######## block 1 ########
$ cat config.mk
export PLATFORM = sky130hd
export DESIGN_NAME = al_ready_commit
export DESIGN_NICKNAME = d
export VERILOG_FILES = /design/src/rtl/al_ready_commit_pkg.sv /design/src/rtl/al_ready_commit_prefix.sv /design/src/rtl/al_ready_commit.sv
export SDC_FILE = /design/constraint.sdc
export NUM_CORES = 1
export LEC_CHECK = 0
export CAP_MARGIN = 20
export CORE_MARGIN = 3
export CORE_UTILIZATION = 35
export CTS_BUF_LIST = sky130_fd_sc_hd__clkbuf_4
export CTS_CLUSTER_SIZE = 24
export DETAILED_ROUTE_END_ITERATION = 8
export HOLD_SLACK_MARGIN = 0.05
export PLACE_DENSITY = 0.73
export SYNTH_ARGS = -nofsm -noshare
export SYNTH_HDL_FRONTEND = slang
export SYNTH_SLANG_ARGS = --single-unit
$ cat constraint.sdc
create_clock -name clk -period 4.2 [get_ports clk]
set_input_delay 0.42 -clock clk [delete_from_list [all_inputs] [get_ports clk]]
set_output_delay 0.42 -clock clk [all_outputs]
set_load 0.02 [all_outputs]
$ cat src/rtl/al_ready_commit_pkg.sv
// Shared constants, state encoding and helpers for the active-list ready-bit commit logic.
package al_ready_commit_pkg;

    localparam int DEPTH        = 128;
    localparam int INDEX        = 7;
    localparam int COMMIT_WIDTH = 4;
    localparam int WIDTH        = 2;
    localparam int CNT_W        = 3;
    localparam int AL_READY_BIT = 0;
    localparam int AL_EXC_BIT   = 1;

    typedef enum logic [1:0] {
        INIT = 2'd0,
        RUN  = 2'd1,
        EXC  = 2'd2
    } alCommitState_t;

    function automatic logic [CNT_W-1:0] lane_popcount(input logic [COMMIT_WIDTH-1:0] vec);
        logic [CNT_W-1:0] sum;
        sum = {CNT_W{1'b0}};
        for (int k = 0; k < COMMIT_WIDTH; k++) begin
            sum = sum + CNT_W'(vec[k]);
        end
        return sum;
    endfunction

endpackage

$ cat src/rtl/al_ready_commit_prefix.sv
// Combinational retire decision: length of the ready, exception-free prefix of the head window.
module al_ready_prefix
    import al_ready_commit_pkg::*;
(
    input  logic [COMMIT_WIDTH*WIDTH-1:0] entries,
    input  logic [CNT_W-1:0]              avail_cnt,
    input  logic                          stall,
    output logic [CNT_W-1:0]              commit_cnt,
    output logic [COMMIT_WIDTH-1:0]       clr_mask,
    output logic                          exc_head
);

    logic             run_s;
    logic [WIDTH-1:0] entry_s;

    // Walk lanes from the head; the first non-retirable entry ends the group.
    always_comb begin
        run_s      = ~stall;
        entry_s    = {WIDTH{1'b0}};
        commit_cnt = {CNT_W{1'b0}};
        clr_mask   = {COMMIT_WIDTH{1'b0}};
        exc_head   = ~stall && (avail_cnt != {CNT_W{1'b0}}) &&
                     entries[AL_READY_BIT] && entries[AL_EXC_BIT];
        for (int k = 0; k < COMMIT_WIDTH; k++) begin
            entry_s = entries[k*WIDTH +: WIDTH];
            if (run_s && (CNT_W'(k) < avail_cnt) &&
                entry_s[AL_READY_BIT] && !entry_s[AL_EXC_BIT]) begin
                clr_mask[k] = 1'b1;
                commit_cnt  = CNT_W'(k + 1);
            end else begin
                run_s = 1'b0;
            end
        end
    end

endmodule

$ cat src/rtl/al_ready_commit.sv
// Commit-side reader/clearer for the active-list ready-bit RAM: sweeps after reset/flush,
// then retires contiguous ready entries from the head and reports head exceptions.
module al_ready_commit
    import al_ready_commit_pkg::*;
(
    input  logic                          clk,
    input  logic                          reset,
    input  logic                          flush_i,
    input  logic                          stall_i,
    input  logic [INDEX:0]                alCount_i,
    input  logic [COMMIT_WIDTH-1:0]       laneActive_i,
    output logic [COMMIT_WIDTH*INDEX-1:0] rdAddr_o,
    input  logic [COMMIT_WIDTH*WIDTH-1:0] rdData_i,
    output logic [COMMIT_WIDTH-1:0]       clrWe_o,
    output logic [COMMIT_WIDTH*INDEX-1:0] clrAddr_o,
    output logic [COMMIT_WIDTH*WIDTH-1:0] clrData_o,
    output logic [COMMIT_WIDTH-1:0]       commitVec_o,
    output logic [CNT_W-1:0]              commitCnt_o,
    output logic [INDEX-1:0]              headPtr_o,
    output logic                          exception_o,
    output logic [INDEX-1:0]              excPtr_o,
    output logic                          ready_o
);

    alCommitState_t            state_r;
    logic [INDEX:0]            sweep_ptr_r;
    logic [INDEX-1:0]          head_r;
    logic [COMMIT_WIDTH-1:0]   commit_vec_r;
    logic [CNT_W-1:0]          commit_cnt_r;
    logic                      exception_r;
    logic [INDEX-1:0]          exc_ptr_r;
    logic                      ready_r;

    logic [CNT_W-1:0]          lane_cnt_s;
    logic [CNT_W-1:0]          avail_cnt_s;
    logic                      prefix_stall_s;
    logic [CNT_W-1:0]          commit_cnt_s;
    logic [COMMIT_WIDTH-1:0]   clr_mask_s;
    logic                      exc_head_s;
    logic [INDEX:0]            sweep_next_s;
    logic [INDEX-1:0]          clr_base_s;

    assign lane_cnt_s     = lane_popcount(laneActive_i);
    assign sweep_next_s   = sweep_ptr_r + (INDEX+1)'(lane_cnt_s);
    assign prefix_stall_s = stall_i || (state_r != RUN);

    // Retire window size: the smaller of valid entries and active lanes.
    always_comb begin
        if (alCount_i < (INDEX+1)'(lane_cnt_s)) begin
            avail_cnt_s = alCount_i[CNT_W-1:0];
        end else begin
            avail_cnt_s = lane_cnt_s;
        end
    end

    al_ready_prefix u_prefix (
        .entries    (rdData_i),
        .avail_cnt  (avail_cnt_s),
        .stall      (prefix_stall_s),
        .commit_cnt (commit_cnt_s),
        .clr_mask   (clr_mask_s),
        .exc_head   (exc_head_s)
    );

    // Clears target the sweep window during INIT and the head window otherwise.
    always_comb begin
        if (state_r == INIT) begin
            clr_base_s = sweep_ptr_r[INDEX-1:0];
        end else begin
            clr_base_s = head_r;
        end
    end

    // Per-lane read and clear addresses; INDEX-bit arithmetic wraps at DEPTH.
    always_comb begin
        rdAddr_o  = {(COMMIT_WIDTH*INDEX){1'b0}};
        clrAddr_o = {(COMMIT_WIDTH*INDEX){1'b0}};
        for (int k = 0; k < COMMIT_WIDTH; k++) begin
            rdAddr_o[k*INDEX +: INDEX]  = head_r + INDEX'(k);
            clrAddr_o[k*INDEX +: INDEX] = clr_base_s + INDEX'(k);
        end
    end

    // Clear write enables per state.
    always_comb begin
        case (state_r)
            INIT:    clrWe_o = laneActive_i;
            RUN:     clrWe_o = clr_mask_s;
            EXC:     clrWe_o = {COMMIT_WIDTH{1'b0}};
            default: clrWe_o = {COMMIT_WIDTH{1'b0}};
        endcase
    end

    // Commit FSM with head/sweep pointers and registered status outputs.
    always_ff @(posedge clk) begin
        if (reset || flush_i) begin
            state_r      <= INIT;
            sweep_ptr_r  <= {(INDEX+1){1'b0}};
            head_r       <= {INDEX{1'b0}};
            commit_vec_r <= {COMMIT_WIDTH{1'b0}};
            commit_cnt_r <= {CNT_W{1'b0}};
            exception_r  <= 1'b0;
            exc_ptr_r    <= {INDEX{1'b0}};
            ready_r      <= 1'b0;
        end else begin
            case (state_r)
                INIT: begin
                    sweep_ptr_r  <= sweep_next_s;
                    commit_vec_r <= {COMMIT_WIDTH{1'b0}};
                    commit_cnt_r <= {CNT_W{1'b0}};
                    if (sweep_next_s >= (INDEX+1)'(DEPTH)) begin
                        state_r <= RUN;
                        ready_r <= 1'b1;
                    end else begin
                        state_r <= INIT;
                    end
                end
                RUN: begin
                    head_r       <= head_r + INDEX'(commit_cnt_s);
                    commit_vec_r <= clr_mask_s;
                    commit_cnt_r <= commit_cnt_s;
                    if (exc_head_s) begin
                        state_r     <= EXC;
                        exception_r <= 1'b1;
                        exc_ptr_r   <= head_r;
                    end else begin
                        state_r <= RUN;
                    end
                end
                EXC: begin
                    commit_vec_r <= {COMMIT_WIDTH{1'b0}};
                    commit_cnt_r <= {CNT_W{1'b0}};
                end
                default: begin
                    state_r     <= INIT;
                    sweep_ptr_r <= {(INDEX+1){1'b0}};
                    ready_r     <= 1'b0;
                end
            endcase
        end
    end

    assign clrData_o   = {(COMMIT_WIDTH*WIDTH){1'b0}};
    assign commitVec_o = commit_vec_r;
    assign commitCnt_o = commit_cnt_r;
    assign headPtr_o   = head_r;
    assign exception_o = exception_r;
    assign excPtr_o    = exc_ptr_r;
    assign ready_o     = ready_r;

endmodule

######## block 2 ########
==> src/rtl/shift_reg_pkg.sv <==
// Shared mode encoding for the universal shift register.
package shift_reg_pkg;

  typedef logic [1:0] mode_t;

  localparam mode_t MODE_HOLD = 2'b00;
  localparam mode_t MODE_SHR  = 2'b01;
  localparam mode_t MODE_SHL  = 2'b10;
  localparam mode_t MODE_LOAD = 2'b11;

endpackage

==> src/rtl/shift_frame_cnt.sv <==
// Frame shift counter: wraps every WIDTH increments and pulses done on the wrapping edge.
module shift_frame_cnt #(
  parameter int unsigned WIDTH = 8,
  parameter int unsigned CNT_W = $clog2(WIDTH)
) (
  input  logic             clk,
  input  logic             reset,
  input  logic             inc,
  input  logic             clr,
  output logic [CNT_W-1:0] cnt,
  output logic             done
);

  logic [CNT_W-1:0] cnt_d, cnt_q;
  logic             done_d, done_q;
  logic             last;

  assign last = (cnt_q == CNT_W'(WIDTH - 1));

  always_comb begin
    cnt_d  = cnt_q;
    done_d = 1'b0;
    if (clr) begin
      cnt_d = '0;
    end else if (inc) begin
      if (last) begin
        cnt_d  = '0;
        done_d = 1'b1;
      end else begin
        cnt_d = cnt_q + CNT_W'(1);
      end
    end
  end

  always_ff @(posedge clk or posedge reset) begin
    if (reset) begin
      cnt_q  <= '0;
      done_q <= 1'b0;
    end else begin
      cnt_q  <= cnt_d;
      done_q <= done_d;
    end
  end

  assign cnt  = cnt_q;
  assign done = done_q;

endmodule

==> src/rtl/shift_reg_univ.sv <==
// Universal shift register (hold / shift right / shift left / load) with frame counting.
// Define SHIFT_ROTATE_EN to add the rotate input, which recirculates the outgoing bit.
module shift_reg_univ
  import shift_reg_pkg::*;
#(
  parameter  int unsigned WIDTH = 8,
  localparam int unsigned CNT_W = $clog2(WIDTH)
) (
  input  logic             clk,
  input  logic             reset,
  input  logic             en,
  input  mode_t            mode,
  input  logic             sin_r,
  input  logic             sin_l,
`ifdef SHIFT_ROTATE_EN
  input  logic             rotate,
`endif
  input  logic [WIDTH-1:0] pin,
  output logic [WIDTH-1:0] pout,
  output logic             sout_r,
  output logic             sout_l,
  output logic [CNT_W-1:0] shift_cnt,
  output logic             frame_done
);

  logic [WIDTH-1:0] q_d, q_q;
  logic             fb_r, fb_l;
  logic             inc, clr;

`ifdef SHIFT_ROTATE_EN
  assign fb_r = rotate ? q_q[0]       : sin_r;
  assign fb_l = rotate ? q_q[WIDTH-1] : sin_l;
`else
  assign fb_r = sin_r;
  assign fb_l = sin_l;
`endif

  always_comb begin
    q_d = q_q;
    inc = 1'b0;
    clr = 1'b0;
    if (en) begin
      unique case (mode)
        MODE_HOLD: ;
        MODE_SHR: begin
          q_d = {fb_r, q_q[WIDTH-1:1]};
          inc = 1'b1;
        end
        MODE_SHL: begin
          q_d = {q_q[WIDTH-2:0], fb_l};
          inc = 1'b1;
        end
        MODE_LOAD: begin
          q_d = pin;
          clr = 1'b1;
        end
        default: ;
      endcase
    end
  end

  always_ff @(posedge clk or posedge reset) begin
    if (reset) begin
      q_q <= '0;
    end else begin
      q_q <= q_d;
    end
  end

  shift_frame_cnt #(
    .WIDTH (WIDTH),
    .CNT_W (CNT_W)
  ) u_frame_cnt (
    .clk   (clk),
    .reset (reset),
    .inc   (inc),
    .clr   (clr),
    .cnt   (shift_cnt),
    .done  (frame_done)
  );

  assign pout   = q_q;
  assign sout_r = q_q[0];
  assign sout_l = q_q[WIDTH-1];

endmodule

==> config.mk <==
export PLATFORM = sky130hd
export DESIGN_NAME = shift_reg_univ
export DESIGN_NICKNAME = d
export VERILOG_FILES = /design/src/rtl/shift_reg_pkg.sv /design/src/rtl/shift_frame_cnt.sv /design/src/rtl/shift_reg_univ.sv
export SDC_FILE = /design/constraint.sdc
export NUM_CORES = 1
export LEC_CHECK = 0
export CAP_MARGIN = 15
export CORE_MARGIN = 2
export CORE_UTILIZATION = 30
export CTS_BUF_LIST = sky130_fd_sc_hd__clkbuf_4 sky130_fd_sc_hd__clkbuf_8
export DETAILED_ROUTE_END_ITERATION = 12
export HOLD_SLACK_MARGIN = 0.03
export PLACE_DENSITY = 0.71
export SLEW_MARGIN = 10
export SYNTH_ARGS = -nofsm -noshare
export SYNTH_HDL_FRONTEND = slang
export SYNTH_SLANG_ARGS = --single-unit
==> constraint.sdc <==
create_clock -name clk -period 1.05 [get_ports clk]
set_input_delay 0.105 -clock clk [delete_from_list [all_inputs] [get_ports clk]]
set_output_delay 0.105 -clock clk [all_outputs]
set_load 0.05 [all_outputs]
######## block 3 ########
<file path="src/rtl/pulse_readback_if.sv">
// Request/UART handshake bundle for pulse_readback: the readback request side
// (req/sel/busy/done/timeout_err) and the UART byte side (transmit/tx_byte/is_transmitting).
interface pulse_readback_if;
  logic       req;
  logic [2:0] sel;
  logic       is_transmitting;
  logic       transmit;
  logic [7:0] tx_byte;
  logic       busy;
  logic       done;
  logic       timeout_err;

  modport master (
    output req, sel, is_transmitting,
    input  transmit, tx_byte, busy, done, timeout_err
  );

  modport slave (
    input  req, sel, is_transmitting,
    output transmit, tx_byte, busy, done, timeout_err
  );
endinterface

</file>
<file path="src/rtl/pulse_readback.sv">
// Pulse-parameter readback: snapshots one 32-bit parameter word on req and streams it
// to a UART as data bytes, the sel byte and (with READBACK_CHECKSUM_EN) a checksum byte.
module pulse_readback #(
  parameter int unsigned TX_START_TIMEOUT = 8
) (
  input  logic              clk,
  input  logic              rst_n,
  pulse_readback_if.slave   bus,
  input  logic [31:0]       del,
  input  logic [31:0]       per,
  input  logic [31:0]       p1wid,
  input  logic [31:0]       p2wid,
  input  logic [31:0]       pbwid,
  input  logic [31:0]       offr_d,
  input  logic [6:0]        pp_pu,
  input  logic [6:0]        pp_pr,
  input  logic [6:0]        p_att,
  input  logic [7:0]        p_bl,
  input  logic              pu,
  input  logic              doub,
  input  logic              bl
);

`ifdef READBACK_CHECKSUM_EN
  localparam logic [2:0] LAST_IDX = 3'd5;
`else
  localparam logic [2:0] LAST_IDX = 3'd4;
`endif
  localparam int unsigned TW = $clog2(TX_START_TIMEOUT + 1);

  typedef enum logic [2:0] {
    S_IDLE       = 3'd0,
    S_LOAD       = 3'd1,
    S_SEND       = 3'd2,
    S_WAIT_START = 3'd3,
    S_WAIT_DONE  = 3'd4,
    S_FINISH     = 3'd5
  } state_t;

  state_t      state_q, state_d;
  logic [31:0] data_q, data_d;
  logic [2:0]  shadow_sel_q, shadow_sel_d;
  logic [2:0]  idx_q, idx_d;
  logic [TW-1:0] timer_q, timer_d;
  logic        transmit_q, transmit_d;
  logic [7:0]  tx_byte_q, tx_byte_d;
  logic        busy_q, busy_d;
  logic        done_q, done_d;
  logic        timeout_err_q, timeout_err_d;
  logic [31:0] sel_word_s;

`ifdef READBACK_CHECKSUM_EN
  function automatic logic [7:0] checksum8(input logic [31:0] w);
    checksum8 = w[7:0] + w[15:8] + w[23:16] + w[31:24];
  endfunction
`endif

  function automatic logic [7:0] packet_byte(input logic [31:0] w, input logic [2:0] s,
                                             input logic [2:0] idx);
    case (idx)
      3'd0:    packet_byte = w[7:0];
      3'd1:    packet_byte = w[15:8];
      3'd2:    packet_byte = w[23:16];
      3'd3:    packet_byte = w[31:24];
      3'd4:    packet_byte = {5'b00000, s};
`ifdef READBACK_CHECKSUM_EN
      3'd5:    packet_byte = checksum8(w);
`endif
      default: packet_byte = 8'h00;
    endcase
  endfunction

  // Live parameter word for the requested sel; codes 4 and 6 mirror the write-side packing.
  always_comb begin
    sel_word_s = 32'h0000_0000;
    case (bus.sel)
      3'd0:    sel_word_s = del;
      3'd1:    sel_word_s = per;
      3'd2:    sel_word_s = p1wid;
      3'd3:    sel_word_s = p2wid;
      3'd4:    sel_word_s = {16'h0000, p_bl, 5'b00000, bl, doub, pu};
      3'd5:    sel_word_s = pbwid;
      3'd6:    sel_word_s = {8'h00, 1'b0, pp_pu, 1'b0, p_att, 1'b0, pp_pr};
      3'd7:    sel_word_s = offr_d;
      default: sel_word_s = 32'h0000_0000;
    endcase
  end

  // Next-state and next-output logic; outputs are computed one state ahead so they are registered.
  always_comb begin
    state_d       = state_q;
    data_d        = data_q;
    shadow_sel_d  = shadow_sel_q;
    idx_d         = idx_q;
    timer_d       = timer_q;
    transmit_d    = 1'b0;
    tx_byte_d     = tx_byte_q;
    busy_d        = busy_q;
    done_d        = 1'b0;
    timeout_err_d = timeout_err_q;
    case (state_q)
      S_IDLE: begin
        if (bus.req) begin
          data_d        = sel_word_s;
          shadow_sel_d  = bus.sel;
          idx_d         = 3'd0;
          tx_byte_d     = packet_byte(sel_word_s, bus.sel, 3'd0);
          busy_d        = 1'b1;
          timeout_err_d = 1'b0;
          state_d       = S_LOAD;
        end else begin
          state_d = S_IDLE;
        end
      end
      S_LOAD: state_d = S_SEND;
      S_SEND: begin
        if (!bus.is_transmitting) begin
          transmit_d = 1'b1;
          timer_d    = '0;
          state_d    = S_WAIT_START;
        end else begin
          state_d = S_SEND;
        end
      end
      S_WAIT_START: begin
        if (bus.is_transmitting) begin
          state_d = S_WAIT_DONE;
        end else if (timer_q == TW'(TX_START_TIMEOUT - 1)) begin
          // UART never picked the byte up: give up on the whole packet
          timeout_err_d = 1'b1;
          busy_d        = 1'b0;
          done_d        = 1'b1;
          state_d       = S_FINISH;
        end else begin
          timer_d = timer_q + TW'(1);
        end
      end
      S_WAIT_DONE: begin
        if (!bus.is_transmitting) begin
          if (idx_q == LAST_IDX) begin
            busy_d  = 1'b0;
            done_d  = 1'b1;
            state_d = S_FINISH;
          end else begin
            idx_d     = idx_q + 3'd1;
            tx_byte_d = packet_byte(data_q, shadow_sel_q, idx_q + 3'd1);
            state_d   = S_SEND;
          end
        end else begin
          state_d = S_WAIT_DONE;
        end
      end
      S_FINISH: state_d = S_IDLE;
      default: begin
        busy_d  = 1'b0;
        state_d = S_IDLE;
      end
    endcase
  end

  // State, shadow and output registers.
  always_ff @(posedge clk or negedge rst_n) begin
    if (!rst_n) begin
      state_q       <= S_IDLE;
      data_q        <= 32'h0000_0000;
      shadow_sel_q  <= 3'd0;
      idx_q         <= 3'd0;
      timer_q       <= '0;
      transmit_q    <= 1'b0;
      tx_byte_q     <= 8'h00;
      busy_q        <= 1'b0;
      done_q        <= 1'b0;
      timeout_err_q <= 1'b0;
    end else begin
      state_q       <= state_d;
      data_q        <= data_d;
      shadow_sel_q  <= shadow_sel_d;
      idx_q         <= idx_d;
      timer_q       <= timer_d;
      transmit_q    <= transmit_d;
      tx_byte_q     <= tx_byte_d;
      busy_q        <= busy_d;
      done_q        <= done_d;
      timeout_err_q <= timeout_err_d;
    end
  end

  assign bus.transmit    = transmit_q;
  assign bus.tx_byte     = tx_byte_q;
  assign bus.busy        = busy_q;
  assign bus.done        = done_q;
  assign bus.timeout_err = timeout_err_q;

endmodule
</file>
<file path="src/flat_wrapper.sv">
// flat-port wrapper written by rule: the top's interface ports become plain ports
module pulse_readback_flat 
#(
  parameter int unsigned TX_START_TIMEOUT = 8
)
  (clk, rst_n, del, per, p1wid, p2wid, pbwid, offr_d, pp_pu, pp_pr, p_att, p_bl, pu, doub, bl, bus_req, bus_sel, bus_is_transmitting, bus_transmit, bus_tx_byte, bus_busy, bus_done, bus_timeout_err);
  pulse_readback_if bus_i ();
  input  logic clk;
  input  logic rst_n;
  input  logic [31:0] del;
  input  logic [31:0] per;
  input  logic [31:0] p1wid;
  input  logic [31:0] p2wid;
  input  logic [31:0] pbwid;
  input  logic [31:0] offr_d;
  input  logic [6:0] pp_pu;
  input  logic [6:0] pp_pr;
  input  logic [6:0] p_att;
  input  logic [7:0] p_bl;
  input  logic pu;
  input  logic doub;
  input  logic bl;
  input wire logic [$bits(bus_i.req)-1:0] bus_req;
  input wire logic [$bits(bus_i.sel)-1:0] bus_sel;
  input wire logic [$bits(bus_i.is_transmitting)-1:0] bus_is_transmitting;
  output wire logic [$bits(bus_i.transmit)-1:0] bus_transmit;
  output wire logic [$bits(bus_i.tx_byte)-1:0] bus_tx_byte;
  output wire logic [$bits(bus_i.busy)-1:0] bus_busy;
  output wire logic [$bits(bus_i.done)-1:0] bus_done;
  output wire logic [$bits(bus_i.timeout_err)-1:0] bus_timeout_err;
  assign bus_i.req = bus_req;
  assign bus_i.sel = bus_sel;
  assign bus_i.is_transmitting = bus_is_transmitting;
  assign bus_transmit = bus_i.transmit;
  assign bus_tx_byte = bus_i.tx_byte;
  assign bus_busy = bus_i.busy;
  assign bus_done = bus_i.done;
  assign bus_timeout_err = bus_i.timeout_err;
  pulse_readback #(.TX_START_TIMEOUT(TX_START_TIMEOUT)) u_core (.clk(clk), .rst_n(rst_n), .bus(bus_i), .del(del), .per(per), .p1wid(p1wid), .p2wid(p2wid), .pbwid(pbwid), .offr_d(offr_d), .pp_pu(pp_pu), .pp_pr(pp_pr), .p_att(p_att), .p_bl(p_bl), .pu(pu), .doub(doub), .bl(bl));
endmodule
</file>
<file path="config.mk">
export PLATFORM = sky130hd
export DESIGN_NAME = pulse_readback_flat
export DESIGN_NICKNAME = d
export VERILOG_FILES = /design/src/rtl/pulse_readback_if.sv /design/src/rtl/pulse_readback.sv /design/src/flat_wrapper.sv
export SDC_FILE = /design/constraint.sdc
export NUM_CORES = 1
export LEC_CHECK = 0
export ABC_CLOCK_PERIOD_IN_PS = 5150
export CAP_MARGIN = 40
export CORE_ASPECT_RATIO = 1.25
export CORE_MARGIN = 2
export CORE_UTILIZATION = 43
export CTS_CLUSTER_DIAMETER = 80
export DETAILED_ROUTE_END_ITERATION = 8
export PLACE_DENSITY_LB_ADDON = 0.15
export REMOVE_ABC_BUFFERS = 1
export SYNTH_ARGS = -nofsm -noshare
export SYNTH_HDL_FRONTEND = slang
export SYNTH_SLANG_ARGS = --single-unit
</file>
<file path="constraint.sdc">
create_clock -name clk -period 5.15 [get_ports clk]
set_input_delay 0.515 -clock clk [delete_from_list [all_inputs] [get_ports clk]]
set_output_delay 0.515 -clock clk [all_outputs]
set_load 0.05 [all_outputs]
</file>
######## block 4 ########
### src/rtl/pong_ai_tracker.sv
// CPU opponent for the right paddle: tracks ball_y against the paddle centre with per-level
// reaction delay and start/stop hysteresis. Optional target jitter is enabled by AI_JITTER_EN.
module pong_ai_tracker #(
  parameter int WIDTH    = 10,
  parameter int PADDLE_H = 48,
  parameter int DW       = 8,
  parameter int DEAD0    = 75,
  parameter int DEAD1    = 55,
  parameter int DEAD2    = 35,
  parameter int DEAD3    = 24,
  parameter int GOOD0    = 35,
  parameter int GOOD1    = 25,
  parameter int GOOD2    = 15,
  parameter int GOOD3    = 8,
  parameter int DELAY0   = 6,
  parameter int DELAY1   = 4,
  parameter int DELAY2   = 2,
  parameter int DELAY3   = 0
) (
  input  logic             clock,
  input  logic             reset_n,
  input  logic             tick,
  input  logic             active,
  input  logic [1:0]       level_state,
  input  logic [WIDTH-1:0] ball_y,
  input  logic [WIDTH-1:0] paddle_y,
  input  logic             at_top,
  input  logic             at_bottom,
  output logic             move,
  output logic             up
);

  localparam int EW = WIDTH + 2;

  typedef enum logic [1:0] {STAY, WAIT, MOVE_UP, MOVE_DOWN} state_t;

  state_t               state_q, state_d;
  logic [DW-1:0]        cnt_q, cnt_d;
  logic                 dir_q, dir_d;
  logic signed [EW-1:0] off;
  logic signed [EW-1:0] centre, err, err_abs;
  logic signed [EW-1:0] dead_l, good_l;
  logic [DW-1:0]        delay_l;

  function automatic logic signed [EW-1:0] abs_err(input logic signed [EW-1:0] e);
    return (e < 0) ? -e : e;
  endfunction

  always_comb begin
    dead_l  = EW'(DEAD0);
    good_l  = EW'(GOOD0);
    delay_l = DW'(DELAY0);
    unique case (level_state)
      2'd1: begin dead_l = EW'(DEAD1); good_l = EW'(GOOD1); delay_l = DW'(DELAY1); end
      2'd2: begin dead_l = EW'(DEAD2); good_l = EW'(GOOD2); delay_l = DW'(DELAY2); end
      2'd3: begin dead_l = EW'(DEAD3); good_l = EW'(GOOD3); delay_l = DW'(DELAY3); end
      default: ;
    endcase
  end

  // Two guard bits keep paddle_y + PADDLE_H/2 + off and the subtraction free of wrap-around.
  always_comb begin
    centre  = $signed({2'b00, paddle_y}) + EW'(PADDLE_H / 2) + off;
    err     = $signed({2'b00, ball_y}) - centre;
    err_abs = abs_err(err);
  end

  always_comb begin
    state_d = state_q;
    cnt_d   = cnt_q;
    dir_d   = dir_q;
    if (!active) begin
      state_d = STAY;
      cnt_d   = '0;
    end else if ((state_q == MOVE_UP && at_top) || (state_q == MOVE_DOWN && at_bottom)) begin
      state_d = STAY;
    end else if (tick) begin
      unique case (state_q)
        STAY: begin
          if (err_abs > dead_l) begin
            dir_d = err[EW-1];
            if (delay_l == '0) begin
              state_d = err[EW-1] ? MOVE_UP : MOVE_DOWN;
            end else begin
              state_d = WAIT;
              cnt_d   = delay_l;
            end
          end
        end
        WAIT: begin
          if (err_abs <= dead_l) begin
            state_d = STAY;
          end else if (cnt_q <= DW'(1)) begin
            state_d = dir_q ? MOVE_UP : MOVE_DOWN;
            cnt_d   = '0;
          end else begin
            cnt_d = cnt_q - DW'(1);
          end
        end
        // No direct reversal: overshooting the band only ever returns to STAY.
        MOVE_UP:   if (err >= -good_l) state_d = STAY;
        MOVE_DOWN: if (err <= good_l)  state_d = STAY;
        default:   state_d = STAY;
      endcase
    end
  end

  always_ff @(posedge clock or negedge reset_n) begin
    if (!reset_n) begin
      state_q <= STAY;
      cnt_q   <= '0;
      dir_q   <= 1'b0;
    end else begin
      state_q <= state_d;
      cnt_q   <= cnt_d;
      dir_q   <= dir_d;
    end
  end

`ifdef AI_JITTER_EN
  logic [15:0]       lfsr_q, lfsr_d;
  logic signed [4:0] off_q, off_d;

  // Offset is latched when leaving STAY so one approach aims at a single target.
  always_comb begin
    lfsr_d = lfsr_q;
    off_d  = off_q;
    if (tick) lfsr_d = {lfsr_q[14:0], lfsr_q[15] ^ lfsr_q[13] ^ lfsr_q[12] ^ lfsr_q[10]};
    if (state_d == STAY) begin
      off_d = '0;
    end else if (state_q == STAY) begin
      off_d = $signed(lfsr_q[4:0]);
    end
  end

  always_ff @(posedge clock or negedge reset_n) begin
    if (!reset_n) begin
      lfsr_q <= 16'hACE1;
      off_q  <= '0;
    end else begin
      lfsr_q <= lfsr_d;
      off_q  <= off_d;
    end
  end

  assign off = EW'(off_q);
`else
  assign off = '0;
`endif

  assign move = (state_q == MOVE_UP) || (state_q == MOVE_DOWN);
  assign up   = (state_q == MOVE_UP);

endmodule

### config.mk
export PLATFORM = sky130hd
export DESIGN_NAME = pong_ai_tracker
export DESIGN_NICKNAME = d
export VERILOG_FILES = /design/src/rtl/pong_ai_tracker.sv
export SDC_FILE = /design/constraint.sdc
export NUM_CORES = 1
export LEC_CHECK = 0
export CAP_MARGIN = 25
export CORE_MARGIN = 2
export CORE_UTILIZATION = 65
export CTS_CLUSTER_SIZE = 10
export DETAILED_ROUTE_END_ITERATION = 8
export DONT_BUFFER_PORTS = 1
export PLACE_DENSITY_LB_ADDON = 0.15
export SYNTH_ARGS = -nofsm -noshare
export SYNTH_HDL_FRONTEND = slang
export SYNTH_SLANG_ARGS = --single-unit
### constraint.sdc
create_clock -name clock -period 3.2 [get_ports clock]
set_input_delay 0.48 -clock clock [delete_from_list [all_inputs] [get_ports clock]]
set_output_delay 0.48 -clock clock [all_outputs]
set_load 0.005 [all_outputs]
block_3/m4.png
Bar = 20 µm.
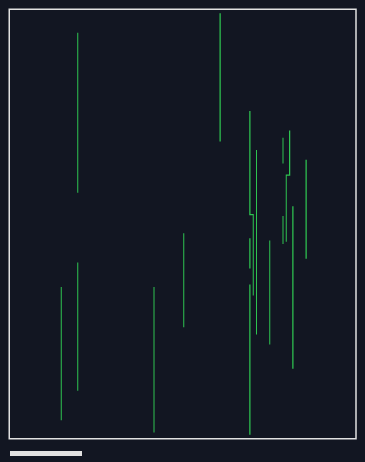
wire length on this layer: 517 µm
nets with wire on the layer: 15

block_3/m2.png
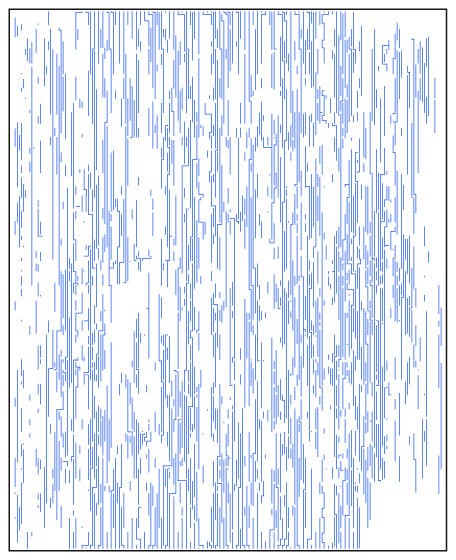
wire length on this layer: 9,100 µm
main direction: vertical
share of all routed wire: 53%
nets with wire on the layer: 815
longest straight run: 48.3 µm

==> results.txt, block 3 <==
run metrics: Switch Pwr=900 µW, ant diodes=0, Filler Cell Count=831, fa+ha+maj area frac=1.65%, Reg with most FFs=u_core.data_q, I/O Pins=243, Max-cap violations=0, Top logic family=AND-OR/OR-AND gates, max reg flops=32, clk latency late pin=0.33 ns, NonClk Buf Share=about a third, DP Cell Count=between 800 and 900, status=completed, clk_buf instances=12, Reg power frac=32.3%, r2r setup slk=2.62 ns, Reg area=0.00143 mm², total track usage=30.1%, ys flops=57, largest cell class by area=combinational gates, Port Buffer Count=242, Hold Path Class=input pin to asynchronous set/reset pin, Final Max Slew Viols=0
block 3: worst max-delay path, cell delays in order, from the launching register on:
cell and delay [ns]:
dfrtp_1 0.41, inv_1 0.12, ha_1 0.49, and2_1 0.34, a2bb2oi_1 0.57, nand2b_1 0.32, mux2_2 0.21
block 3: worst min-delay path by stage:
stage	start	endpoint	slack, ns
6_report	rst_n	u_core.data_q[13]	0.32
5_1_grt	rst_n	u_core.data_q[1]	0.39
4_1_cts	rst_n	u_core.data_q[13]	0.36
3_5_place_dp	u_core.shadow_sel_q[0]	u_core.shadow_sel_q[0]	0.46
3_3_place_gp	u_core.shadow_sel_q[0]	u_core.shadow_sel_q[0]	0.45
2_1_floorplan	rst_n	u_core.bus.busy	0.22
block 3: power groups by stage:
stage	combinational (mW)	clock (mW)	sequential [mW]
floorplan	0.460	0	0.847
global placement	0.979	0	0.769
detailed placement	1.03	0	0.777
CTS	1.04	0.594	0.773
global route	1.13	0.615	0.796
finish	1.04	0.593	0.779
block 3: per-layer routing:
metal  vias up  GRT usage, %  wire length (µm)
met3        32          6.01              1150
met2       238          52.5              9100
li1       2340             -                 -
met4         0          11.9               516
met5         -             0                 0
met1      2468          35.3              6470
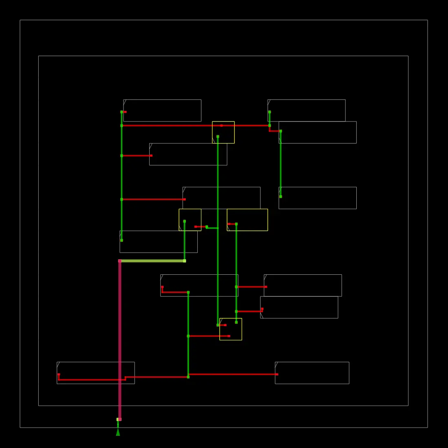
block_2/clock_nets.png
CTS sink count: 12
Clock Skew: 0.00417 ns

block_2/sizing.png
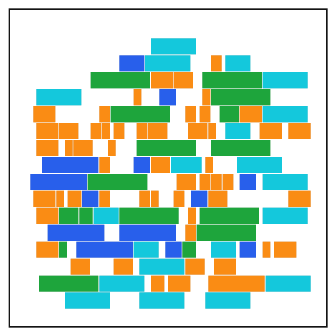
| colour | size | cells | most used |
|---|---|---|---|
| orange | x1 and smaller | 54 | clkdlybuf4s50_1 |
| cyan | x6 and larger | 20 | buf_12 |
| green | x2 | 16 | dfrtp_2 |
| blue | x3 and x4 | 13 | ha_4 |

==> results.txt, block 2 <==
run metrics: Core Box Area=approximately 0.002 mm², DR vias=638, combinational share of power=a little over half, highest metal used=met4, critical-path cell list=ha_4 -> ha_4 -> a22o_1, Sw Ratio=38.6%, cell count after synthesis=67, Power Total=2.38 mW, final worst slack=-0.0600 ns, CP Depth=3, Worst R2R Start=u_frame_cnt.cnt[0], Final Max Slew Viols=0, synthesized cell area=654 µm², worst setup path category=register to register, r2r setup slk=-0.06 ns, ys flops=12, crit path capture=u_frame_cnt.cnt[2], cell internal pwr=1.46 mW, first-pass GRT wire length=2930 µm, Synth area leader=dfrtp_1, YS chip area=654 µm², grt met1 use=17.8%, area grow syn2layout=96.6%, Hold Fails Final Rpt=0, WL met1=778 µm, post-layout period usage=106%, yosys stat cell total=around 67, status=complete, but fails checks, Detail Placement HPWL=1340 µm, Top Layout Cells=14 x buf_12, 12 x clkdlybuf4s50_1, 11 x a22o_1, 11 x dfrtp_2, 9 x nand2_1, failing checks=setup timing, crit-path max FO=2, Core Rows=16, Top-area cell share=a little under half, Pwr Density=1850 mW/mm², Worst VDD drop=between 1000 and 1500 µV, Clock Path Buffers=2, Worst setup EP type=register, setup violators final=5, Die X-Extent=50.7 µm, clock share of power=16.0%, syn_area_per_cell=9.77 µm², clk latency late pin=approximately 0.27 ns, pre-CTS WS=-0.627 ns, reg-to-reg endpoint=u_frame_cnt.cnt[2], H-tree Lvls=1, M2 GR Usage=between 20% and 30%, post-layout minimum cycle time=1.11 ns, dominant logic cell type in the layout=buf_12
==> block 2: power groups by stage <==
stage          Sequential (mW)  Clock (mW)  Combinational, mW
2_1_floorplan            0.991           0              0.274
3_3_place_gp             0.662           0               1.28
3_5_place_dp             0.665           0               1.30
4_1_cts                  0.705       0.388               1.26
5_1_grt                  0.726       0.405               1.35
6_report                 0.709       0.380               1.29
==> block 2: synthesized netlist by cell type <==
master and count:
dfrtp_1 12, a22o_1 11, a21oi_1 8, ha_1 5, buf_6 1, inv_1 3, nand2b_1 1, nor2_2 1
buf_2 1, nand2_1 9, buf_4 3, nor2_1 2, and2_1 1, o21ai_1 9
==> block 2: layout make-up <==
type                            instances  area [µm²]
Timing Repair Buffer                   37         507
Fill cell                             167         716
Tap cell                               27        33.8
Inverter                                3        11.3
Clock buffer                            4        36.3
Sequential cell                        12         314
Multi-Input combinational cell         47         384
==> block 2: logic make-up after synthesis <==
| kind of cell | count (synthesis) | share of synthesized area [%] |
|---|---|---|
| AOI/OAI and AO/OA | 28 | 27.7 |
| adders and majority gates | 5 | 9.56 |
| buffers and inverters | 8 | 7.65 |
| DFF | 12 | 45.9 |
| and+or+nand+nor | 14 | 9.18 |
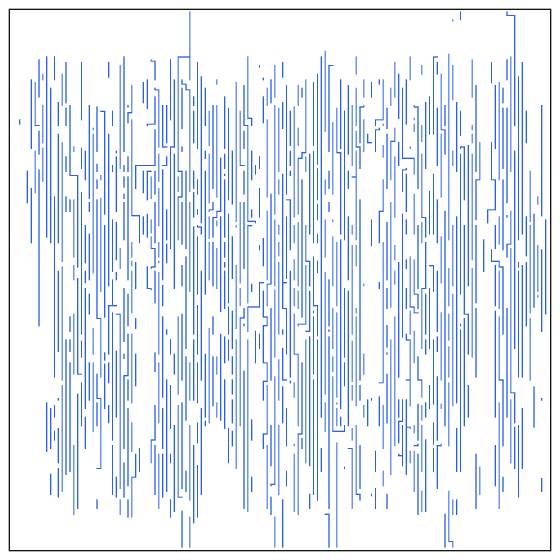
block_4/m2.png
longest straight run: 42.8 µm
main direction: vertical
wire length on this layer: 3,890 µm

==> results.txt, block 4 <==
run metrics: syn nets=between 300 and 400, syn_area_per_cell=7.73 µm², status=complete, but fails checks, Switch Pwr=~800 µW, max incr delay on CP=0.37 ns, Clock Path Buffers=2, Log Warnings=38, number of enable flip-flop cells=0, Post-Route WL=7840 µm, final worst slack=-0.845 ns, Root Buffer=clkbuf_4, global route overflow=0, RePlAce Congestion=0.961, LEAKAGE=~1.5 nW, sequential area share after synthesis=11.7%, Critical-path top delay cell=fa_2, combinational share of power=78.3%, post-layout period usage=126%, M2 GR Usage=63.8%, vias per std cell=6.56, first-pass GRT wire length=11,200 µm, critical path arrival=4.25 ns, clk latency late pin=0.29 ns, R2R depth=6, antenna-violating nets left=0, worst min-delay path startpoint=active, Port Buffer Count=0, routed wl met3=roughly 520 µm, failing checks=setup timing, setup violators final=11, ys async rst share=100%
-- block 4: how the worst max path moves through the flow --
stage,slack (ns),endpoint,depth (start not counted),startpoint
2_1_floorplan,-0.95,dir_q,22,paddle_y[1]
3_3_place_gp,-0.92,dir_q,22,ball_y[0]
3_5_place_dp,-1.07,state_q[1],22,ball_y[0]
4_1_cts,-0.70,state_q[1],21,paddle_y[1]
5_1_grt,-0.96,state_q[0],22,paddle_y[1]
6_report,-0.85,state_q[1],21,paddle_y[1]
-- block 4: what timing repair did --
action | in CTS | in global routing
gates resized | 20 | 16
buffers inserted | 2 | 3
hold endpoints to repair | 11 | 0
pin swaps | 6 | 3
hold buffers | 1 | 0
endpoints found under the setup margin | 11 | 11
-- block 4: state kept, by name, summed over array words and instances (netlist names) --
signal	flops
dir_q	1
state_q	2
cnt_q	8
-- block 4: placed cells by master, fill, tap and decap left out, types with 4 or more instances in the layout --
master / count
mux2i_1: 4
buf_4: 56
o21ai_0: 9
a21oi_1: 13
a31oi_1: 5
ha_1: 48
dfrtp_1: 11
o21ai_1: 4
nand4_1: 5
nor2b_1: 5
inv_1: 40
xnor2_1: 8
or2_2: 4
nand2_1: 24
nor2_1: 22
o21ai_2: 8
block_1/clock_nets.png
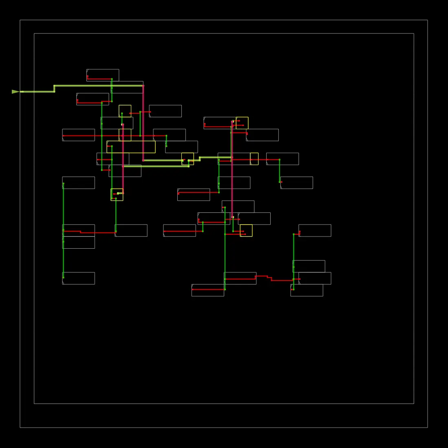
CTS sink count: 32
flip-flops: 32
CTS buffer count: 5
clk latency late pin: 0.33 ns

block_1/m2.png
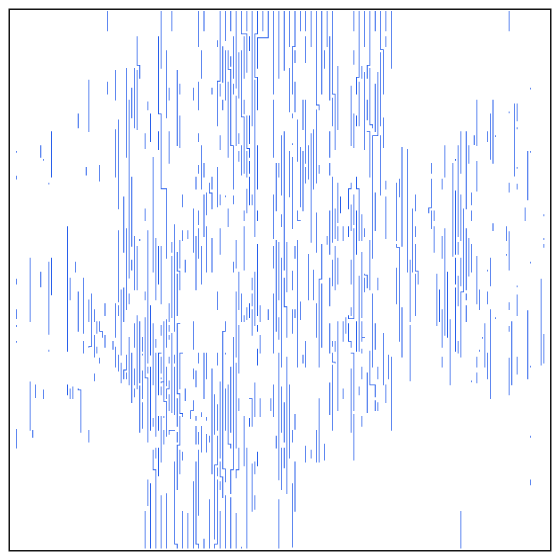
share of all routed wire: 51%
nets with wire on the layer: 416
wire length on this layer: 3,700 µm
longest straight run: 30.6 µm

==> results.txt, block 1 <==
run metrics: Max-cap violations=0, RSZ-0062 raised after global routing=false, cell count after synthesis=332, Core Rows=31, Commonest flop=dfxtp_1, DR vias=approximately 2,600, Reg area=between 600 and 700 µm², YS chip area=0.00264 mm², Largest delay share family, worst path=adder cells, initial antenna violation count=0, crit-path max FO=4, routed wl met3=424 µm, status=completed, Core Box Area=0.00729 mm², clock share of power=30.7%, Clock Skew=about 0.011 ns, highest metal used=met4, worst slew pin tran=1.12 ns, most crowded layer after global routing=met2, antenna-violating nets left=0, top post-synthesis cells by area=dfxtp_1 24%, ha_1 10%, xnor2_1 8.3%, yosys stat cell total=between 300 and 400, total track usage=17.1%, Slew headroom=roughly 25%, Top-area cell share=24.3%, Die H=between 90 and 100 µm, global route overflow=0, Comb power=roughly 230 µW, Pwr Density=slightly below 200 mW/mm², Gate Area=0.00177 mm², Comb gates=around 250, Die X-Extent=92.8 µm, WP data required=3.78 ns, Clock Path Buffers=2, Setup TNS=0 ns, Log Warnings=33, largest cell class by area=combinational gates, Synth area leader=dfxtp_1, Final nets=slightly below 500, Seq group=310 µW, post-layout minimum cycle time=between 3 and 4 ns, CP Depth=16, Hold Path Class=register to register, max incr delay on CP=0.52 ns, fraction of layout instances using a drive strength above 1=11.6%, num tapcells=99, Root Buffer=clkbuf_4
-- block 1: per-stage QoR --
stage | power (mW) | instance area, µm²
floorplan | 0.445 | 2670
global placement | 0.526 | 3780
detailed placement | 0.532 | 3780
CTS | 0.775 | 3900
global route | 0.816 | 3940
finish | 0.772 | 3940
-- block 1: registers in the layout (all words and copies together), names as in the netlist --
signal,count
exception_o,1
excPtr_o,7
commitCnt_o,2
sweep_ptr_r,8
ready_o,1
state_r,2
commitVec_o,4
headPtr_o,7
-- block 1: cells in the mapped netlist (2+ instances only) --
library cell and n:
nor2_1 44, dfxtp_1 32, inv_1 28, nand2_1 26
xnor2_1 25, ha_1 22, buf_4 20, a21oi_1 17
mux2i_1 17, o21ai_0 11, nand3_1 10, xor2_1 9
buf_2 7, nand2b_1 6, clkbuf_1 5, nor2b_1 5
nor3_1 5, nand4_1 4, or3_1 4, fa_1 3
a211oi_1 2, a211oi_2 2, a21o_1 2, and3_1 2
nor4b_1 2
-- block 1: timing repair --
item                       CTS  global route
resized                     18             9
setup endpoints to repair    9            10
hold endpoints to repair     0             0
pin swaps                    3             4
buffers inserted             0             1

==> gallery <==
M3 wires.
Bar = 20 µm.
picture 1
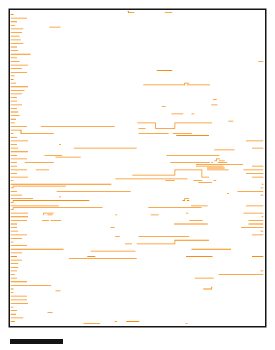
picture 2
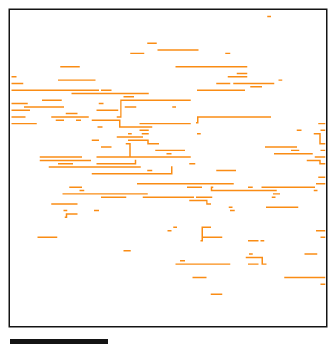
picture 3
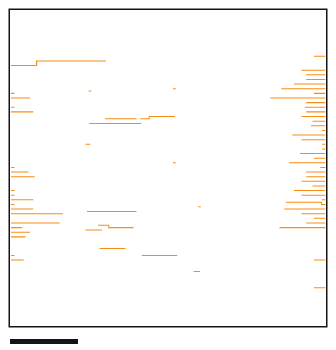
picture 4
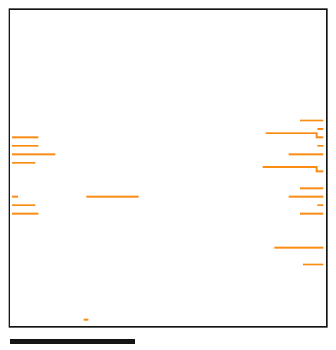
| picture | from |
|---|---|
| picture 1 | block 3 |
| picture 4 | block 2 |
| picture 2 | block 4 |
| picture 3 | block 1 |

Key to picture 4:
wire length on this layer: 87.6 µm
main direction: horizontal


######## block 5 ########
**config.mk**
```make
export PLATFORM = sky130hd
export DESIGN_NAME = mem_stage
export DESIGN_NICKNAME = d
export VERILOG_FILES = /design/src/rtl/pipe_ctrl_pkg.sv /design/src/rtl/dmem_handshake_fsm.sv /design/src/rtl/mem_stage.sv
export SDC_FILE = /design/constraint.sdc
export NUM_CORES = 1
export LEC_CHECK = 0
export CAP_MARGIN = 20
export CORE_AREA = 2 2 132 134
export CTS_BUF_LIST = sky130_fd_sc_hd__clkbuf_16
export DETAILED_ROUTE_END_ITERATION = 12
export DIE_AREA = 0 0 134 136
export PLACE_DENSITY = 0.83
export REMOVE_ABC_BUFFERS = 1
export SLEW_MARGIN = 20
export SYNTH_ARGS = -nofsm -noshare
export SYNTH_HDL_FRONTEND = slang
export SYNTH_SLANG_ARGS = --single-unit
```
**constraint.sdc**
```tcl
create_clock -name clk -period 1.6 [get_ports clk]
set_clock_uncertainty 0.05 [all_clocks]
set_input_delay 0.32 -clock clk [delete_from_list [all_inputs] [get_ports clk]]
set_output_delay 0.32 -clock clk [all_outputs]
set_load 0.01 [all_outputs]
```
**src/rtl/pipe_ctrl_pkg.sv**
```systemverilog
// Pipeline control-word bit map and memory-stage FSM encodings.
// Shared with the execute and writeback stages.
package pipe_ctrl_pkg;

  localparam int unsigned CTRL_W         = 32;
  localparam int unsigned MEM_READ_BIT   = 21;
  localparam int unsigned MEM_WRITE_BIT  = 20;
  localparam int unsigned REG_WRITE_BIT  = 19;
  localparam int unsigned MEM_TO_REG_BIT = 18;
  localparam int unsigned ADDR_SEL_BIT   = 17;

  typedef enum logic [0:0] {
    ST_IDLE = 1'b0,
    ST_WAIT = 1'b1
  } mem_state_e;

  typedef struct packed {
    logic mem_read;
    logic mem_write;
    logic reg_write;
    logic addr_sel;
  } mem_ctrl_t;

endpackage

```
**src/rtl/dmem_handshake_fsm.sv**
```systemverilog
// IDLE/WAIT data-memory handshake sequencer.
// Optional abort-on-timeout counter and sticky error flag under MEM_TIMEOUT_EN.
module dmem_handshake_fsm
  import pipe_ctrl_pkg::*;
#(
  parameter int unsigned TIMEOUT_CYC = 255
) (
  input  logic clk,
  input  logic rst_n,
  input  logic start_i,
  input  logic ack_i,
  output logic busy_o,
  output logic done_c,
  output logic abort_c,
  output logic mem_err_o
);

  mem_state_e state_q, state_d;
  logic       timeout_hit;

`ifdef MEM_TIMEOUT_EN
  localparam int unsigned CNT_W = $clog2(TIMEOUT_CYC + 1);

  logic [CNT_W-1:0] cnt_q, cnt_d;
  logic             err_q, err_d;

  assign timeout_hit = (state_q == ST_WAIT) && (cnt_q == CNT_W'(TIMEOUT_CYC - 1));

  // WAIT-cycle counter; an ack on the final cycle still wins over the abort
  always_comb begin
    cnt_d = '0;
    err_d = err_q | abort_c;
    if ((state_q == ST_WAIT) && !ack_i && !timeout_hit) begin
      cnt_d = cnt_q + CNT_W'(1);
    end
  end

  always_ff @(posedge clk or negedge rst_n) begin
    if (!rst_n) begin
      cnt_q <= '0;
      err_q <= 1'b0;
    end else begin
      cnt_q <= cnt_d;
      err_q <= err_d;
    end
  end

  assign mem_err_o = err_q;
`else
  assign timeout_hit = 1'b0;
  assign mem_err_o   = 1'b0;
`endif

  always_ff @(posedge clk or negedge rst_n) begin
    if (!rst_n) begin
      state_q <= ST_IDLE;
    end else begin
      state_q <= state_d;
    end
  end

  always_comb begin
    state_d = state_q;
    case (state_q)
      ST_IDLE: if (start_i) state_d = ST_WAIT;
      ST_WAIT: if (ack_i || timeout_hit) state_d = ST_IDLE;
      default: state_d = ST_IDLE;
    endcase
  end

  always_comb begin
    busy_o  = (state_q == ST_WAIT);
    done_c  = (state_q == ST_WAIT) && ack_i;
    abort_c = timeout_hit && !ack_i;
  end

endmodule

```
**src/rtl/mem_stage.sv**
```systemverilog
// Memory pipeline stage: captures the execute bundle, runs loads/stores over req/ack,
// emits a registered writeback bundle. Optional timeout abort: define MEM_TIMEOUT_EN.
module mem_stage
  import pipe_ctrl_pkg::*;
#(
  parameter int unsigned DATA_W      = 32,
  parameter int unsigned DEST_W      = 5,
  parameter int unsigned TIMEOUT_CYC = 255
) (
  input  logic              clk,
  input  logic              rst_n,
  input  logic              ex_valid,
  input  logic [DATA_W-1:0] ex_alu_out,
  input  logic [DATA_W-1:0] ex_mem_addr,
  input  logic [DATA_W-1:0] ex_store_data,
  input  logic [DEST_W-1:0] ex_dest,
  input  logic [CTRL_W-1:0] ex_controls,
  output logic              mem_stall,
  output logic              dmem_req,
  output logic              dmem_we,
  output logic [DATA_W-1:0] dmem_addr,
  output logic [DATA_W-1:0] dmem_wdata,
  input  logic [DATA_W-1:0] dmem_rdata,
  input  logic              dmem_ack,
  output logic              wb_valid,
  output logic              wb_reg_write,
  output logic [DEST_W-1:0] wb_dest,
  output logic [DATA_W-1:0] wb_data,
  output logic              mem_err
);

  mem_ctrl_t         ctrl;
  logic              busy, done_c, abort_c;
  logic              accept, is_mem, start, dest_nz;
  logic [DATA_W-1:0] addr_mux, addr_word;
  logic              ctrl_unused;

  assign ctrl = '{
    mem_read:  ex_controls[MEM_READ_BIT],
    mem_write: ex_controls[MEM_WRITE_BIT],
    reg_write: ex_controls[REG_WRITE_BIT],
    addr_sel:  ex_controls[ADDR_SEL_BIT]
  };

  // Load data is always returned for loads, so mem_to_reg carries no extra information here
  assign ctrl_unused = ^{ex_controls[31:22], ex_controls[MEM_TO_REG_BIT],
                         ex_controls[16:0], addr_mux[1:0]};

  assign accept    = ex_valid && !busy;
  assign is_mem    = ctrl.mem_read || ctrl.mem_write;
  assign start     = accept && is_mem;
  assign dest_nz   = (ex_dest != '0);
  assign addr_mux  = ctrl.addr_sel ? ex_alu_out : ex_mem_addr;
  assign addr_word = {addr_mux[DATA_W-1:2], 2'b00};

  dmem_handshake_fsm #(
    .TIMEOUT_CYC(TIMEOUT_CYC)
  ) u_fsm (
    .clk      (clk),
    .rst_n    (rst_n),
    .start_i  (start),
    .ack_i    (dmem_ack),
    .busy_o   (busy),
    .done_c   (done_c),
    .abort_c  (abort_c),
    .mem_err_o(mem_err)
  );

  logic [DATA_W-1:0] dmem_addr_q, dmem_addr_d, dmem_wdata_q, dmem_wdata_d;
  logic              dmem_we_q, dmem_we_d;
  logic              pend_load_q, pend_load_d, pend_rw_q, pend_rw_d;
  logic [DEST_W-1:0] pend_dest_q, pend_dest_d;
  logic [DATA_W-1:0] pend_alu_q, pend_alu_d;
  logic              wb_valid_q, wb_valid_d, wb_reg_write_q, wb_reg_write_d;
  logic [DEST_W-1:0] wb_dest_q, wb_dest_d;
  logic [DATA_W-1:0] wb_data_q, wb_data_d;

  // Capture on accept; completion or abort of an access produces the writeback
  always_comb begin
    dmem_addr_d    = dmem_addr_q;
    dmem_wdata_d   = dmem_wdata_q;
    dmem_we_d      = dmem_we_q;
    pend_load_d    = pend_load_q;
    pend_rw_d      = pend_rw_q;
    pend_dest_d    = pend_dest_q;
    pend_alu_d     = pend_alu_q;
    wb_valid_d     = 1'b0;
    wb_reg_write_d = wb_reg_write_q;
    wb_dest_d      = wb_dest_q;
    wb_data_d      = wb_data_q;

    if (start) begin
      dmem_addr_d  = addr_word;
      dmem_wdata_d = ex_store_data;
      dmem_we_d    = ctrl.mem_write;
      pend_load_d  = !ctrl.mem_write;
      pend_rw_d    = !ctrl.mem_write && ctrl.reg_write && dest_nz;
      pend_dest_d  = ex_dest;
      pend_alu_d   = ex_alu_out;
    end else if (accept) begin
      wb_valid_d     = 1'b1;
      wb_reg_write_d = ctrl.reg_write && dest_nz;
      wb_dest_d      = ex_dest;
      wb_data_d      = ex_alu_out;
    end

    if (done_c) begin
      wb_valid_d     = 1'b1;
      wb_reg_write_d = pend_rw_q;
      wb_dest_d      = pend_dest_q;
      wb_data_d      = pend_load_q ? dmem_rdata : pend_alu_q;
    end else if (abort_c) begin
      wb_valid_d     = 1'b1;
      wb_reg_write_d = 1'b0;
      wb_dest_d      = pend_dest_q;
      wb_data_d      = pend_alu_q;
    end
  end

  always_ff @(posedge clk or negedge rst_n) begin
    if (!rst_n) begin
      dmem_addr_q    <= '0;
      dmem_wdata_q   <= '0;
      dmem_we_q      <= 1'b0;
      pend_load_q    <= 1'b0;
      pend_rw_q      <= 1'b0;
      pend_dest_q    <= '0;
      pend_alu_q     <= '0;
      wb_valid_q     <= 1'b0;
      wb_reg_write_q <= 1'b0;
      wb_dest_q      <= '0;
      wb_data_q      <= '0;
    end else begin
      dmem_addr_q    <= dmem_addr_d;
      dmem_wdata_q   <= dmem_wdata_d;
      dmem_we_q      <= dmem_we_d;
      pend_load_q    <= pend_load_d;
      pend_rw_q      <= pend_rw_d;
      pend_dest_q    <= pend_dest_d;
      pend_alu_q     <= pend_alu_d;
      wb_valid_q     <= wb_valid_d;
      wb_reg_write_q <= wb_reg_write_d;
      wb_dest_q      <= wb_dest_d;
      wb_data_q      <= wb_data_d;
    end
  end

  // Request and stall both follow the registered FSM state, so reset drops them at once
  assign mem_stall    = busy;
  assign dmem_req     = busy;
  assign dmem_we      = dmem_we_q;
  assign dmem_addr    = dmem_addr_q;
  assign dmem_wdata   = dmem_wdata_q;
  assign wb_valid     = wb_valid_q;
  assign wb_reg_write = wb_reg_write_q;
  assign wb_dest      = wb_dest_q;
  assign wb_data      = wb_data_q;

endmodule

```
######## block 6 ########
[config.mk]
export PLATFORM = sky130hd
export DESIGN_NAME = reg_write_arbiter
export DESIGN_NICKNAME = d
export VERILOG_FILES = /design/src/rtl/reg_write_arbiter.sv
export SDC_FILE = /design/constraint.sdc
export NUM_CORES = 1
export LEC_CHECK = 0
export ABC_AREA = 1
export ABC_CLOCK_PERIOD_IN_PS = 1950
export CORE_AREA = 2 2 73 75
export CTS_BUF_LIST = sky130_fd_sc_hd__clkbuf_16
export CTS_CLUSTER_DIAMETER = 120
export DETAILED_ROUTE_END_ITERATION = 6
export DIE_AREA = 0 0 75 77
export PLACE_DENSITY_LB_ADDON = 0.12
export SLEW_MARGIN = 20
export SYNTH_ARGS = -nofsm -noshare
export SYNTH_HDL_FRONTEND = slang
export SYNTH_SLANG_ARGS = --single-unit
[constraint.sdc]
create_clock -name clk -period 1.95 [get_ports clk]
set_input_delay 0.195 -clock clk [delete_from_list [all_inputs] [get_ports clk]]
set_output_delay 0.195 -clock clk [all_outputs]
set_load 0.01 [all_outputs]
[src/rtl/reg_write_arbiter.sv]
// Round-robin write arbiter for a shared bank of 1-bit enable-gated cells.
// The winner's word is shadowed, then loaded LSB first, one cell per cycle.
module reg_write_arbiter #(
  parameter int WIDTH = 8
) (
  input  logic               clk,
  input  logic               rst_n,
  input  logic [3:0]         req,
  input  logic [4*WIDTH-1:0] wdata,
  output logic [3:0]         grant,
  output logic [3:0]         ack,
  output logic [WIDTH-1:0]   cell_en,
  output logic               cell_din,
  output logic               busy,
  output logic [1:0]         last_owner
);

  localparam int CW = (WIDTH > 1) ? $clog2(WIDTH) : 1;

  typedef enum logic [1:0] {
    IDLE  = 2'd0,
    WRITE = 2'd1,
    DONE  = 2'd2
  } state_e;

  state_e           state_q, state_d;
  logic [1:0]       ptr_q, ptr_d;
  logic [1:0]       owner_q, owner_d;
  logic [1:0]       last_q, last_d;
  logic [CW-1:0]    bitcnt_q, bitcnt_d;
  logic [WIDTH-1:0] shadow_q, shadow_d;
  logic [3:0]       grant_q, grant_d;
  logic [3:0]       ack_q, ack_d;

  logic [WIDTH-1:0] words [4];
  logic [1:0]       win;
  logic [1:0]       idx;
  logic             win_vld;
  logic             last_bit;

  always_comb begin
    for (int i = 0; i < 4; i++) begin
      words[i] = wdata[i*WIDTH +: WIDTH];
    end
  end

  // Scan from the highest offset down so the bit nearest ptr wins.
  always_comb begin
    win     = ptr_q;
    idx     = ptr_q;
    win_vld = 1'b0;
    for (int i = 3; i >= 0; i--) begin
      idx = ptr_q + 2'(i);
      if (req[idx]) begin
        win     = idx;
        win_vld = 1'b1;
      end
    end
  end

  assign last_bit = (bitcnt_q == CW'(WIDTH - 1));

  always_comb begin
    state_d  = state_q;
    ptr_d    = ptr_q;
    owner_d  = owner_q;
    last_d   = last_q;
    bitcnt_d = bitcnt_q;
    shadow_d = shadow_q;
    grant_d  = grant_q;
    ack_d    = 4'd0;
    unique case (state_q)
      IDLE: begin
        if (win_vld) begin
          state_d  = WRITE;
          owner_d  = win;
          grant_d  = 4'd1 << win;
          shadow_d = words[win];
          bitcnt_d = '0;
        end
      end
      WRITE: begin
        bitcnt_d = bitcnt_q + CW'(1);
        if (last_bit) begin
          state_d  = DONE;
          bitcnt_d = '0;
          grant_d  = 4'd0;
          ack_d    = 4'd1 << owner_q;
          last_d   = owner_q;
          ptr_d    = owner_q + 2'd1;
        end
      end
      DONE: begin
        state_d = IDLE;
      end
      default: begin
        state_d = IDLE;
        grant_d = 4'd0;
      end
    endcase
  end

  always_ff @(posedge clk or negedge rst_n) begin
    if (!rst_n) begin
      state_q  <= IDLE;
      ptr_q    <= 2'd0;
      owner_q  <= 2'd0;
      last_q   <= 2'd0;
      bitcnt_q <= '0;
      shadow_q <= '0;
      grant_q  <= 4'd0;
      ack_q    <= 4'd0;
    end else begin
      state_q  <= state_d;
      ptr_q    <= ptr_d;
      owner_q  <= owner_d;
      last_q   <= last_d;
      bitcnt_q <= bitcnt_d;
      shadow_q <= shadow_d;
      grant_q  <= grant_d;
      ack_q    <= ack_d;
    end
  end

  assign grant      = grant_q;
  assign ack        = ack_q;
  assign last_owner = last_q;
  assign busy       = (state_q != IDLE);
  assign cell_en    = (state_q == WRITE)
                    ? (WIDTH'(1) << bitcnt_q) : '0;
  assign cell_din   = (state_q == WRITE) & shadow_q[bitcnt_q];

endmodule

######## block 7 ########
<file path="config.mk">
export PLATFORM = sky130hd
export DESIGN_NAME = hazard_ctrl_unit_flat
export DESIGN_NICKNAME = d
export VERILOG_FILES = /design/src/rtl/hazard_pkg.sv /design/src/rtl/hazard_ctrl_unit_if.sv /design/src/rtl/fwd_select.sv /design/src/rtl/hazard_ctrl_unit.sv /design/src/flat_wrapper.sv
export SDC_FILE = /design/constraint.sdc
export NUM_CORES = 1
export LEC_CHECK = 0
export ABC_CLOCK_PERIOD_IN_PS = 2500
export CORE_MARGIN = 3
export CORE_UTILIZATION = 31
export CTS_CLUSTER_DIAMETER = 40
export DETAILED_ROUTE_END_ITERATION = 12
export GPL_TIMING_DRIVEN = 1
export PLACE_DENSITY = 0.86
export SLEW_MARGIN = 40
export SYNTH_ARGS = -nofsm -noshare
export SYNTH_HDL_FRONTEND = slang
export SYNTH_SLANG_ARGS = --single-unit
</file>
<file path="constraint.sdc">
create_clock -name clk -period 2.5 [get_ports clk]
set_input_delay 0.625 -clock clk [delete_from_list [all_inputs] [get_ports clk]]
set_output_delay 0.625 -clock clk [all_outputs]
set_load 0.1 [all_outputs]
</file>
<file path="src/rtl/hazard_pkg.sv">
// Shared encodings for the hazard/forwarding controller: forward selects, ALU source
// selects and the stall FSM state type.
package hazard_pkg;

  localparam logic [1:0] FWD_NONE = 2'b00;
  localparam logic [1:0] FWD_MW   = 2'b01;
  localparam logic [1:0] FWD_EM   = 2'b10;

  localparam logic [1:0] ALU1_SRC_PC = 2'b01;
  localparam logic [1:0] ALU_SRC_REG = 2'b00;

  typedef enum logic [1:0] {
    Idle,
    LuWait,
    CtrlWait
  } haz_state_e;

endpackage

</file>
<file path="src/rtl/hazard_ctrl_unit_if.sv">
// Pipeline-side signal bundle of the hazard controller. The pipeline owns the master
// modport, the controller the slave modport.
interface hazard_ctrl_unit_if #(
  parameter int unsigned REG_AW = 3
);

  logic              id_valid;
  logic [REG_AW-1:0] id_r1_num;
  logic [REG_AW-1:0] id_r2_num;
  logic              id_r1_used;
  logic              id_r2_used;
  logic              id_is_ctrl;
  logic [REG_AW-1:0] ex_r1_num;
  logic [REG_AW-1:0] ex_r2_num;
  logic [1:0]        ex_alu1_sel;
  logic [1:0]        ex_alu2_sel;
  logic              ex_mem_read;
  logic [REG_AW-1:0] ex_wr_num;
  logic              ex_wr_en;
  logic [REG_AW-1:0] em_wr_num;
  logic [REG_AW-1:0] mw_wr_num;
  logic              em_wr_en;
  logic              mw_wr_en;

  logic [1:0]        forward_a;
  logic [1:0]        forward_b;
  logic              stall_pc;
  logic              stall_ifid;
  logic              ifid_nop;
  logic              bubble_idex;
  logic              busy;

  modport master (
    output id_valid, id_r1_num, id_r2_num, id_r1_used, id_r2_used, id_is_ctrl,
    output ex_r1_num, ex_r2_num, ex_alu1_sel, ex_alu2_sel, ex_mem_read, ex_wr_num, ex_wr_en,
    output em_wr_num, mw_wr_num, em_wr_en, mw_wr_en,
    input  forward_a, forward_b, stall_pc, stall_ifid, ifid_nop, bubble_idex, busy
  );

  modport slave (
    input  id_valid, id_r1_num, id_r2_num, id_r1_used, id_r2_used, id_is_ctrl,
    input  ex_r1_num, ex_r2_num, ex_alu1_sel, ex_alu2_sel, ex_mem_read, ex_wr_num, ex_wr_en,
    input  em_wr_num, mw_wr_num, em_wr_en, mw_wr_en,
    output forward_a, forward_b, stall_pc, stall_ifid, ifid_nop, bubble_idex, busy
  );

endinterface

</file>
<file path="src/rtl/fwd_select.sv">
// Priority forward-select for one EX operand: EX/MEM beats MEM/WB; en_i gates the
// whole chain off when the ALU operand does not come from the register file.
module fwd_select
  import hazard_pkg::*;
#(
  parameter int unsigned REG_AW = 3
) (
  input  logic [REG_AW-1:0] src_num_i,
  input  logic              en_i,
  input  logic [REG_AW-1:0] em_wr_num_i,
  input  logic              em_wr_en_i,
  input  logic [REG_AW-1:0] mw_wr_num_i,
  input  logic              mw_wr_en_i,
  output logic [1:0]        fwd_o
);

  always_comb begin
    fwd_o = FWD_NONE;
    if (en_i) begin
      if (em_wr_en_i && (src_num_i == em_wr_num_i)) begin
        fwd_o = FWD_EM;
      end else if (mw_wr_en_i && (src_num_i == mw_wr_num_i)) begin
        fwd_o = FWD_MW;
      end
    end
  end

endmodule

</file>
<file path="src/rtl/hazard_ctrl_unit.sv">
// Hazard/forwarding controller: combinational EX operand forwarding plus a stall FSM for
// multi-cycle load-use interlock and counted control-flow freeze. Optional stall perf
// counters are built when HAZ_PERF_CNT_EN is defined.
module hazard_ctrl_unit
  import hazard_pkg::*;
#(
  parameter int unsigned REG_AW   = 3,
  parameter int unsigned LU_LAT   = 1,
  parameter int unsigned CTRL_LAT = 3
`ifdef HAZ_PERF_CNT_EN
  ,
  parameter int unsigned PERF_W   = 16
`endif
) (
  input  logic                   clk,
  input  logic                   rst_n,
  hazard_ctrl_unit_if.slave      hz_bus
`ifdef HAZ_PERF_CNT_EN
  ,
  output logic [PERF_W-1:0]      lu_stall_cnt,
  output logic [PERF_W-1:0]      ctrl_stall_cnt
`endif
);

  localparam int unsigned MaxLat = (LU_LAT > CTRL_LAT) ? LU_LAT : CTRL_LAT;
  localparam int unsigned CntW   = $clog2(MaxLat + 1);

  logic [1:0] fwd_a_raw, fwd_b_raw;

  fwd_select #(.REG_AW(REG_AW)) u_fwd_a (
    .src_num_i   (hz_bus.ex_r1_num),
    .en_i        (hz_bus.ex_alu1_sel != ALU1_SRC_PC),
    .em_wr_num_i (hz_bus.em_wr_num),
    .em_wr_en_i  (hz_bus.em_wr_en),
    .mw_wr_num_i (hz_bus.mw_wr_num),
    .mw_wr_en_i  (hz_bus.mw_wr_en),
    .fwd_o       (fwd_a_raw)
  );

  fwd_select #(.REG_AW(REG_AW)) u_fwd_b (
    .src_num_i   (hz_bus.ex_r2_num),
    .en_i        (hz_bus.ex_alu2_sel == ALU_SRC_REG),
    .em_wr_num_i (hz_bus.em_wr_num),
    .em_wr_en_i  (hz_bus.em_wr_en),
    .mw_wr_num_i (hz_bus.mw_wr_num),
    .mw_wr_en_i  (hz_bus.mw_wr_en),
    .fwd_o       (fwd_b_raw)
  );

  logic lu_hit;
  assign lu_hit = hz_bus.id_valid && hz_bus.ex_mem_read && hz_bus.ex_wr_en &&
                  ((hz_bus.id_r1_used && (hz_bus.id_r1_num == hz_bus.ex_wr_num)) ||
                   (hz_bus.id_r2_used && (hz_bus.id_r2_num == hz_bus.ex_wr_num)));

  haz_state_e       state_q, state_d;
  logic [CntW-1:0]  cnt_q, cnt_d;
  logic             lu_stall, ctrl_stall;

  always_ff @(posedge clk) begin
    if (!rst_n) begin
      state_q <= Idle;
      cnt_q   <= '0;
    end else begin
      state_q <= state_d;
      cnt_q   <= cnt_d;
    end
  end

  always_comb begin
    state_d    = state_q;
    cnt_d      = cnt_q;
    lu_stall   = 1'b0;
    ctrl_stall = 1'b0;
    case (state_q)
      Idle: begin
        // Load-use wins; a held ctrl instruction is re-detected once released.
        if (lu_hit) begin
          lu_stall = 1'b1;
          if (LU_LAT > 1) begin
            state_d = LuWait;
            cnt_d   = CntW'(LU_LAT - 2);
          end
        end else if (hz_bus.id_valid && hz_bus.id_is_ctrl) begin
          ctrl_stall = 1'b1;
          state_d    = CtrlWait;
          cnt_d      = CntW'(CTRL_LAT - 1);
        end
      end
      LuWait: begin
        lu_stall = 1'b1;
        if (cnt_q == '0) state_d = Idle;
        else             cnt_d   = cnt_q - 1'b1;
      end
      CtrlWait: begin
        ctrl_stall = 1'b1;
        if (cnt_q == '0) state_d = Idle;
        else             cnt_d   = cnt_q - 1'b1;
      end
      default: begin
        state_d = Idle;
        cnt_d   = '0;
      end
    endcase
  end

  // Every output is forced quiet while reset is held, forwarding included.
  assign hz_bus.forward_a   = rst_n ? fwd_a_raw : FWD_NONE;
  assign hz_bus.forward_b   = rst_n ? fwd_b_raw : FWD_NONE;
  assign hz_bus.stall_pc    = rst_n && (lu_stall || ctrl_stall);
  assign hz_bus.stall_ifid  = rst_n && lu_stall;
  assign hz_bus.bubble_idex = rst_n && lu_stall;
  assign hz_bus.ifid_nop    = rst_n && ctrl_stall;
  assign hz_bus.busy        = rst_n && (state_q != Idle);

`ifdef HAZ_PERF_CNT_EN
  logic [PERF_W-1:0] lu_cnt_q, lu_cnt_d, ctrl_cnt_q, ctrl_cnt_d;

  always_comb begin
    lu_cnt_d   = lu_cnt_q;
    ctrl_cnt_d = ctrl_cnt_q;
    if (lu_stall && (lu_cnt_q != '1))     lu_cnt_d   = lu_cnt_q + 1'b1;
    if (ctrl_stall && (ctrl_cnt_q != '1)) ctrl_cnt_d = ctrl_cnt_q + 1'b1;
  end

  always_ff @(posedge clk) begin
    if (!rst_n) begin
      lu_cnt_q   <= '0;
      ctrl_cnt_q <= '0;
    end else begin
      lu_cnt_q   <= lu_cnt_d;
      ctrl_cnt_q <= ctrl_cnt_d;
    end
  end

  assign lu_stall_cnt   = lu_cnt_q;
  assign ctrl_stall_cnt = ctrl_cnt_q;
`endif

endmodule

</file>
<file path="src/flat_wrapper.sv">
// flat-port wrapper written by rule: the top's interface ports become plain ports
module hazard_ctrl_unit_flat import hazard_pkg::*;
#(
  parameter int unsigned REG_AW   = 3,
  parameter int unsigned LU_LAT   = 1,
  parameter int unsigned CTRL_LAT = 3

)
  (clk, rst_n, hz_bus_id_valid, hz_bus_id_r1_num, hz_bus_id_r2_num, hz_bus_id_r1_used, hz_bus_id_r2_used, hz_bus_id_is_ctrl, hz_bus_ex_r1_num, hz_bus_ex_r2_num, hz_bus_ex_alu1_sel, hz_bus_ex_alu2_sel, hz_bus_ex_mem_read, hz_bus_ex_wr_num, hz_bus_ex_wr_en, hz_bus_em_wr_num, hz_bus_mw_wr_num, hz_bus_em_wr_en, hz_bus_mw_wr_en, hz_bus_forward_a, hz_bus_forward_b, hz_bus_stall_pc, hz_bus_stall_ifid, hz_bus_ifid_nop, hz_bus_bubble_idex, hz_bus_busy);
  hazard_ctrl_unit_if #(.REG_AW(REG_AW)) hz_bus_i ();
  input  logic clk;
  input  logic rst_n;
  input wire logic [$bits(hz_bus_i.id_valid)-1:0] hz_bus_id_valid;
  input wire logic [$bits(hz_bus_i.id_r1_num)-1:0] hz_bus_id_r1_num;
  input wire logic [$bits(hz_bus_i.id_r2_num)-1:0] hz_bus_id_r2_num;
  input wire logic [$bits(hz_bus_i.id_r1_used)-1:0] hz_bus_id_r1_used;
  input wire logic [$bits(hz_bus_i.id_r2_used)-1:0] hz_bus_id_r2_used;
  input wire logic [$bits(hz_bus_i.id_is_ctrl)-1:0] hz_bus_id_is_ctrl;
  input wire logic [$bits(hz_bus_i.ex_r1_num)-1:0] hz_bus_ex_r1_num;
  input wire logic [$bits(hz_bus_i.ex_r2_num)-1:0] hz_bus_ex_r2_num;
  input wire logic [$bits(hz_bus_i.ex_alu1_sel)-1:0] hz_bus_ex_alu1_sel;
  input wire logic [$bits(hz_bus_i.ex_alu2_sel)-1:0] hz_bus_ex_alu2_sel;
  input wire logic [$bits(hz_bus_i.ex_mem_read)-1:0] hz_bus_ex_mem_read;
  input wire logic [$bits(hz_bus_i.ex_wr_num)-1:0] hz_bus_ex_wr_num;
  input wire logic [$bits(hz_bus_i.ex_wr_en)-1:0] hz_bus_ex_wr_en;
  input wire logic [$bits(hz_bus_i.em_wr_num)-1:0] hz_bus_em_wr_num;
  input wire logic [$bits(hz_bus_i.mw_wr_num)-1:0] hz_bus_mw_wr_num;
  input wire logic [$bits(hz_bus_i.em_wr_en)-1:0] hz_bus_em_wr_en;
  input wire logic [$bits(hz_bus_i.mw_wr_en)-1:0] hz_bus_mw_wr_en;
  output wire logic [$bits(hz_bus_i.forward_a)-1:0] hz_bus_forward_a;
  output wire logic [$bits(hz_bus_i.forward_b)-1:0] hz_bus_forward_b;
  output wire logic [$bits(hz_bus_i.stall_pc)-1:0] hz_bus_stall_pc;
  output wire logic [$bits(hz_bus_i.stall_ifid)-1:0] hz_bus_stall_ifid;
  output wire logic [$bits(hz_bus_i.ifid_nop)-1:0] hz_bus_ifid_nop;
  output wire logic [$bits(hz_bus_i.bubble_idex)-1:0] hz_bus_bubble_idex;
  output wire logic [$bits(hz_bus_i.busy)-1:0] hz_bus_busy;
  assign hz_bus_i.id_valid = hz_bus_id_valid;
  assign hz_bus_i.id_r1_num = hz_bus_id_r1_num;
  assign hz_bus_i.id_r2_num = hz_bus_id_r2_num;
  assign hz_bus_i.id_r1_used = hz_bus_id_r1_used;
  assign hz_bus_i.id_r2_used = hz_bus_id_r2_used;
  assign hz_bus_i.id_is_ctrl = hz_bus_id_is_ctrl;
  assign hz_bus_i.ex_r1_num = hz_bus_ex_r1_num;
  assign hz_bus_i.ex_r2_num = hz_bus_ex_r2_num;
  assign hz_bus_i.ex_alu1_sel = hz_bus_ex_alu1_sel;
  assign hz_bus_i.ex_alu2_sel = hz_bus_ex_alu2_sel;
  assign hz_bus_i.ex_mem_read = hz_bus_ex_mem_read;
  assign hz_bus_i.ex_wr_num = hz_bus_ex_wr_num;
  assign hz_bus_i.ex_wr_en = hz_bus_ex_wr_en;
  assign hz_bus_i.em_wr_num = hz_bus_em_wr_num;
  assign hz_bus_i.mw_wr_num = hz_bus_mw_wr_num;
  assign hz_bus_i.em_wr_en = hz_bus_em_wr_en;
  assign hz_bus_i.mw_wr_en = hz_bus_mw_wr_en;
  assign hz_bus_forward_a = hz_bus_i.forward_a;
  assign hz_bus_forward_b = hz_bus_i.forward_b;
  assign hz_bus_stall_pc = hz_bus_i.stall_pc;
  assign hz_bus_stall_ifid = hz_bus_i.stall_ifid;
  assign hz_bus_ifid_nop = hz_bus_i.ifid_nop;
  assign hz_bus_bubble_idex = hz_bus_i.bubble_idex;
  assign hz_bus_busy = hz_bus_i.busy;
  hazard_ctrl_unit #(.REG_AW(REG_AW), .LU_LAT(LU_LAT), .CTRL_LAT(CTRL_LAT)) u_core (.clk(clk), .rst_n(rst_n), .hz_bus(hz_bus_i));
endmodule
</file>
######## block 8 ########
$ cat src/rtl/ram_arbiter.sv
// ram_arbiter: shares one 64-bit RAM port between instruction fetch (I) and load/store (D),
// converts byte addresses to word indices, sequences read latency and returns valid/ready responses.
// Build option ARB_ROUND_ROBIN_EN: conflicts alternate between requesters instead of fixed
// D priority with a starvation guard for I.
module ram_arbiter #(
    parameter logic [63:0] RAM_BASE = 64'h0000_0000_8000_0000,
    parameter int RAM_LAT = 1
`ifndef ARB_ROUND_ROBIN_EN
    ,parameter int STARVE_MAX = 8
`endif
) (
    input  logic        clk,
    input  logic        rst_n,
    input  logic        i_req_valid,
    output logic        i_req_ready,
    input  logic [63:0] i_addr,
    output logic        i_resp_valid,
    input  logic        i_resp_ready,
    output logic [31:0] i_inst,
    input  logic        d_req_valid,
    output logic        d_req_ready,
    input  logic        d_we,
    input  logic [63:0] d_addr,
    input  logic [63:0] d_wdata,
    input  logic [63:0] d_wmask,
    output logic        d_resp_valid,
    input  logic        d_resp_ready,
    output logic [63:0] d_rdata,
    output logic [63:0] mem_addr,
    output logic        mem_r_ena,
    output logic        mem_w_ena,
    output logic [63:0] mem_w_data,
    output logic [63:0] mem_w_mask,
    input  logic [63:0] mem_r_data
);
    typedef enum logic [1:0] {IDLE, WAIT, RESP} state_t;
    state_t state, state_nxt;
    logic [1:0] lat_cnt;
    logic owner_d;
    logic inst_hi;
    logic [63:0] resp_q;
    logic idle, grant_i, grant_d, i_wins, resp_hs;

`ifdef ARB_ROUND_ROBIN_EN
    logic last_d;
    assign i_wins = last_d;
    // Remember who won last so the next conflict goes to the other requester.
    always_ff @(posedge clk or negedge rst_n) begin
        if (!rst_n) last_d <= 1'b0;
        else if (grant_i || grant_d) last_d <= grant_d;
    end
`else
    localparam int SW = $clog2(STARVE_MAX + 1);
    logic [SW-1:0] starve_cnt;
    assign i_wins = starve_cnt >= SW'(STARVE_MAX);
    // Count D grants that passed over a waiting fetch; any fetch grant clears it.
    always_ff @(posedge clk or negedge rst_n) begin
        if (!rst_n) starve_cnt <= '0;
        else if (grant_i) starve_cnt <= '0;
        else if (grant_d && i_req_valid) starve_cnt <= starve_cnt + 1'b1;
    end
`endif

    assign i_req_ready  = grant_i;
    assign d_req_ready  = grant_d;
    assign i_resp_valid = state == RESP && !owner_d;
    assign d_resp_valid = state == RESP && owner_d;
    assign i_inst       = inst_hi ? resp_q[63:32] : resp_q[31:0];
    assign d_rdata      = resp_q;
    assign resp_hs      = owner_d ? d_resp_ready : i_resp_ready;

    // Grant in IDLE, drive the granted op onto the RAM port, and decode the next state.
    always_comb begin
        idle       = rst_n && state == IDLE;
        grant_d    = idle && d_req_valid && !(i_req_valid && i_wins);
        grant_i    = idle && i_req_valid && !grant_d;
        mem_addr   = (grant_i || grant_d) ? ((grant_d ? d_addr : i_addr) - RAM_BASE) >> 3 : '0;
        mem_w_ena  = grant_d && d_we;
        mem_r_ena  = grant_i || (grant_d && !d_we);
        mem_w_data = mem_w_ena ? d_wdata : '0;
        mem_w_mask = mem_w_ena ? d_wmask : '0;
        state_nxt  = mem_w_ena ? RESP :
                     mem_r_ena ? WAIT :
                     (state == WAIT && lat_cnt == 2'd0) ? RESP :
                     (state == RESP && resp_hs) ? IDLE : state;
    end

    // State, transaction owner, latency countdown and the response register.
    always_ff @(posedge clk or negedge rst_n) begin
        if (!rst_n) begin
            state   <= IDLE;
            lat_cnt <= 2'd0;
            owner_d <= 1'b0;
            inst_hi <= 1'b0;
            resp_q  <= '0;
        end else begin
            state <= state_nxt;
            if (grant_i || grant_d) begin
                owner_d <= grant_d;
                inst_hi <= grant_i && i_addr[2];
                lat_cnt <= 2'(RAM_LAT - 1);
            end
            if (mem_w_ena) resp_q <= '0;
            if (state == WAIT) begin
                if (lat_cnt == 2'd0) resp_q <= mem_r_data;
                else lat_cnt <= lat_cnt - 2'd1;
            end
        end
    end
endmodule

$ cat config.mk
export PLATFORM = sky130hd
export DESIGN_NAME = ram_arbiter
export DESIGN_NICKNAME = d
export VERILOG_FILES = /design/src/rtl/ram_arbiter.sv
export SDC_FILE = /design/constraint.sdc
export NUM_CORES = 1
export LEC_CHECK = 0
export ABC_AREA = 1
export CORE_AREA = 2 2 242 244
export CTS_BUF_LIST = sky130_fd_sc_hd__clkbuf_4 sky130_fd_sc_hd__clkbuf_8
export DETAILED_ROUTE_END_ITERATION = 16
export DIE_AREA = 0 0 244 246
export GPL_ROUTABILITY_DRIVEN = 1
export RECOVER_POWER = 25
export SLEW_MARGIN = 25
export SYNTH_ARGS = -nofsm -noshare
export SYNTH_HDL_FRONTEND = slang
export SYNTH_SLANG_ARGS = --single-unit
$ cat constraint.sdc
create_clock -name clk -period 3.3 [get_ports clk]
set_input_delay 0.66 -clock clk [delete_from_list [all_inputs] [get_ports clk]]
set_output_delay 0.66 -clock clk [all_outputs]
set_load 0.02 [all_outputs]

==> screenshots <==
The metal 1 layer.
Plate I
Bar = 50 µm. Cells faint in the background.
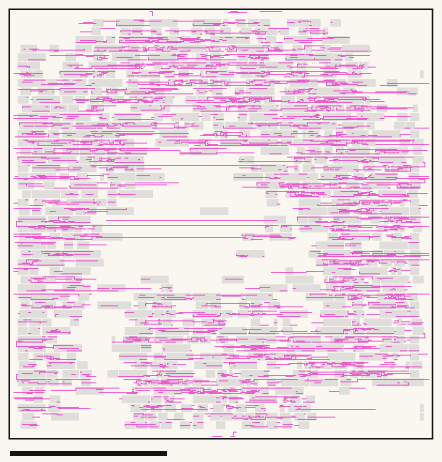
Plate II
Bar = 50 µm. Cells faint in the background.
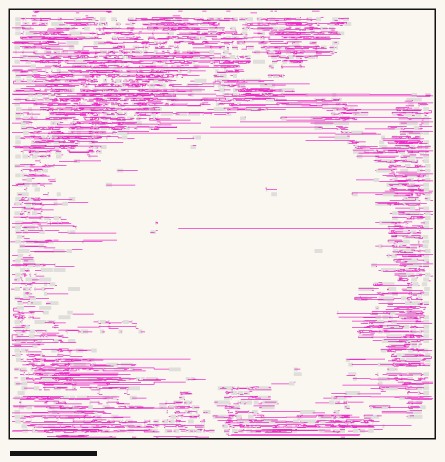
Plate III
Bar = 20 µm. Cells faint in the background.
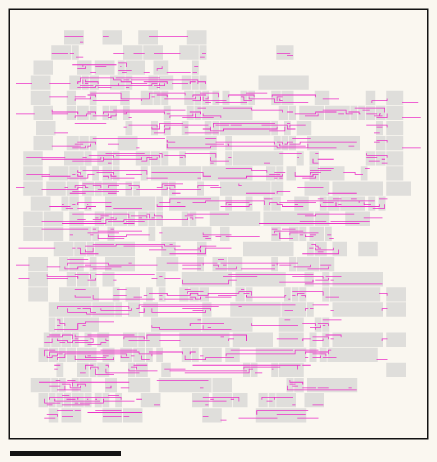
Plate IV
Bar = 10 µm. Cells faint in the background.
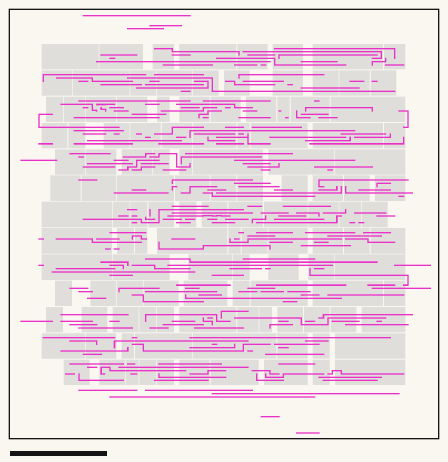
- largest die: Plate II
- block 8 = Plate II
- block 5 = Plate I
- block 7 = Plate IV
- block 6 = Plate III

Key to Plate III:
wire length on this layer: 2,170 µm
nets with wire on the layer: 335

block_7/clock_nets.png
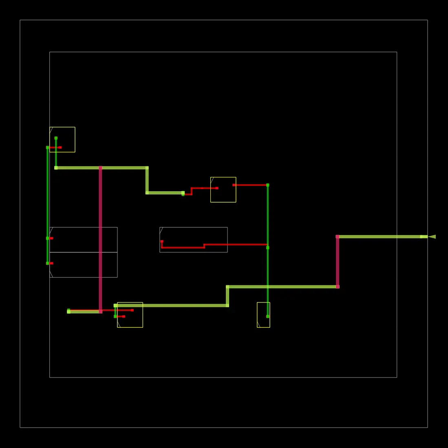
clk latency late pin: 0.26 ns
CTS sink count: 3
clk_buf instances: 4
flip-flops: 3

==> results.txt, block 7 <==
run metrics: hold path depth=2, R2R depth=5, max incr delay on CP=0.52 ns, Commonest flop=dfxtp_1, Reg clk slew, reported paths=about 0.04 ns, status=complete, but fails checks, CTS tree=built, worst min-delay path startpoint=u_core.cnt_q[1], Fin Hold WS=0.522 ns, WP data required=1.88 ns, Port Buffer Count=43, syn_area_per_cell=7.70 µm², syn nets=95, highest metal used=met4, Final Cell Area=0.00123 mm², final worst slack=-0.0444 ns, non-filler instance count after layout=139, vias in the first global route=805, Post-Route WL=3460 µm, M2 GR Usage=64.8%, Final Core Density=slightly above 90%, critical-path cell list=clkdlybuf4s50_1 -> xnor2_1 -> nand4_1 -> nor2_2 -> buf_12, grt met1 use=between 30 and 40%, Final nets=161, Final Max Slew Viols=0, Reg area=60.1 µm², yosys stat cell total=59, Worst VDD drop=301 µV, top post-synthesis cells by area=xnor2_1 27%, dfxtp_1 13%, xor2_1 9.6%, hold path endpoint=u_core.cnt_q[1], ys async rst share=0%, GRT met3 Usage=11.4%, Root Buffer=clkbuf_4, Top Layout Cells=20 x buf_4, 12 x clkbuf_2, 10 x xnor2_1, Largest delay share family, worst path=buffers and inverters, number of enable flip-flop cells=0, yosys synthesis warning count=0, failing checks=setup timing, pin count of the biggest net entering global routing=10, Hold Path Class=register to register, initial antenna violation count=0, CP Depth=5, Detail Placement HPWL=1820 µm, r2r setup slk=about 1.1 ns, setup violators final=4, worst setup path category=input pin to output port, DP Cell Count=129, first-pass GRT wire length=4790 µm, Die H=44.3 µm, routed length per placed instance=24.9 µm, Gate Area=507 µm², Setup TNS=-0.0849 ns, DRC=0, WL met1=1310 µm, Clock Skew=0.0105 ns
-- block 7: cells by family after synthesis --
kind of cell / Yosys count / synth area share [%]
AND/OR/NAND/NOR: 23 / 29.2
XOR/XNOR: 19 / 36.6
AND-OR/OR-AND: 8 / 13.2
buffers and inverters: 5 / 4.96
flip-flops: 3 / 13.2
adder cells (fa/ha/maj): 1 / 2.75
-- block 7: synth_stat cells (all sizes together), types with 2 or more instances --
library cell   n
a21oi          4
nand4          5
nor3           2
inv            3
and2           2
xor2           5
o211ai         2
nand2          4
xnor2         14
nor2           2
dfxtp          3
-- block 7: final cells by class --
class                   count  area share (%)
multi-input cells          51            41.1
flip-flops and latches      3            4.87
well taps                  15            1.52
inverters                   3           0.913
repair buffers             63            49.5
clock buffers               4            2.13
-- block 7: where the power goes --
part           total (mW)  internal [mW]  switching (mW)
sequential         0.0570         0.0520         0.00499
clock              0.0968         0.0605          0.0363
combinational       0.221          0.104           0.117
total               0.375          0.216           0.159
-- block 7: registers in the layout, indices dropped and copies added (netlist names) --
name and cells:
u_core.cnt_q 2, u_core.state_q 1
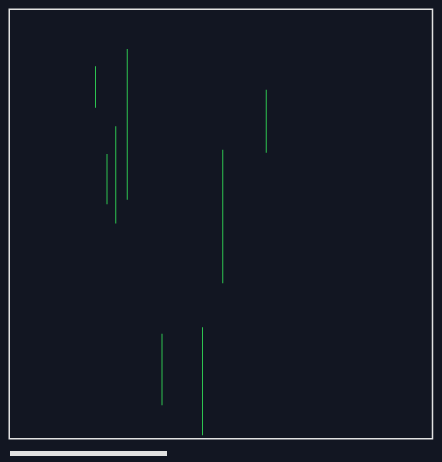
block_5/m4.png
Bar = 50 µm.
longest straight run: 47.6 µm
main direction: vertical

==> results.txt, block 5 <==
run metrics: most crowded layer after global routing=met2, Hold Path Class=input pin to asynchronous set/reset pin, Filler Cell Count=1,356, Setup Fix Bufs, Post-CTS=3, Max-cap violations=0, DR vias=between 5,000 and 6,000, clock-cell share of area=~6%, post-CTS sizing=123, vias per std cell=5.14, CP Depth=5, first-pass GRT wire length=30,100 µm, post-layout period usage=106%, Worst VDD drop=between 700 and 800 µV, CTS sink count=142, Top Layout Cells=141 x dfrtp_1, 136 x clkdlybuf4s50_1, 102 x dlygate4sd2_1, sequential area share after synthesis=between 50% and 60%, bufs w/o clock=roughly 300, H-tree Lvls=4, WP data required=between 1.5 and 2 ns, non-filler instance count after layout=1,026, Synth area leader=dfrtp_1, worst setup path category=register to register, clk latency late pin=0.41 ns, inverters=2, DRC=0, Reg clk slew, reported paths=0.06 ns, ys flops=142, Final Cell Area=between 0.01 and 0.015 mm², Core Rows=48, top post-synthesis cells by area=dfrtp_1 55%, mux2_2 11%, mux2i_1 9.8%, max incr delay on CP=approximately 0.57 ns, Final nets=957, reg-to-reg endpoint=wb_data[5], critical path arrival=between 1.5 and 2 ns, dominant logic cell type in the layout=dfrtp_1, Core Box Area=around 0.017 mm², Fin Hold WS=approximately 0.36 ns, M2 GR Usage=between 30 and 40%, status=complete, but fails checks, setup violators final=106, failing checks=setup timing, Port Buffer Count=242, final worst slack=-0.0924 ns, YS chip area=0.00646 mm², NonClk Buf Share=29.7%, pin count of the biggest net entering global routing=41, Synth top cell by count=dfrtp_1, initial antenna violation count=0
[block 5: per-layer routing]
layer | part of all wire, % | up-vias
met2 | 51 | 220
li1 | - | 2401
met3 | 7.6 | 18
met5 | 0 | -
met4 | 1.1 | 0
met1 | 41 | 2638
[block 5: report_power, final]
group          switching, mW  internal (mW)  total [mW]
Sequential             0.544           4.54        5.09
Clock                   1.50           2.57        4.07
Combinational           1.82           2.21        4.03
Total                   3.87           9.32        13.2
[block 5: cells by family (layout without fill, tap and decap cells)]
| family | count (synthesis) | after routing | synth area share, % |
|---|---|---|---|
| AND-OR/OR-AND | 102 | 102 | 9.88 |
| buffers and inverters | 47 | 335 | 4.11 |
| flip-flops | 142 | 142 | 55.0 |
| multiplexers | 133 | 133 | 22.0 |
| other | 1 | 3 | 0.0581 |
| AND/OR/NAND/NOR | 86 | 86 | 8.99 |
[block 5: flip-flops by register name, summed over array words and instances (netlist names)]
signal / cells
dmem_wdata: 32
pend_alu_q: 32
wb_data: 32
dmem_addr: 30
pend_dest_q: 5
wb_dest: 5
dmem_we: 1
pend_load_q: 1
pend_rw_q: 1
u_fsm.busy_o: 1
wb_reg_write: 1
wb_valid: 1
block_6/m3.png
Bar = 20 µm.
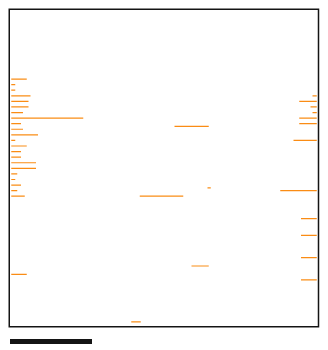
nets with wire on the layer: 37
main direction: horizontal

block_6/m2.png
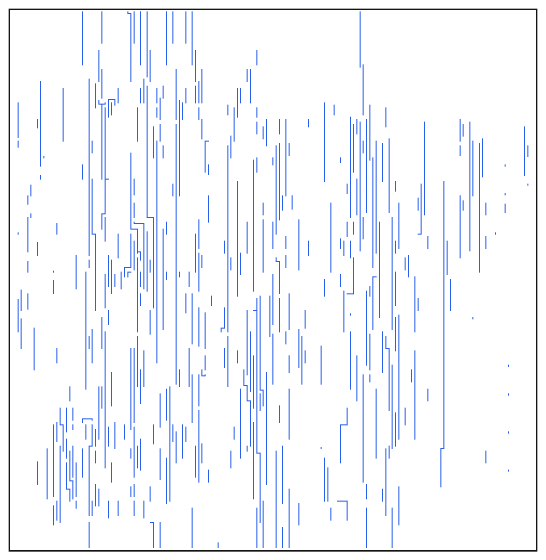
wire length on this layer: 1,990 µm
longest straight run: 38.1 µm
main direction: vertical

==> results.txt, block 6 <==
run metrics: antenna-violating nets left=0, Synth top cell by count=nand2_1, worst setup path category=register to register, dominant logic cell type in the layout=nand2_1, Reg clk slew, reported paths=about 0.06 ns, clock group power=about 460 µW, cell internal pwr=2.45 mW, Root Buffer=clkbuf_16, Top logic family=simple AND/OR/NAND/NOR gates, NonClk Buf Share=a little over a quarter, YS chip area=0.00193 mm², fa+ha+maj area frac=6.49%, ys async rst share=100%, area grow syn2layout=46.7%, routed length per placed instance=around 11 µm, status=completed, Iteration-0 DRC Markers=81, Init Core Util=38.8%, syn_area_per_cell=7.12 µm², ant diodes=0, combinational share of power=70.0%, first-pass GRT wire length=7510 µm, Critical-path top delay cell=dfrtp_1, total track usage=16.1%, Pwr Density=1660 mW/mm², clock share of power=roughly 9.7%, Post-Synth XOR/XNOR Area=0%, Worst setup EP type=register, Port Buffer Count=roughly 57, Sw Ratio=between 40 and 50%, DP Cell Count=just over 400, Core Box Area=0.00498 mm², Comb power=3.29 mW, flip-flops=27, post-layout period usage=between 90 and 100%, Core Rows=26, CTS sink count=27, RSZ-0062 raised after global routing=true, r2r setup slk=0.12 ns, most used cell along the critical path=nand2_1, Simple-Gate Fraction of Synth Area=41.6%, fmax=~0.55 GHz
==> block 6: flip-flops by register name, indices dropped and copies added, names as in the netlist <==
name,flops
last_owner,2
state_q,2
grant,4
ptr_q,2
bitcnt_q,3
owner_q,2
shadow_q,8
ack,4
==> block 6: per-stage QoR <==
stage / setup slack, ns / power [mW] / setup TNS (ns) / util [%]
CTS: 0.0212 / 4.38 / 0 / 54.6
finish: 0.119 / 4.69 / 0 / 56.9
global route: -0.0120 / 5.22 / -0.0120 / 56.9
global placement: 0.0288 / 3.92 / 0 / 53.1
detailed placement: 0.00372 / 3.95 / 0 / 53.1
floorplan: 0.288 / 3.15 / 0 / -
==> block 6: final timing paths <==
check                                end  depth (start not counted)
max reg2reg                  shadow_q[6]                         16
min reg2reg                  shadow_q[5]                          2
max in group asynchronous    bitcnt_q[1]                          2
min in group clk             shadow_q[5]                          2
max                          shadow_q[6]                         16
min                        last_owner[0]                          2
==> block 6: cells by family after synthesis <==
kind of cell,Yosys count
buf+inv,43
simple gates,170
compound gates,21
fa+ha+maj,10
flops,27
block_8/m3.png
Bar = 50 µm.
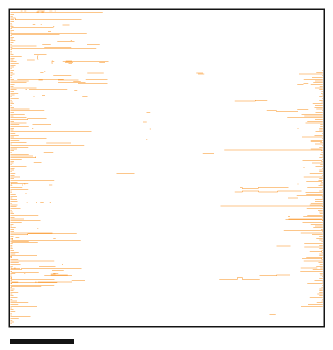
longest straight run: 79.1 µm
share of all routed wire: 7.6%
nets with wire on the layer: 370
wire length on this layer: 3,560 µm

block_8/m4.png
Bar = 50 µm.
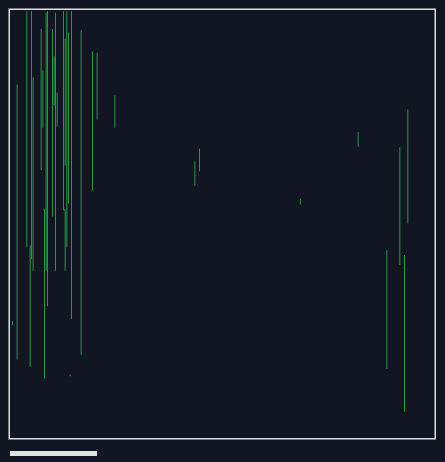
share of all routed wire: 5.9%
nets with wire on the layer: 31
main direction: vertical
longest straight run: 186 µm

==> results.txt, block 8 <==
run metrics: status=complete, but fails checks, failing checks=capacitance limit, slew limit, setup timing, WL met1=17,900 µm, post-layout period usage=103%, die area=around 0.060 mm², reg-to-reg endpoint=d_rdata[15], Synth top cell by count=nand2_1, clock group power=805 µW, drt pass-1 iters=5, I/O Pins=621, Detail Placement HPWL=40,200 µm, Die H=roughly 250 µm, clock-cell share of area=1.36%, number of enable flip-flop cells=0, Pwr Density=531 mW/mm², final worst slack=-0.0962 ns, top post-synthesis cells by area=dfrtp_1 29%, nand2_1 17%, inv_1 15%, Simple-Gate Fraction of Synth Area=about 36%, worst setup path category=input pin to output port, Max-cap violations=1, Comb gates=740, clock share of power=9.6%, Power Total=about 8.4 mW, yosys synthesis warning count=0, CTS tree=built, Switch Pwr=3.94 mW, CTS sink count=74, Post-CTS Hold Buffers=0, Worst VDD drop=455 µV, crit path capture=mem_addr[38], Final Max Slew Viols=38, Sw Ratio=46.8%, WP data required=2.64 ns, Gate Area=between 0.004 and 0.005 mm², Hold Path Class=input pin to asynchronous set/reset pin, sequential area share after synthesis=28.6%, Comb/total area=25.7%, routed length per placed instance=17.9 µm, fa+ha+maj area frac=less than 1%, Fin Hold WS=0.454 ns, Setup Fix Bufs, Post-CTS=17, max reg flops=64, flip-flops=~74, area grow syn2layout=145%, clk_buf instances=11, setup violators final=5, cell count after synthesis=1,124, Init Core Util=between 10 and 15%, DR vias=9,648, Seq area share=11.7%, post-CTS sizing=145
## block 8: per-layer routing
metal / GRT usage, % / vias to the layer above
li1: - / 4734
met1: 16.4 / 4388
met2: 24.6 / 452
met3: 4.05 / 70
met4: 8.07 / 4
met5: 0 / -
## block 8: worst max-delay path, stage by stage
cell and delay, ns:
dlygate4sd2_1 0.26, nand2_4 0.12, nor2_8 0.07, buf_12 0.14, buf_12 0.14, nand2_2 0.07, nand2_2 0.06, inv_2 0.07
ha_4 0.13, inv_4 0.03, nor2_4 0.19, buf_6 0.17, nand3_4 0.10, buf_4 0.15, o21a_1 0.20, buf_6 0.15
## block 8: layout by cell type, fill, tap and decap left out, types with 4 or more instances in the layout
cell type        count
o21ai_0             74
buf_12              52
nor2_2              48
a22o_1              33
buf_6               21
o21a_1               4
clkbuf_1             6
dlygate4sd3_1       19
dlygate4sd2_1       10
o21bai_1             5
nand2_2             41
a21oi_2              4
dlymetal6s2s_1      82
nand3_1             19
buf_2                5
inv_2                5
clkbuf_8             9
nand2_4             41
nand2_1            231
clkdlybuf4s50_1    399
nor2_1             145
dfrtp_1             73
inv_1              249
nor2_4              26
a21oi_1             37
buf_4              155

######## block 9 ########
===== src/rtl/branch_predict_unit_pkg.sv =====
// Shared definitions for the branch predict unit.
// Holds branch condition codes, 2-bit counter state encodings and the default table
// geometry. No ports.
package branch_predict_unit_pkg;

  // Branch condition codes carried on Ex_Cond.
  localparam logic [1:0] COND_BEQ = 2'b00;
  localparam logic [1:0] COND_BNE = 2'b01;
  localparam logic [1:0] COND_BLT = 2'b10;
  localparam logic [1:0] COND_BGE = 2'b11;

  // 2-bit saturating counter states. The MSB is the predicted direction.
  localparam logic [1:0] SNT = 2'b00;
  localparam logic [1:0] WNT = 2'b01;
  localparam logic [1:0] WT  = 2'b10;
  localparam logic [1:0] ST  = 2'b11;

  // Default table geometry. The top derives its own index width from its parameter.
  localparam int unsigned DEF_BHT_ENTRIES = 16;
  localparam int unsigned IDX_W           = $clog2(DEF_BHT_ENTRIES);

endpackage


===== src/rtl/sat_counter2.sv =====
// One 2-bit saturating direction counter.
// Ports:
//   clk   - rising-edge clock
//   rst   - synchronous active-high reset, loads weak-not-taken
//   en    - update this counter on the next edge
//   inc   - 1: count toward strong-taken, 0: count toward strong-not-taken
//   state - current counter value
module sat_counter2
  import branch_predict_unit_pkg::*;
(
  input  logic       clk,
  input  logic       rst,
  input  logic       en,
  input  logic       inc,
  output logic [1:0] state
);

  logic [1:0] state_q, state_d;

  always_comb begin
    state_d = state_q;
    if (inc) begin
      if (state_q != ST) state_d = state_q + 2'd1;
    end else begin
      if (state_q != SNT) state_d = state_q - 2'd1;
    end
  end

  always_ff @(posedge clk) begin
    if (rst) begin
      state_q <= WNT;
    end else if (en) begin
      state_q <= state_d;
    end
  end

  assign state = state_q;

endmodule


===== src/rtl/branch_predict_unit.sv =====
// Branch predictor and resolver.
// Predicts direction in ID from a direct-mapped table of 2-bit counters indexed by PC,
// resolves BEQ/BNE/BLT/BGE in EX, flags mispredictions with a redirect PC and keeps
// saturating statistics.
// Ports:
//   clk, rst                 - clock, synchronous active-high reset
//   Id_PC / Pred_Taken       - lookup address and combinational prediction
//   Ex_Valid, Ex_Branch      - live conditional branch in EX
//   Ex_Cond                  - condition code (BEQ/BNE/BLT/BGE)
//   Ex_Is_Zero, Ex_Is_Neg    - ALU flags for rs-rt
//   Ex_PC                    - branch PC, selects the table entry to train
//   Ex_Pred_Taken            - prediction made for this branch in ID
//   Ex_Target, Ex_PC_Plus4   - taken and fall-through addresses
//   PCSrc, Mispredict        - resolved outcome and mispredict flag
//   Redirect_PC              - correct next PC for the EX branch
//   Branch_Count, Miss_Count - saturating statistics since reset
module branch_predict_unit
  import branch_predict_unit_pkg::*;
#(
  parameter int unsigned PC_W        = 32,
  parameter int unsigned BHT_ENTRIES = 16,
  parameter int unsigned IDX_LSB     = 2,
  parameter int unsigned STAT_W      = 16
) (
  input  logic              clk,
  input  logic              rst,
  input  logic [PC_W-1:0]   Id_PC,
  output logic              Pred_Taken,
  input  logic              Ex_Valid,
  input  logic              Ex_Branch,
  input  logic [1:0]        Ex_Cond,
  input  logic              Ex_Is_Zero,
  input  logic              Ex_Is_Neg,
  input  logic [PC_W-1:0]   Ex_PC,
  input  logic              Ex_Pred_Taken,
  input  logic [PC_W-1:0]   Ex_Target,
  input  logic [PC_W-1:0]   Ex_PC_Plus4,
  output logic              PCSrc,
  output logic              Mispredict,
  output logic [PC_W-1:0]   Redirect_PC,
  output logic [STAT_W-1:0] Branch_Count,
  output logic [STAT_W-1:0] Miss_Count
);

  localparam int unsigned IdxW = $clog2(BHT_ENTRIES);

  logic            resolve;
  logic            cond_true;
  logic [IdxW-1:0] rd_idx, wr_idx;
  logic [1:0]      bht [BHT_ENTRIES];

  // Only the index field of each PC matters; the rest is folded here to mark it unused.
  logic unused_pc_bits;
  assign unused_pc_bits = ^{Id_PC, Ex_PC};

  assign resolve = Ex_Valid & Ex_Branch;

  always_comb begin
    cond_true = 1'b0;
    unique case (Ex_Cond)
      COND_BEQ: cond_true = Ex_Is_Zero;
      COND_BNE: cond_true = ~Ex_Is_Zero;
      COND_BLT: cond_true = Ex_Is_Neg;
      COND_BGE: cond_true = ~Ex_Is_Neg;
      default:  cond_true = 1'b0;
    endcase
  end

  assign PCSrc       = resolve & cond_true;
  assign Mispredict  = resolve & (PCSrc != Ex_Pred_Taken);
  assign Redirect_PC = PCSrc ? Ex_Target : Ex_PC_Plus4;

  assign rd_idx = Id_PC[IDX_LSB +: IdxW];
  assign wr_idx = Ex_PC[IDX_LSB +: IdxW];

  // Registered table, so a same-cycle lookup of the entry being trained sees the old value.
  for (genvar i = 0; i < BHT_ENTRIES; i++) begin : g_bht
    sat_counter2 u_ctr (
      .clk   (clk),
      .rst   (rst),
      .en    (resolve && (wr_idx == IdxW'(i))),
      .inc   (PCSrc),
      .state (bht[i])
    );
  end

  assign Pred_Taken = bht[rd_idx][1];

  logic [STAT_W-1:0] branch_cnt_q, branch_cnt_d;
  logic [STAT_W-1:0] miss_cnt_q, miss_cnt_d;

  always_comb begin
    branch_cnt_d = branch_cnt_q;
    miss_cnt_d   = miss_cnt_q;
    if (resolve && (branch_cnt_q != '1)) branch_cnt_d = branch_cnt_q + STAT_W'(1);
    if (Mispredict && (miss_cnt_q != '1)) miss_cnt_d = miss_cnt_q + STAT_W'(1);
  end

  always_ff @(posedge clk) begin
    if (rst) begin
      branch_cnt_q <= '0;
      miss_cnt_q   <= '0;
    end else begin
      branch_cnt_q <= branch_cnt_d;
      miss_cnt_q   <= miss_cnt_d;
    end
  end

  assign Branch_Count = branch_cnt_q;
  assign Miss_Count   = miss_cnt_q;

endmodule


===== config.mk =====
export PLATFORM = sky130hd
export DESIGN_NAME = branch_predict_unit
export DESIGN_NICKNAME = d
export VERILOG_FILES = /design/src/rtl/branch_predict_unit_pkg.sv /design/src/rtl/sat_counter2.sv /design/src/rtl/branch_predict_unit.sv
export SDC_FILE = /design/constraint.sdc
export NUM_CORES = 1
export LEC_CHECK = 0
export ABC_AREA = 1
export CORE_UTILIZATION = 45
export CTS_BUF_LIST = sky130_fd_sc_hd__clkbuf_2 sky130_fd_sc_hd__clkbuf_4 sky130_fd_sc_hd__clkbuf_8
export DETAILED_ROUTE_END_ITERATION = 10
export GPL_ROUTABILITY_DRIVEN = 0
export PLACE_DENSITY_LB_ADDON = 0.25
export SLEW_MARGIN = 10
export SYNTH_ARGS = -nofsm -noshare
export SYNTH_HDL_FRONTEND = slang
export SYNTH_SLANG_ARGS = --single-unit

===== constraint.sdc =====
create_clock -name clk -period 5.9 [get_ports clk]
set_input_delay 1.77 -clock clk [delete_from_list [all_inputs] [get_ports clk]]
set_output_delay 1.77 -clock clk [all_outputs]
set_load 0.05 [all_outputs]

######## block 10 ########
[config.mk]
export PLATFORM = sky130hd
export DESIGN_NAME = vga_mode_ctrl
export DESIGN_NICKNAME = d
export VERILOG_FILES = /design/src/rtl/vga_mode_ctrl.sv
export SDC_FILE = /design/constraint.sdc
export NUM_CORES = 1
export LEC_CHECK = 0
export CORE_UTILIZATION = 53
export CTS_BUF_LIST = sky130_fd_sc_hd__clkbuf_2
export CTS_CLUSTER_DIAMETER = 120
export DETAILED_ROUTE_END_ITERATION = 12
export PLACE_DENSITY_LB_ADDON = 0.3
export SETUP_SLACK_MARGIN = 0.15
export SLEW_MARGIN = 0
export SYNTH_ARGS = -nofsm -noshare
export SYNTH_HDL_FRONTEND = slang
export SYNTH_SLANG_ARGS = --single-unit
[constraint.sdc]
create_clock -name P_CLK -period 7.6 [get_ports P_CLK]
set_input_delay 0.76 -clock P_CLK [delete_from_list [all_inputs] [get_ports P_CLK]]
set_output_delay 0.76 -clock P_CLK [all_outputs]
set_load 0.005 [all_outputs]
[src/rtl/vga_mode_ctrl.sv]
// ---------------------------------------------------------------------------
// vga_mode_ctrl -- video-mode controller and frame sequencer.
//
// Holds a fixed four-entry table of display modes and presents the selected
// row as the VIS/FRONT/SYNC/BACK configuration for the horizontal and
// vertical sync-calc instances. Internal pixel/line counters generate the
// per-line V_STEP strobe and the FRAME_END strobe. Mode changes are only
// applied on a frame boundary. After reset and after every applied change,
// video stays muted for MUTE_FRAMES whole frames.
//
// Parameters:
//   MUTE_FRAMES  frames VIDEO_EN stays low after reset / mode switch (1..15)
//   RESET_MODE   mode index loaded on reset (0..3)
//
// Ports:
//   P_CLK        pixel clock
//   RST          synchronous active-low reset
//   MODE_REQ     mode-change request (sampled each cycle)
//   MODE_SEL     requested mode index, sampled with MODE_REQ
//   MODE_BUSY    change pending or mute in progress
//   MODE_ACK     one-cycle pulse when a requested change completes
//   CUR_MODE     mode currently applied
//   H_*/V_*      table row of CUR_MODE (visible, front porch, sync, back porch)
//   CALC_RST_N   active-low restart for both sync-calc instances
//   V_STEP       one-cycle pulse at the start of every line
//   FRAME_END    one-cycle pulse at the start of every frame
//   VIDEO_EN     high when video may be driven
//   FRAME_CNT    (only with VGA_FRAME_CNT_EN) frames since reset / last switch
//
// Optional feature macro: VGA_FRAME_CNT_EN adds the 16-bit FRAME_CNT output.
// ---------------------------------------------------------------------------
module vga_mode_ctrl #(
   parameter int unsigned MUTE_FRAMES = 2,
   parameter int unsigned RESET_MODE  = 0
) (
   input  logic        P_CLK,
   input  logic        RST,
   input  logic        MODE_REQ,
   input  logic [1:0]  MODE_SEL,
   output logic        MODE_BUSY,
   output logic        MODE_ACK,
   output logic [1:0]  CUR_MODE,
   output logic [11:0] H_VIS,
   output logic [11:0] V_VIS,
   output logic [7:0]  H_FRONT,
   output logic [7:0]  H_SYNC,
   output logic [7:0]  H_BACK,
   output logic [7:0]  V_FRONT,
   output logic [7:0]  V_SYNC,
   output logic [7:0]  V_BACK,
   output logic        CALC_RST_N,
   output logic        V_STEP,
   output logic        FRAME_END,
`ifdef VGA_FRAME_CNT_EN
   output logic [15:0] FRAME_CNT,
`endif
   output logic        VIDEO_EN
);

   localparam logic [1:0] ST_RUN  = 2'd0;
   localparam logic [1:0] ST_PEND = 2'd1;
   localparam logic [1:0] ST_MUTE = 2'd2;

   localparam logic [1:0] RST_MODE  = 2'(RESET_MODE);
   localparam logic [3:0] MUTE_INIT = 4'(MUTE_FRAMES);

   // Row layout: {h_vis, h_front, h_sync, h_back, v_vis, v_front, v_sync, v_back}
   function automatic logic [71:0] mode_row(input logic [1:0] m);
      logic [71:0] r;
      case (m)
         2'd0:    r = {12'd640,  8'd16, 8'd96,  8'd48,  12'd480,  8'd10, 8'd2, 8'd33};
         2'd1:    r = {12'd800,  8'd40, 8'd128, 8'd88,  12'd600,  8'd1,  8'd4, 8'd23};
         2'd2:    r = {12'd1024, 8'd24, 8'd136, 8'd160, 12'd768,  8'd3,  8'd6, 8'd29};
         default: r = {12'd1280, 8'd48, 8'd112, 8'd248, 12'd1024, 8'd1,  8'd3, 8'd38};
      endcase
      return r;
   endfunction

   logic [1:0]  state_q, state_d;
   logic [11:0] h_cnt_q, h_cnt_d;
   logic [11:0] v_cnt_q, v_cnt_d;
   logic [1:0]  cur_mode_q, cur_mode_d;
   logic [1:0]  pend_mode_q, pend_mode_d;
   logic [3:0]  mute_cnt_q, mute_cnt_d;
   logic        from_rst_q, from_rst_d;   // current mute was entered from reset
   logic        calc_rst_n_q, calc_rst_n_d;
   logic        v_step_q, v_step_d;
   logic        frame_end_q, frame_end_d;
   logic        ack_q, ack_d;
`ifdef VGA_FRAME_CNT_EN
   logic [15:0] frame_cnt_q, frame_cnt_d;
`endif

   logic [71:0] row;
   logic [11:0] ht, vt;
   logic        line_end, frame_bnd;

   // Table outputs follow cur_mode_q, which only moves at reset or at the
   // frame-boundary edge, so they never change mid-frame.
   assign row     = mode_row(cur_mode_q);
   assign H_VIS   = row[71:60];
   assign H_FRONT = row[59:52];
   assign H_SYNC  = row[51:44];
   assign H_BACK  = row[43:36];
   assign V_VIS   = row[35:24];
   assign V_FRONT = row[23:16];
   assign V_SYNC  = row[15:8];
   assign V_BACK  = row[7:0];

   // Totals fit in 12 bits (max 1688 / 1066).
   assign ht = H_VIS + {4'd0, H_FRONT} + {4'd0, H_SYNC} + {4'd0, H_BACK};
   assign vt = V_VIS + {4'd0, V_FRONT} + {4'd0, V_SYNC} + {4'd0, V_BACK};

   assign line_end  = (h_cnt_q == ht - 12'd1);
   assign frame_bnd = line_end && (v_cnt_q == vt - 12'd1);

   always_comb begin
      state_d      = state_q;
      cur_mode_d   = cur_mode_q;
      pend_mode_d  = pend_mode_q;
      mute_cnt_d   = mute_cnt_q;
      from_rst_d   = from_rst_q;
      calc_rst_n_d = 1'b1;
      v_step_d     = line_end;
      frame_end_d  = frame_bnd;
      ack_d        = 1'b0;

      if (line_end) begin
         h_cnt_d = 12'd0;
         v_cnt_d = frame_bnd ? 12'd0 : v_cnt_q + 12'd1;
      end else begin
         h_cnt_d = h_cnt_q + 12'd1;
         v_cnt_d = v_cnt_q;
      end

`ifdef VGA_FRAME_CNT_EN
      frame_cnt_d = frame_bnd ? frame_cnt_q + 16'd1 : frame_cnt_q;
`endif

      case (state_q)
         ST_RUN: begin
            if (MODE_REQ) begin
               pend_mode_d = MODE_SEL;
               state_d     = ST_PEND;
            end
         end
         ST_PEND: begin
            // Counters already wrap to 0 on this edge; only the mode and the
            // restart pulse need extra handling.
            if (frame_bnd) begin
               cur_mode_d   = pend_mode_q;
               calc_rst_n_d = 1'b0;
               mute_cnt_d   = MUTE_INIT;
               from_rst_d   = 1'b0;
               state_d      = ST_MUTE;
`ifdef VGA_FRAME_CNT_EN
               frame_cnt_d  = 16'd0;
`endif
            end
         end
         ST_MUTE: begin
            if (frame_bnd) begin
               if (mute_cnt_q == 4'd1) begin
                  state_d = ST_RUN;
                  ack_d   = ~from_rst_q;
               end else begin
                  mute_cnt_d = mute_cnt_q - 4'd1;
               end
            end
         end
         default: state_d = ST_MUTE;
      endcase
   end

   always_ff @(posedge P_CLK) begin
      if (!RST) begin
         state_q      <= ST_MUTE;
         h_cnt_q      <= 12'd0;
         v_cnt_q      <= 12'd0;
         cur_mode_q   <= RST_MODE;
         pend_mode_q  <= 2'd0;
         mute_cnt_q   <= MUTE_INIT;
         from_rst_q   <= 1'b1;
         calc_rst_n_q <= 1'b0;
         v_step_q     <= 1'b0;
         frame_end_q  <= 1'b0;
         ack_q        <= 1'b0;
`ifdef VGA_FRAME_CNT_EN
         frame_cnt_q  <= 16'd0;
`endif
      end else begin
         state_q      <= state_d;
         h_cnt_q      <= h_cnt_d;
         v_cnt_q      <= v_cnt_d;
         cur_mode_q   <= cur_mode_d;
         pend_mode_q  <= pend_mode_d;
         mute_cnt_q   <= mute_cnt_d;
         from_rst_q   <= from_rst_d;
         calc_rst_n_q <= calc_rst_n_d;
         v_step_q     <= v_step_d;
         frame_end_q  <= frame_end_d;
         ack_q        <= ack_d;
`ifdef VGA_FRAME_CNT_EN
         frame_cnt_q  <= frame_cnt_d;
`endif
      end
   end

   assign CUR_MODE   = cur_mode_q;
   assign CALC_RST_N = calc_rst_n_q;
   assign V_STEP     = v_step_q;
   assign FRAME_END  = frame_end_q;
   assign MODE_ACK   = ack_q;
   assign MODE_BUSY  = (state_q != ST_RUN);
   assign VIDEO_EN   = (state_q != ST_MUTE);
`ifdef VGA_FRAME_CNT_EN
   assign FRAME_CNT  = frame_cnt_q;
`endif

endmodule

==> layout pictures side by side <==
The metal 1 layer.
Bar = 20 µm. Cells faint in the background.
panel A
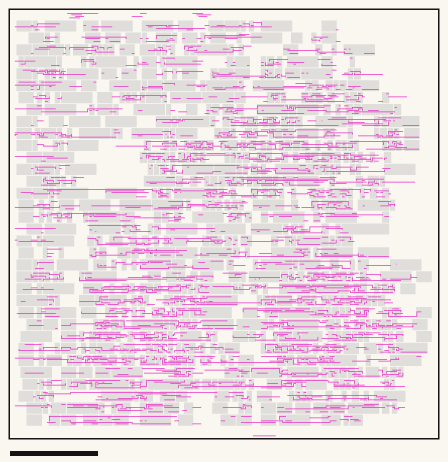
panel B
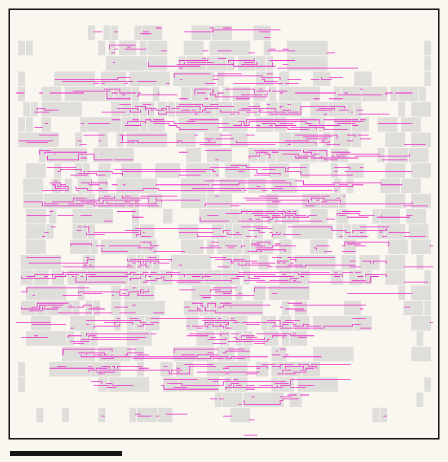
- largest die: panel A
For block 10, see panel B.
For block 9, see panel A.

block_10/clock_nets.png
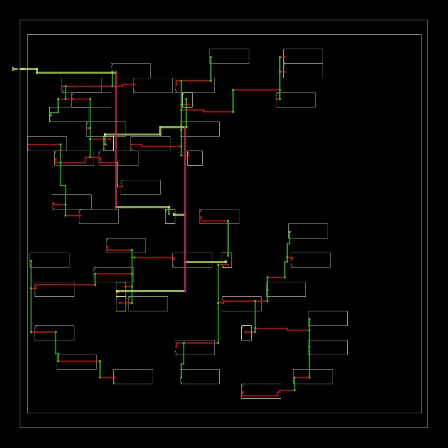
CTS buffer count: 5
CTS sink count: 39
clk_buf instances: 6
Clock Skew: 0.0291 ns
flip-flops: 39

block_10/m3.png
Bar = 20 µm.
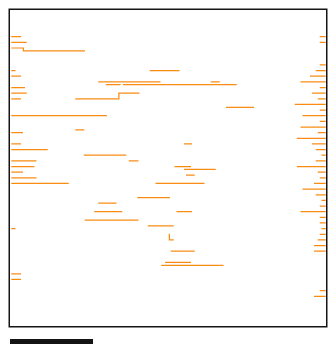
wire length on this layer: 392 µm
nets with wire on the layer: 78

==> results.txt, block 10 <==
run metrics: status=completed, Commonest flop=dfxtp_1, vias in the first global route=2,056, Pwr Density=roughly 100 mW/mm², hold path endpoint=from_rst_q, Worst VDD drop=a little over 100 µV, number of enable flip-flop cells=0, DRC=0, combinational share of power=4.4%, placed cell areas=0.00310 mm², metal2 WL=2740 µm, WL met1=2620 µm, fmax=around 0.27 GHz, top post-synthesis cells by area=dfxtp_1 27%, buf_4 15%, ha_1 6.9%, Worst R2R Start=CUR_MODE[1], ant diodes=0, clock share of power=30.1%, R2R depth=10, drt pass-1 iters=4, area grow syn2layout=7.82%, setup violators final=0, Top Consumer=registers, Init Core Util=56.0%, Core Box Area=0.00520 mm², r2r setup slk=slightly below 4 ns, Root Buffer=clkbuf_2, Final Cell Area=between 0.003 and 0.004 mm², Synth mux share=1.07%, Final Max Slew Viols=0, highest metal used=met4, synthesized cell area=0.00291 mm², Iteration-0 DRC Markers=207, max incr delay on CP=0.70 ns, post-layout minimum cycle time=3.68 ns, first-pass GRT wire length=9490 µm, crit path capture=v_cnt_q[0]
-- block 10: layout by cell type, fill, tap and decap left out, drive strengths merged, types with 3 or more instances in the layout --
| master | count |
|---|---|
| clkbuf | 6 |
| a21oi | 9 |
| nand2 | 22 |
| o211ai | 3 |
| a32oi | 8 |
| o31ai | 13 |
| inv | 25 |
| dfxtp | 39 |
| or3 | 4 |
| or4 | 3 |
| o21ai | 5 |
| and3 | 11 |
| ha | 16 |
| clkdlybuf4s50 | 50 |
| nand3 | 11 |
| nor2 | 35 |
| nor2b | 3 |
| nand4 | 9 |
| a211oi | 3 |
| xor2 | 15 |
| conb | 34 |
| xnor2 | 18 |
| nor3 | 8 |
-- block 10: final cells by class --
class,instances,area [µm²],area share (%)
clock buffers,6,30.0,0.956
clock inverters,2,12.5,0.398
inverters,25,93.8,2.99
multi-input cells,255,1630,51.8
flip-flops and latches,39,781,24.9
well taps,70,87.6,2.79
repair buffers,51,508,16.2
-- block 10: per-stage QoR --
step | setup slack (ns) | hold WS, ns
5_1_grt | 3.53 | 0.520
3_5_place_dp | 3.89 | 0.448
2_1_floorplan | 4.51 | 0.418
6_report | 3.92 | 0.473
4_1_cts | 3.86 | 0.475
3_3_place_gp | 4.00 | 0.430
block_9/m4.png
Bar = 20 µm.
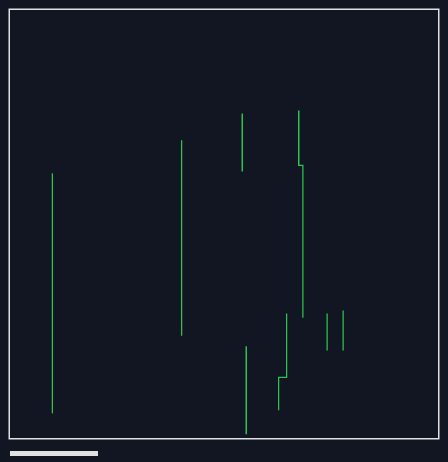
nets with wire on the layer: 7
share of all routed wire: 1.8%
wire length on this layer: 220 µm
longest straight run: 54.4 µm
main direction: vertical

==> results.txt, block 9 <==
run metrics: status=completed, Top Layout Cells=247 x nand2_1, 111 x clkdlybuf4s50_1, 64 x dfxtp_1, 64 x nor2_1, 63 x inv_1, worst setup path startpoint=Ex_Valid, Largest delay share family, worst path=buffers and inverters, drt pass-1 iters=5, number of enable flip-flop cells=0, Commonest flop=dfxtp_1, routed length per placed instance=13.4 µm, top post-synthesis cells by area=dfxtp_1 31%, nand2_1 23%, nand3_1 7.6%, Yosys cell types=32, syn nets=818, Iteration-0 DRC Markers=163, Clock Path Buffers=2, YS chip area=0.00410 mm², fmax=around 0.18 GHz, pin count of the biggest net entering global routing=50, yosys synthesis warning count=0, CTS buffer count=9, grt met1 use=28.7%, initial antenna violation count=0, placed cell areas=0.00596 mm², most crowded layer after global routing=met2, Final Max Slew Viols=0, Filler Cell Count=745, cell count after synthesis=679, Port Buffer Count=147, Setup Fix Bufs, Post-CTS=0, fa+ha+maj area frac=less than 1%, non-filler instance count after layout=931, post-layout period usage=91.9%, ant diodes=0, Worst VDD drop=around 110 µV, Final Cell Area=0.00617 mm², WL met1=4860 µm, Die H=97.5 µm, Pwr Density=approximately 190 mW/mm², dominant logic cell type in the layout=nand2_1, Post-Synth XOR/XNOR Area=2.99%, CTS sink count=64, Top-area cell share=31.2%, CP Depth=9, Core Rows=34, Simple-Gate Fraction of Synth Area=41.0%, synthesized cell area=0.00410 mm², Worst R2R Start=Miss_Count[0], post-CTS sizing=0, highest metal used=met4, Post-CTS Hold Buffers=0, reg-to-reg endpoint=Miss_Count[7], ys async rst share=0%, most used cell along the critical path=nand2_1
==> block 9: through the flow <==
stage / setup slack (ns) / utilization (%)
floorplan: 1.11 / -
global placement: 0.521 / 68.0
detailed placement: 0.502 / 68.0
CTS: 0.480 / 70.4
global route: 0.417 / 70.4
finish: 0.478 / 70.4
==> block 9: sequential cells by signal, summed over array words and instances, names as in the netlist <==
| signal | flops |
|---|---|
| g_bht.u_ctr.state | 32 |
| Branch_Count | 16 |
| Miss_Count | 16 |
==> block 9: cell type report <==
type | count | share of cell area (%)
multi-input cells | 524 | 39.7
repair buffers | 153 | 30.0
flip-flops and latches | 64 | 20.8
inverters | 66 | 4.04
clock buffers | 11 | 2.45
well taps | 108 | 2.19
clock inverters | 5 | 0.892
==> block 9: worst min-delay path, stage by stage, from the launching register on <==
cell,delay (ns)
dfxtp_1,0.33
nand2_1,0.06
nand2_1,0.04
==> block 9: report_power, final <==
| group | internal [mW] | switching (mW) | leakage, nW |
|---|---|---|---|
| combinational | 0.146 | 0.173 | 1.95 |
| clock | 0.217 | 0.177 | 0.101 |
| sequential | 0.436 | 0.00533 | 0.517 |
| total | 0.798 | 0.355 | 2.57 |


==> screenshots <==
Met2 routing.
(a)
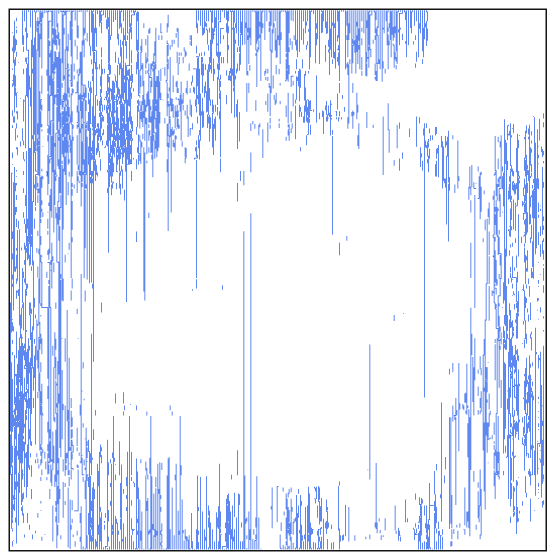
(b)
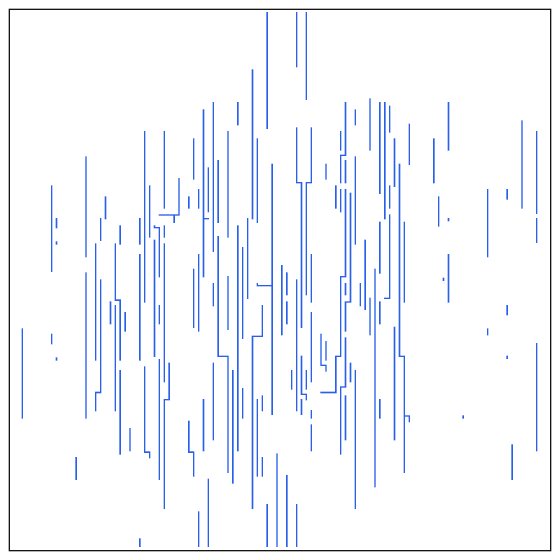
(c)
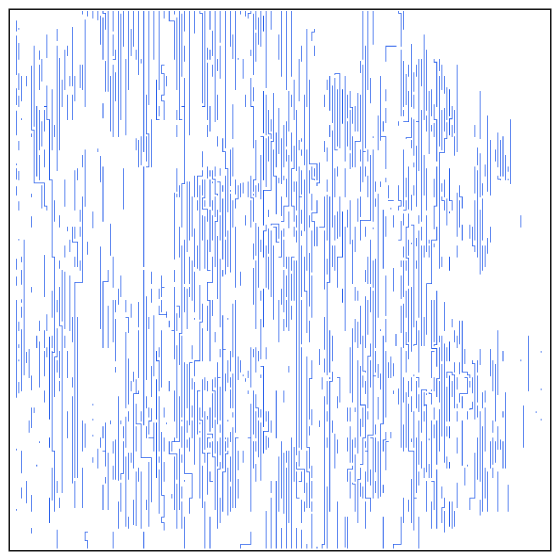
(d)
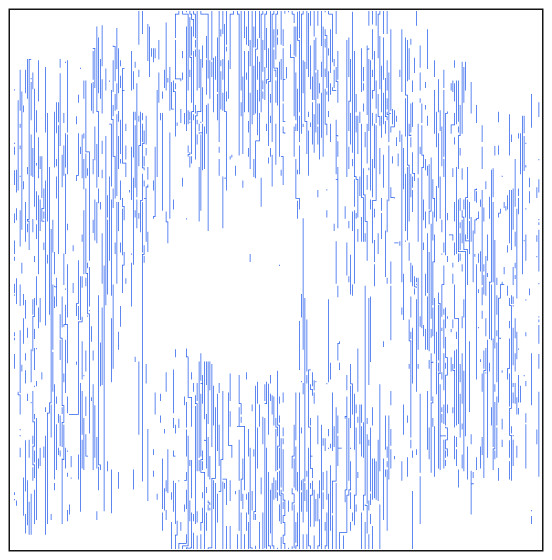
(e)
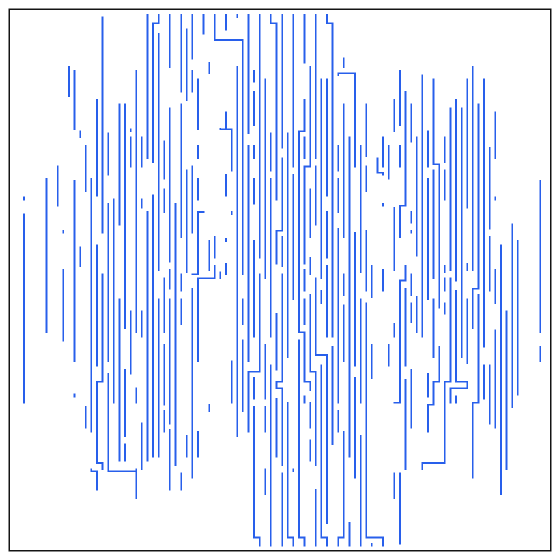
(f)
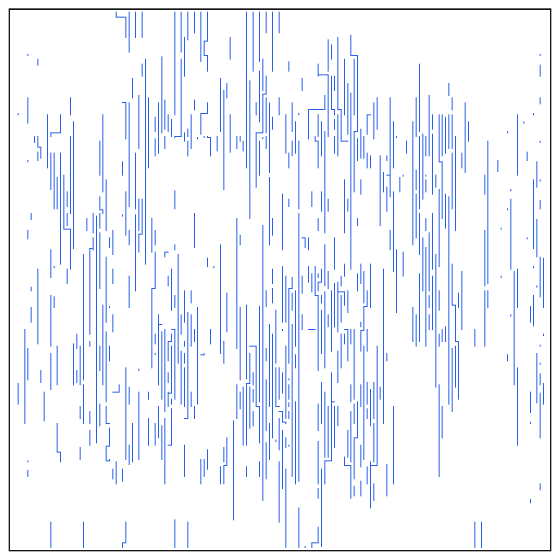
(c): block 9
(a): block 8
(b): block 2
(e): block 7
(d): block 5
(f): block 10

Key to (c):
share of all routed wire: 52%
longest straight run: 50.7 µm


==> notes/layouts.md <==
Pictures saved along the way, in no particular order.

Sizing map.
image #1
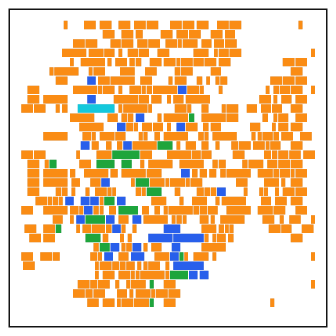
image #2
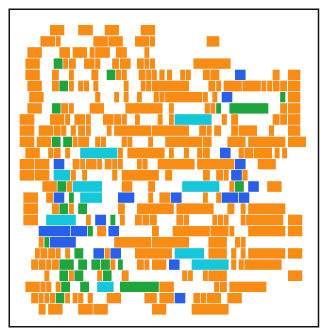
image #3
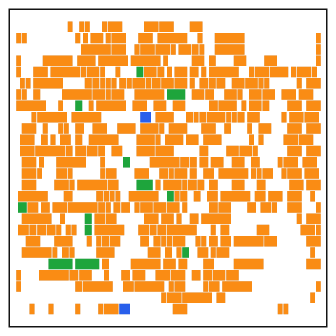
Image #1 is block 1.
Image #3 is block 10.
Image #2 is block 6.
Of these, most cells: image #1

Power and IR drop assume default switching activity.
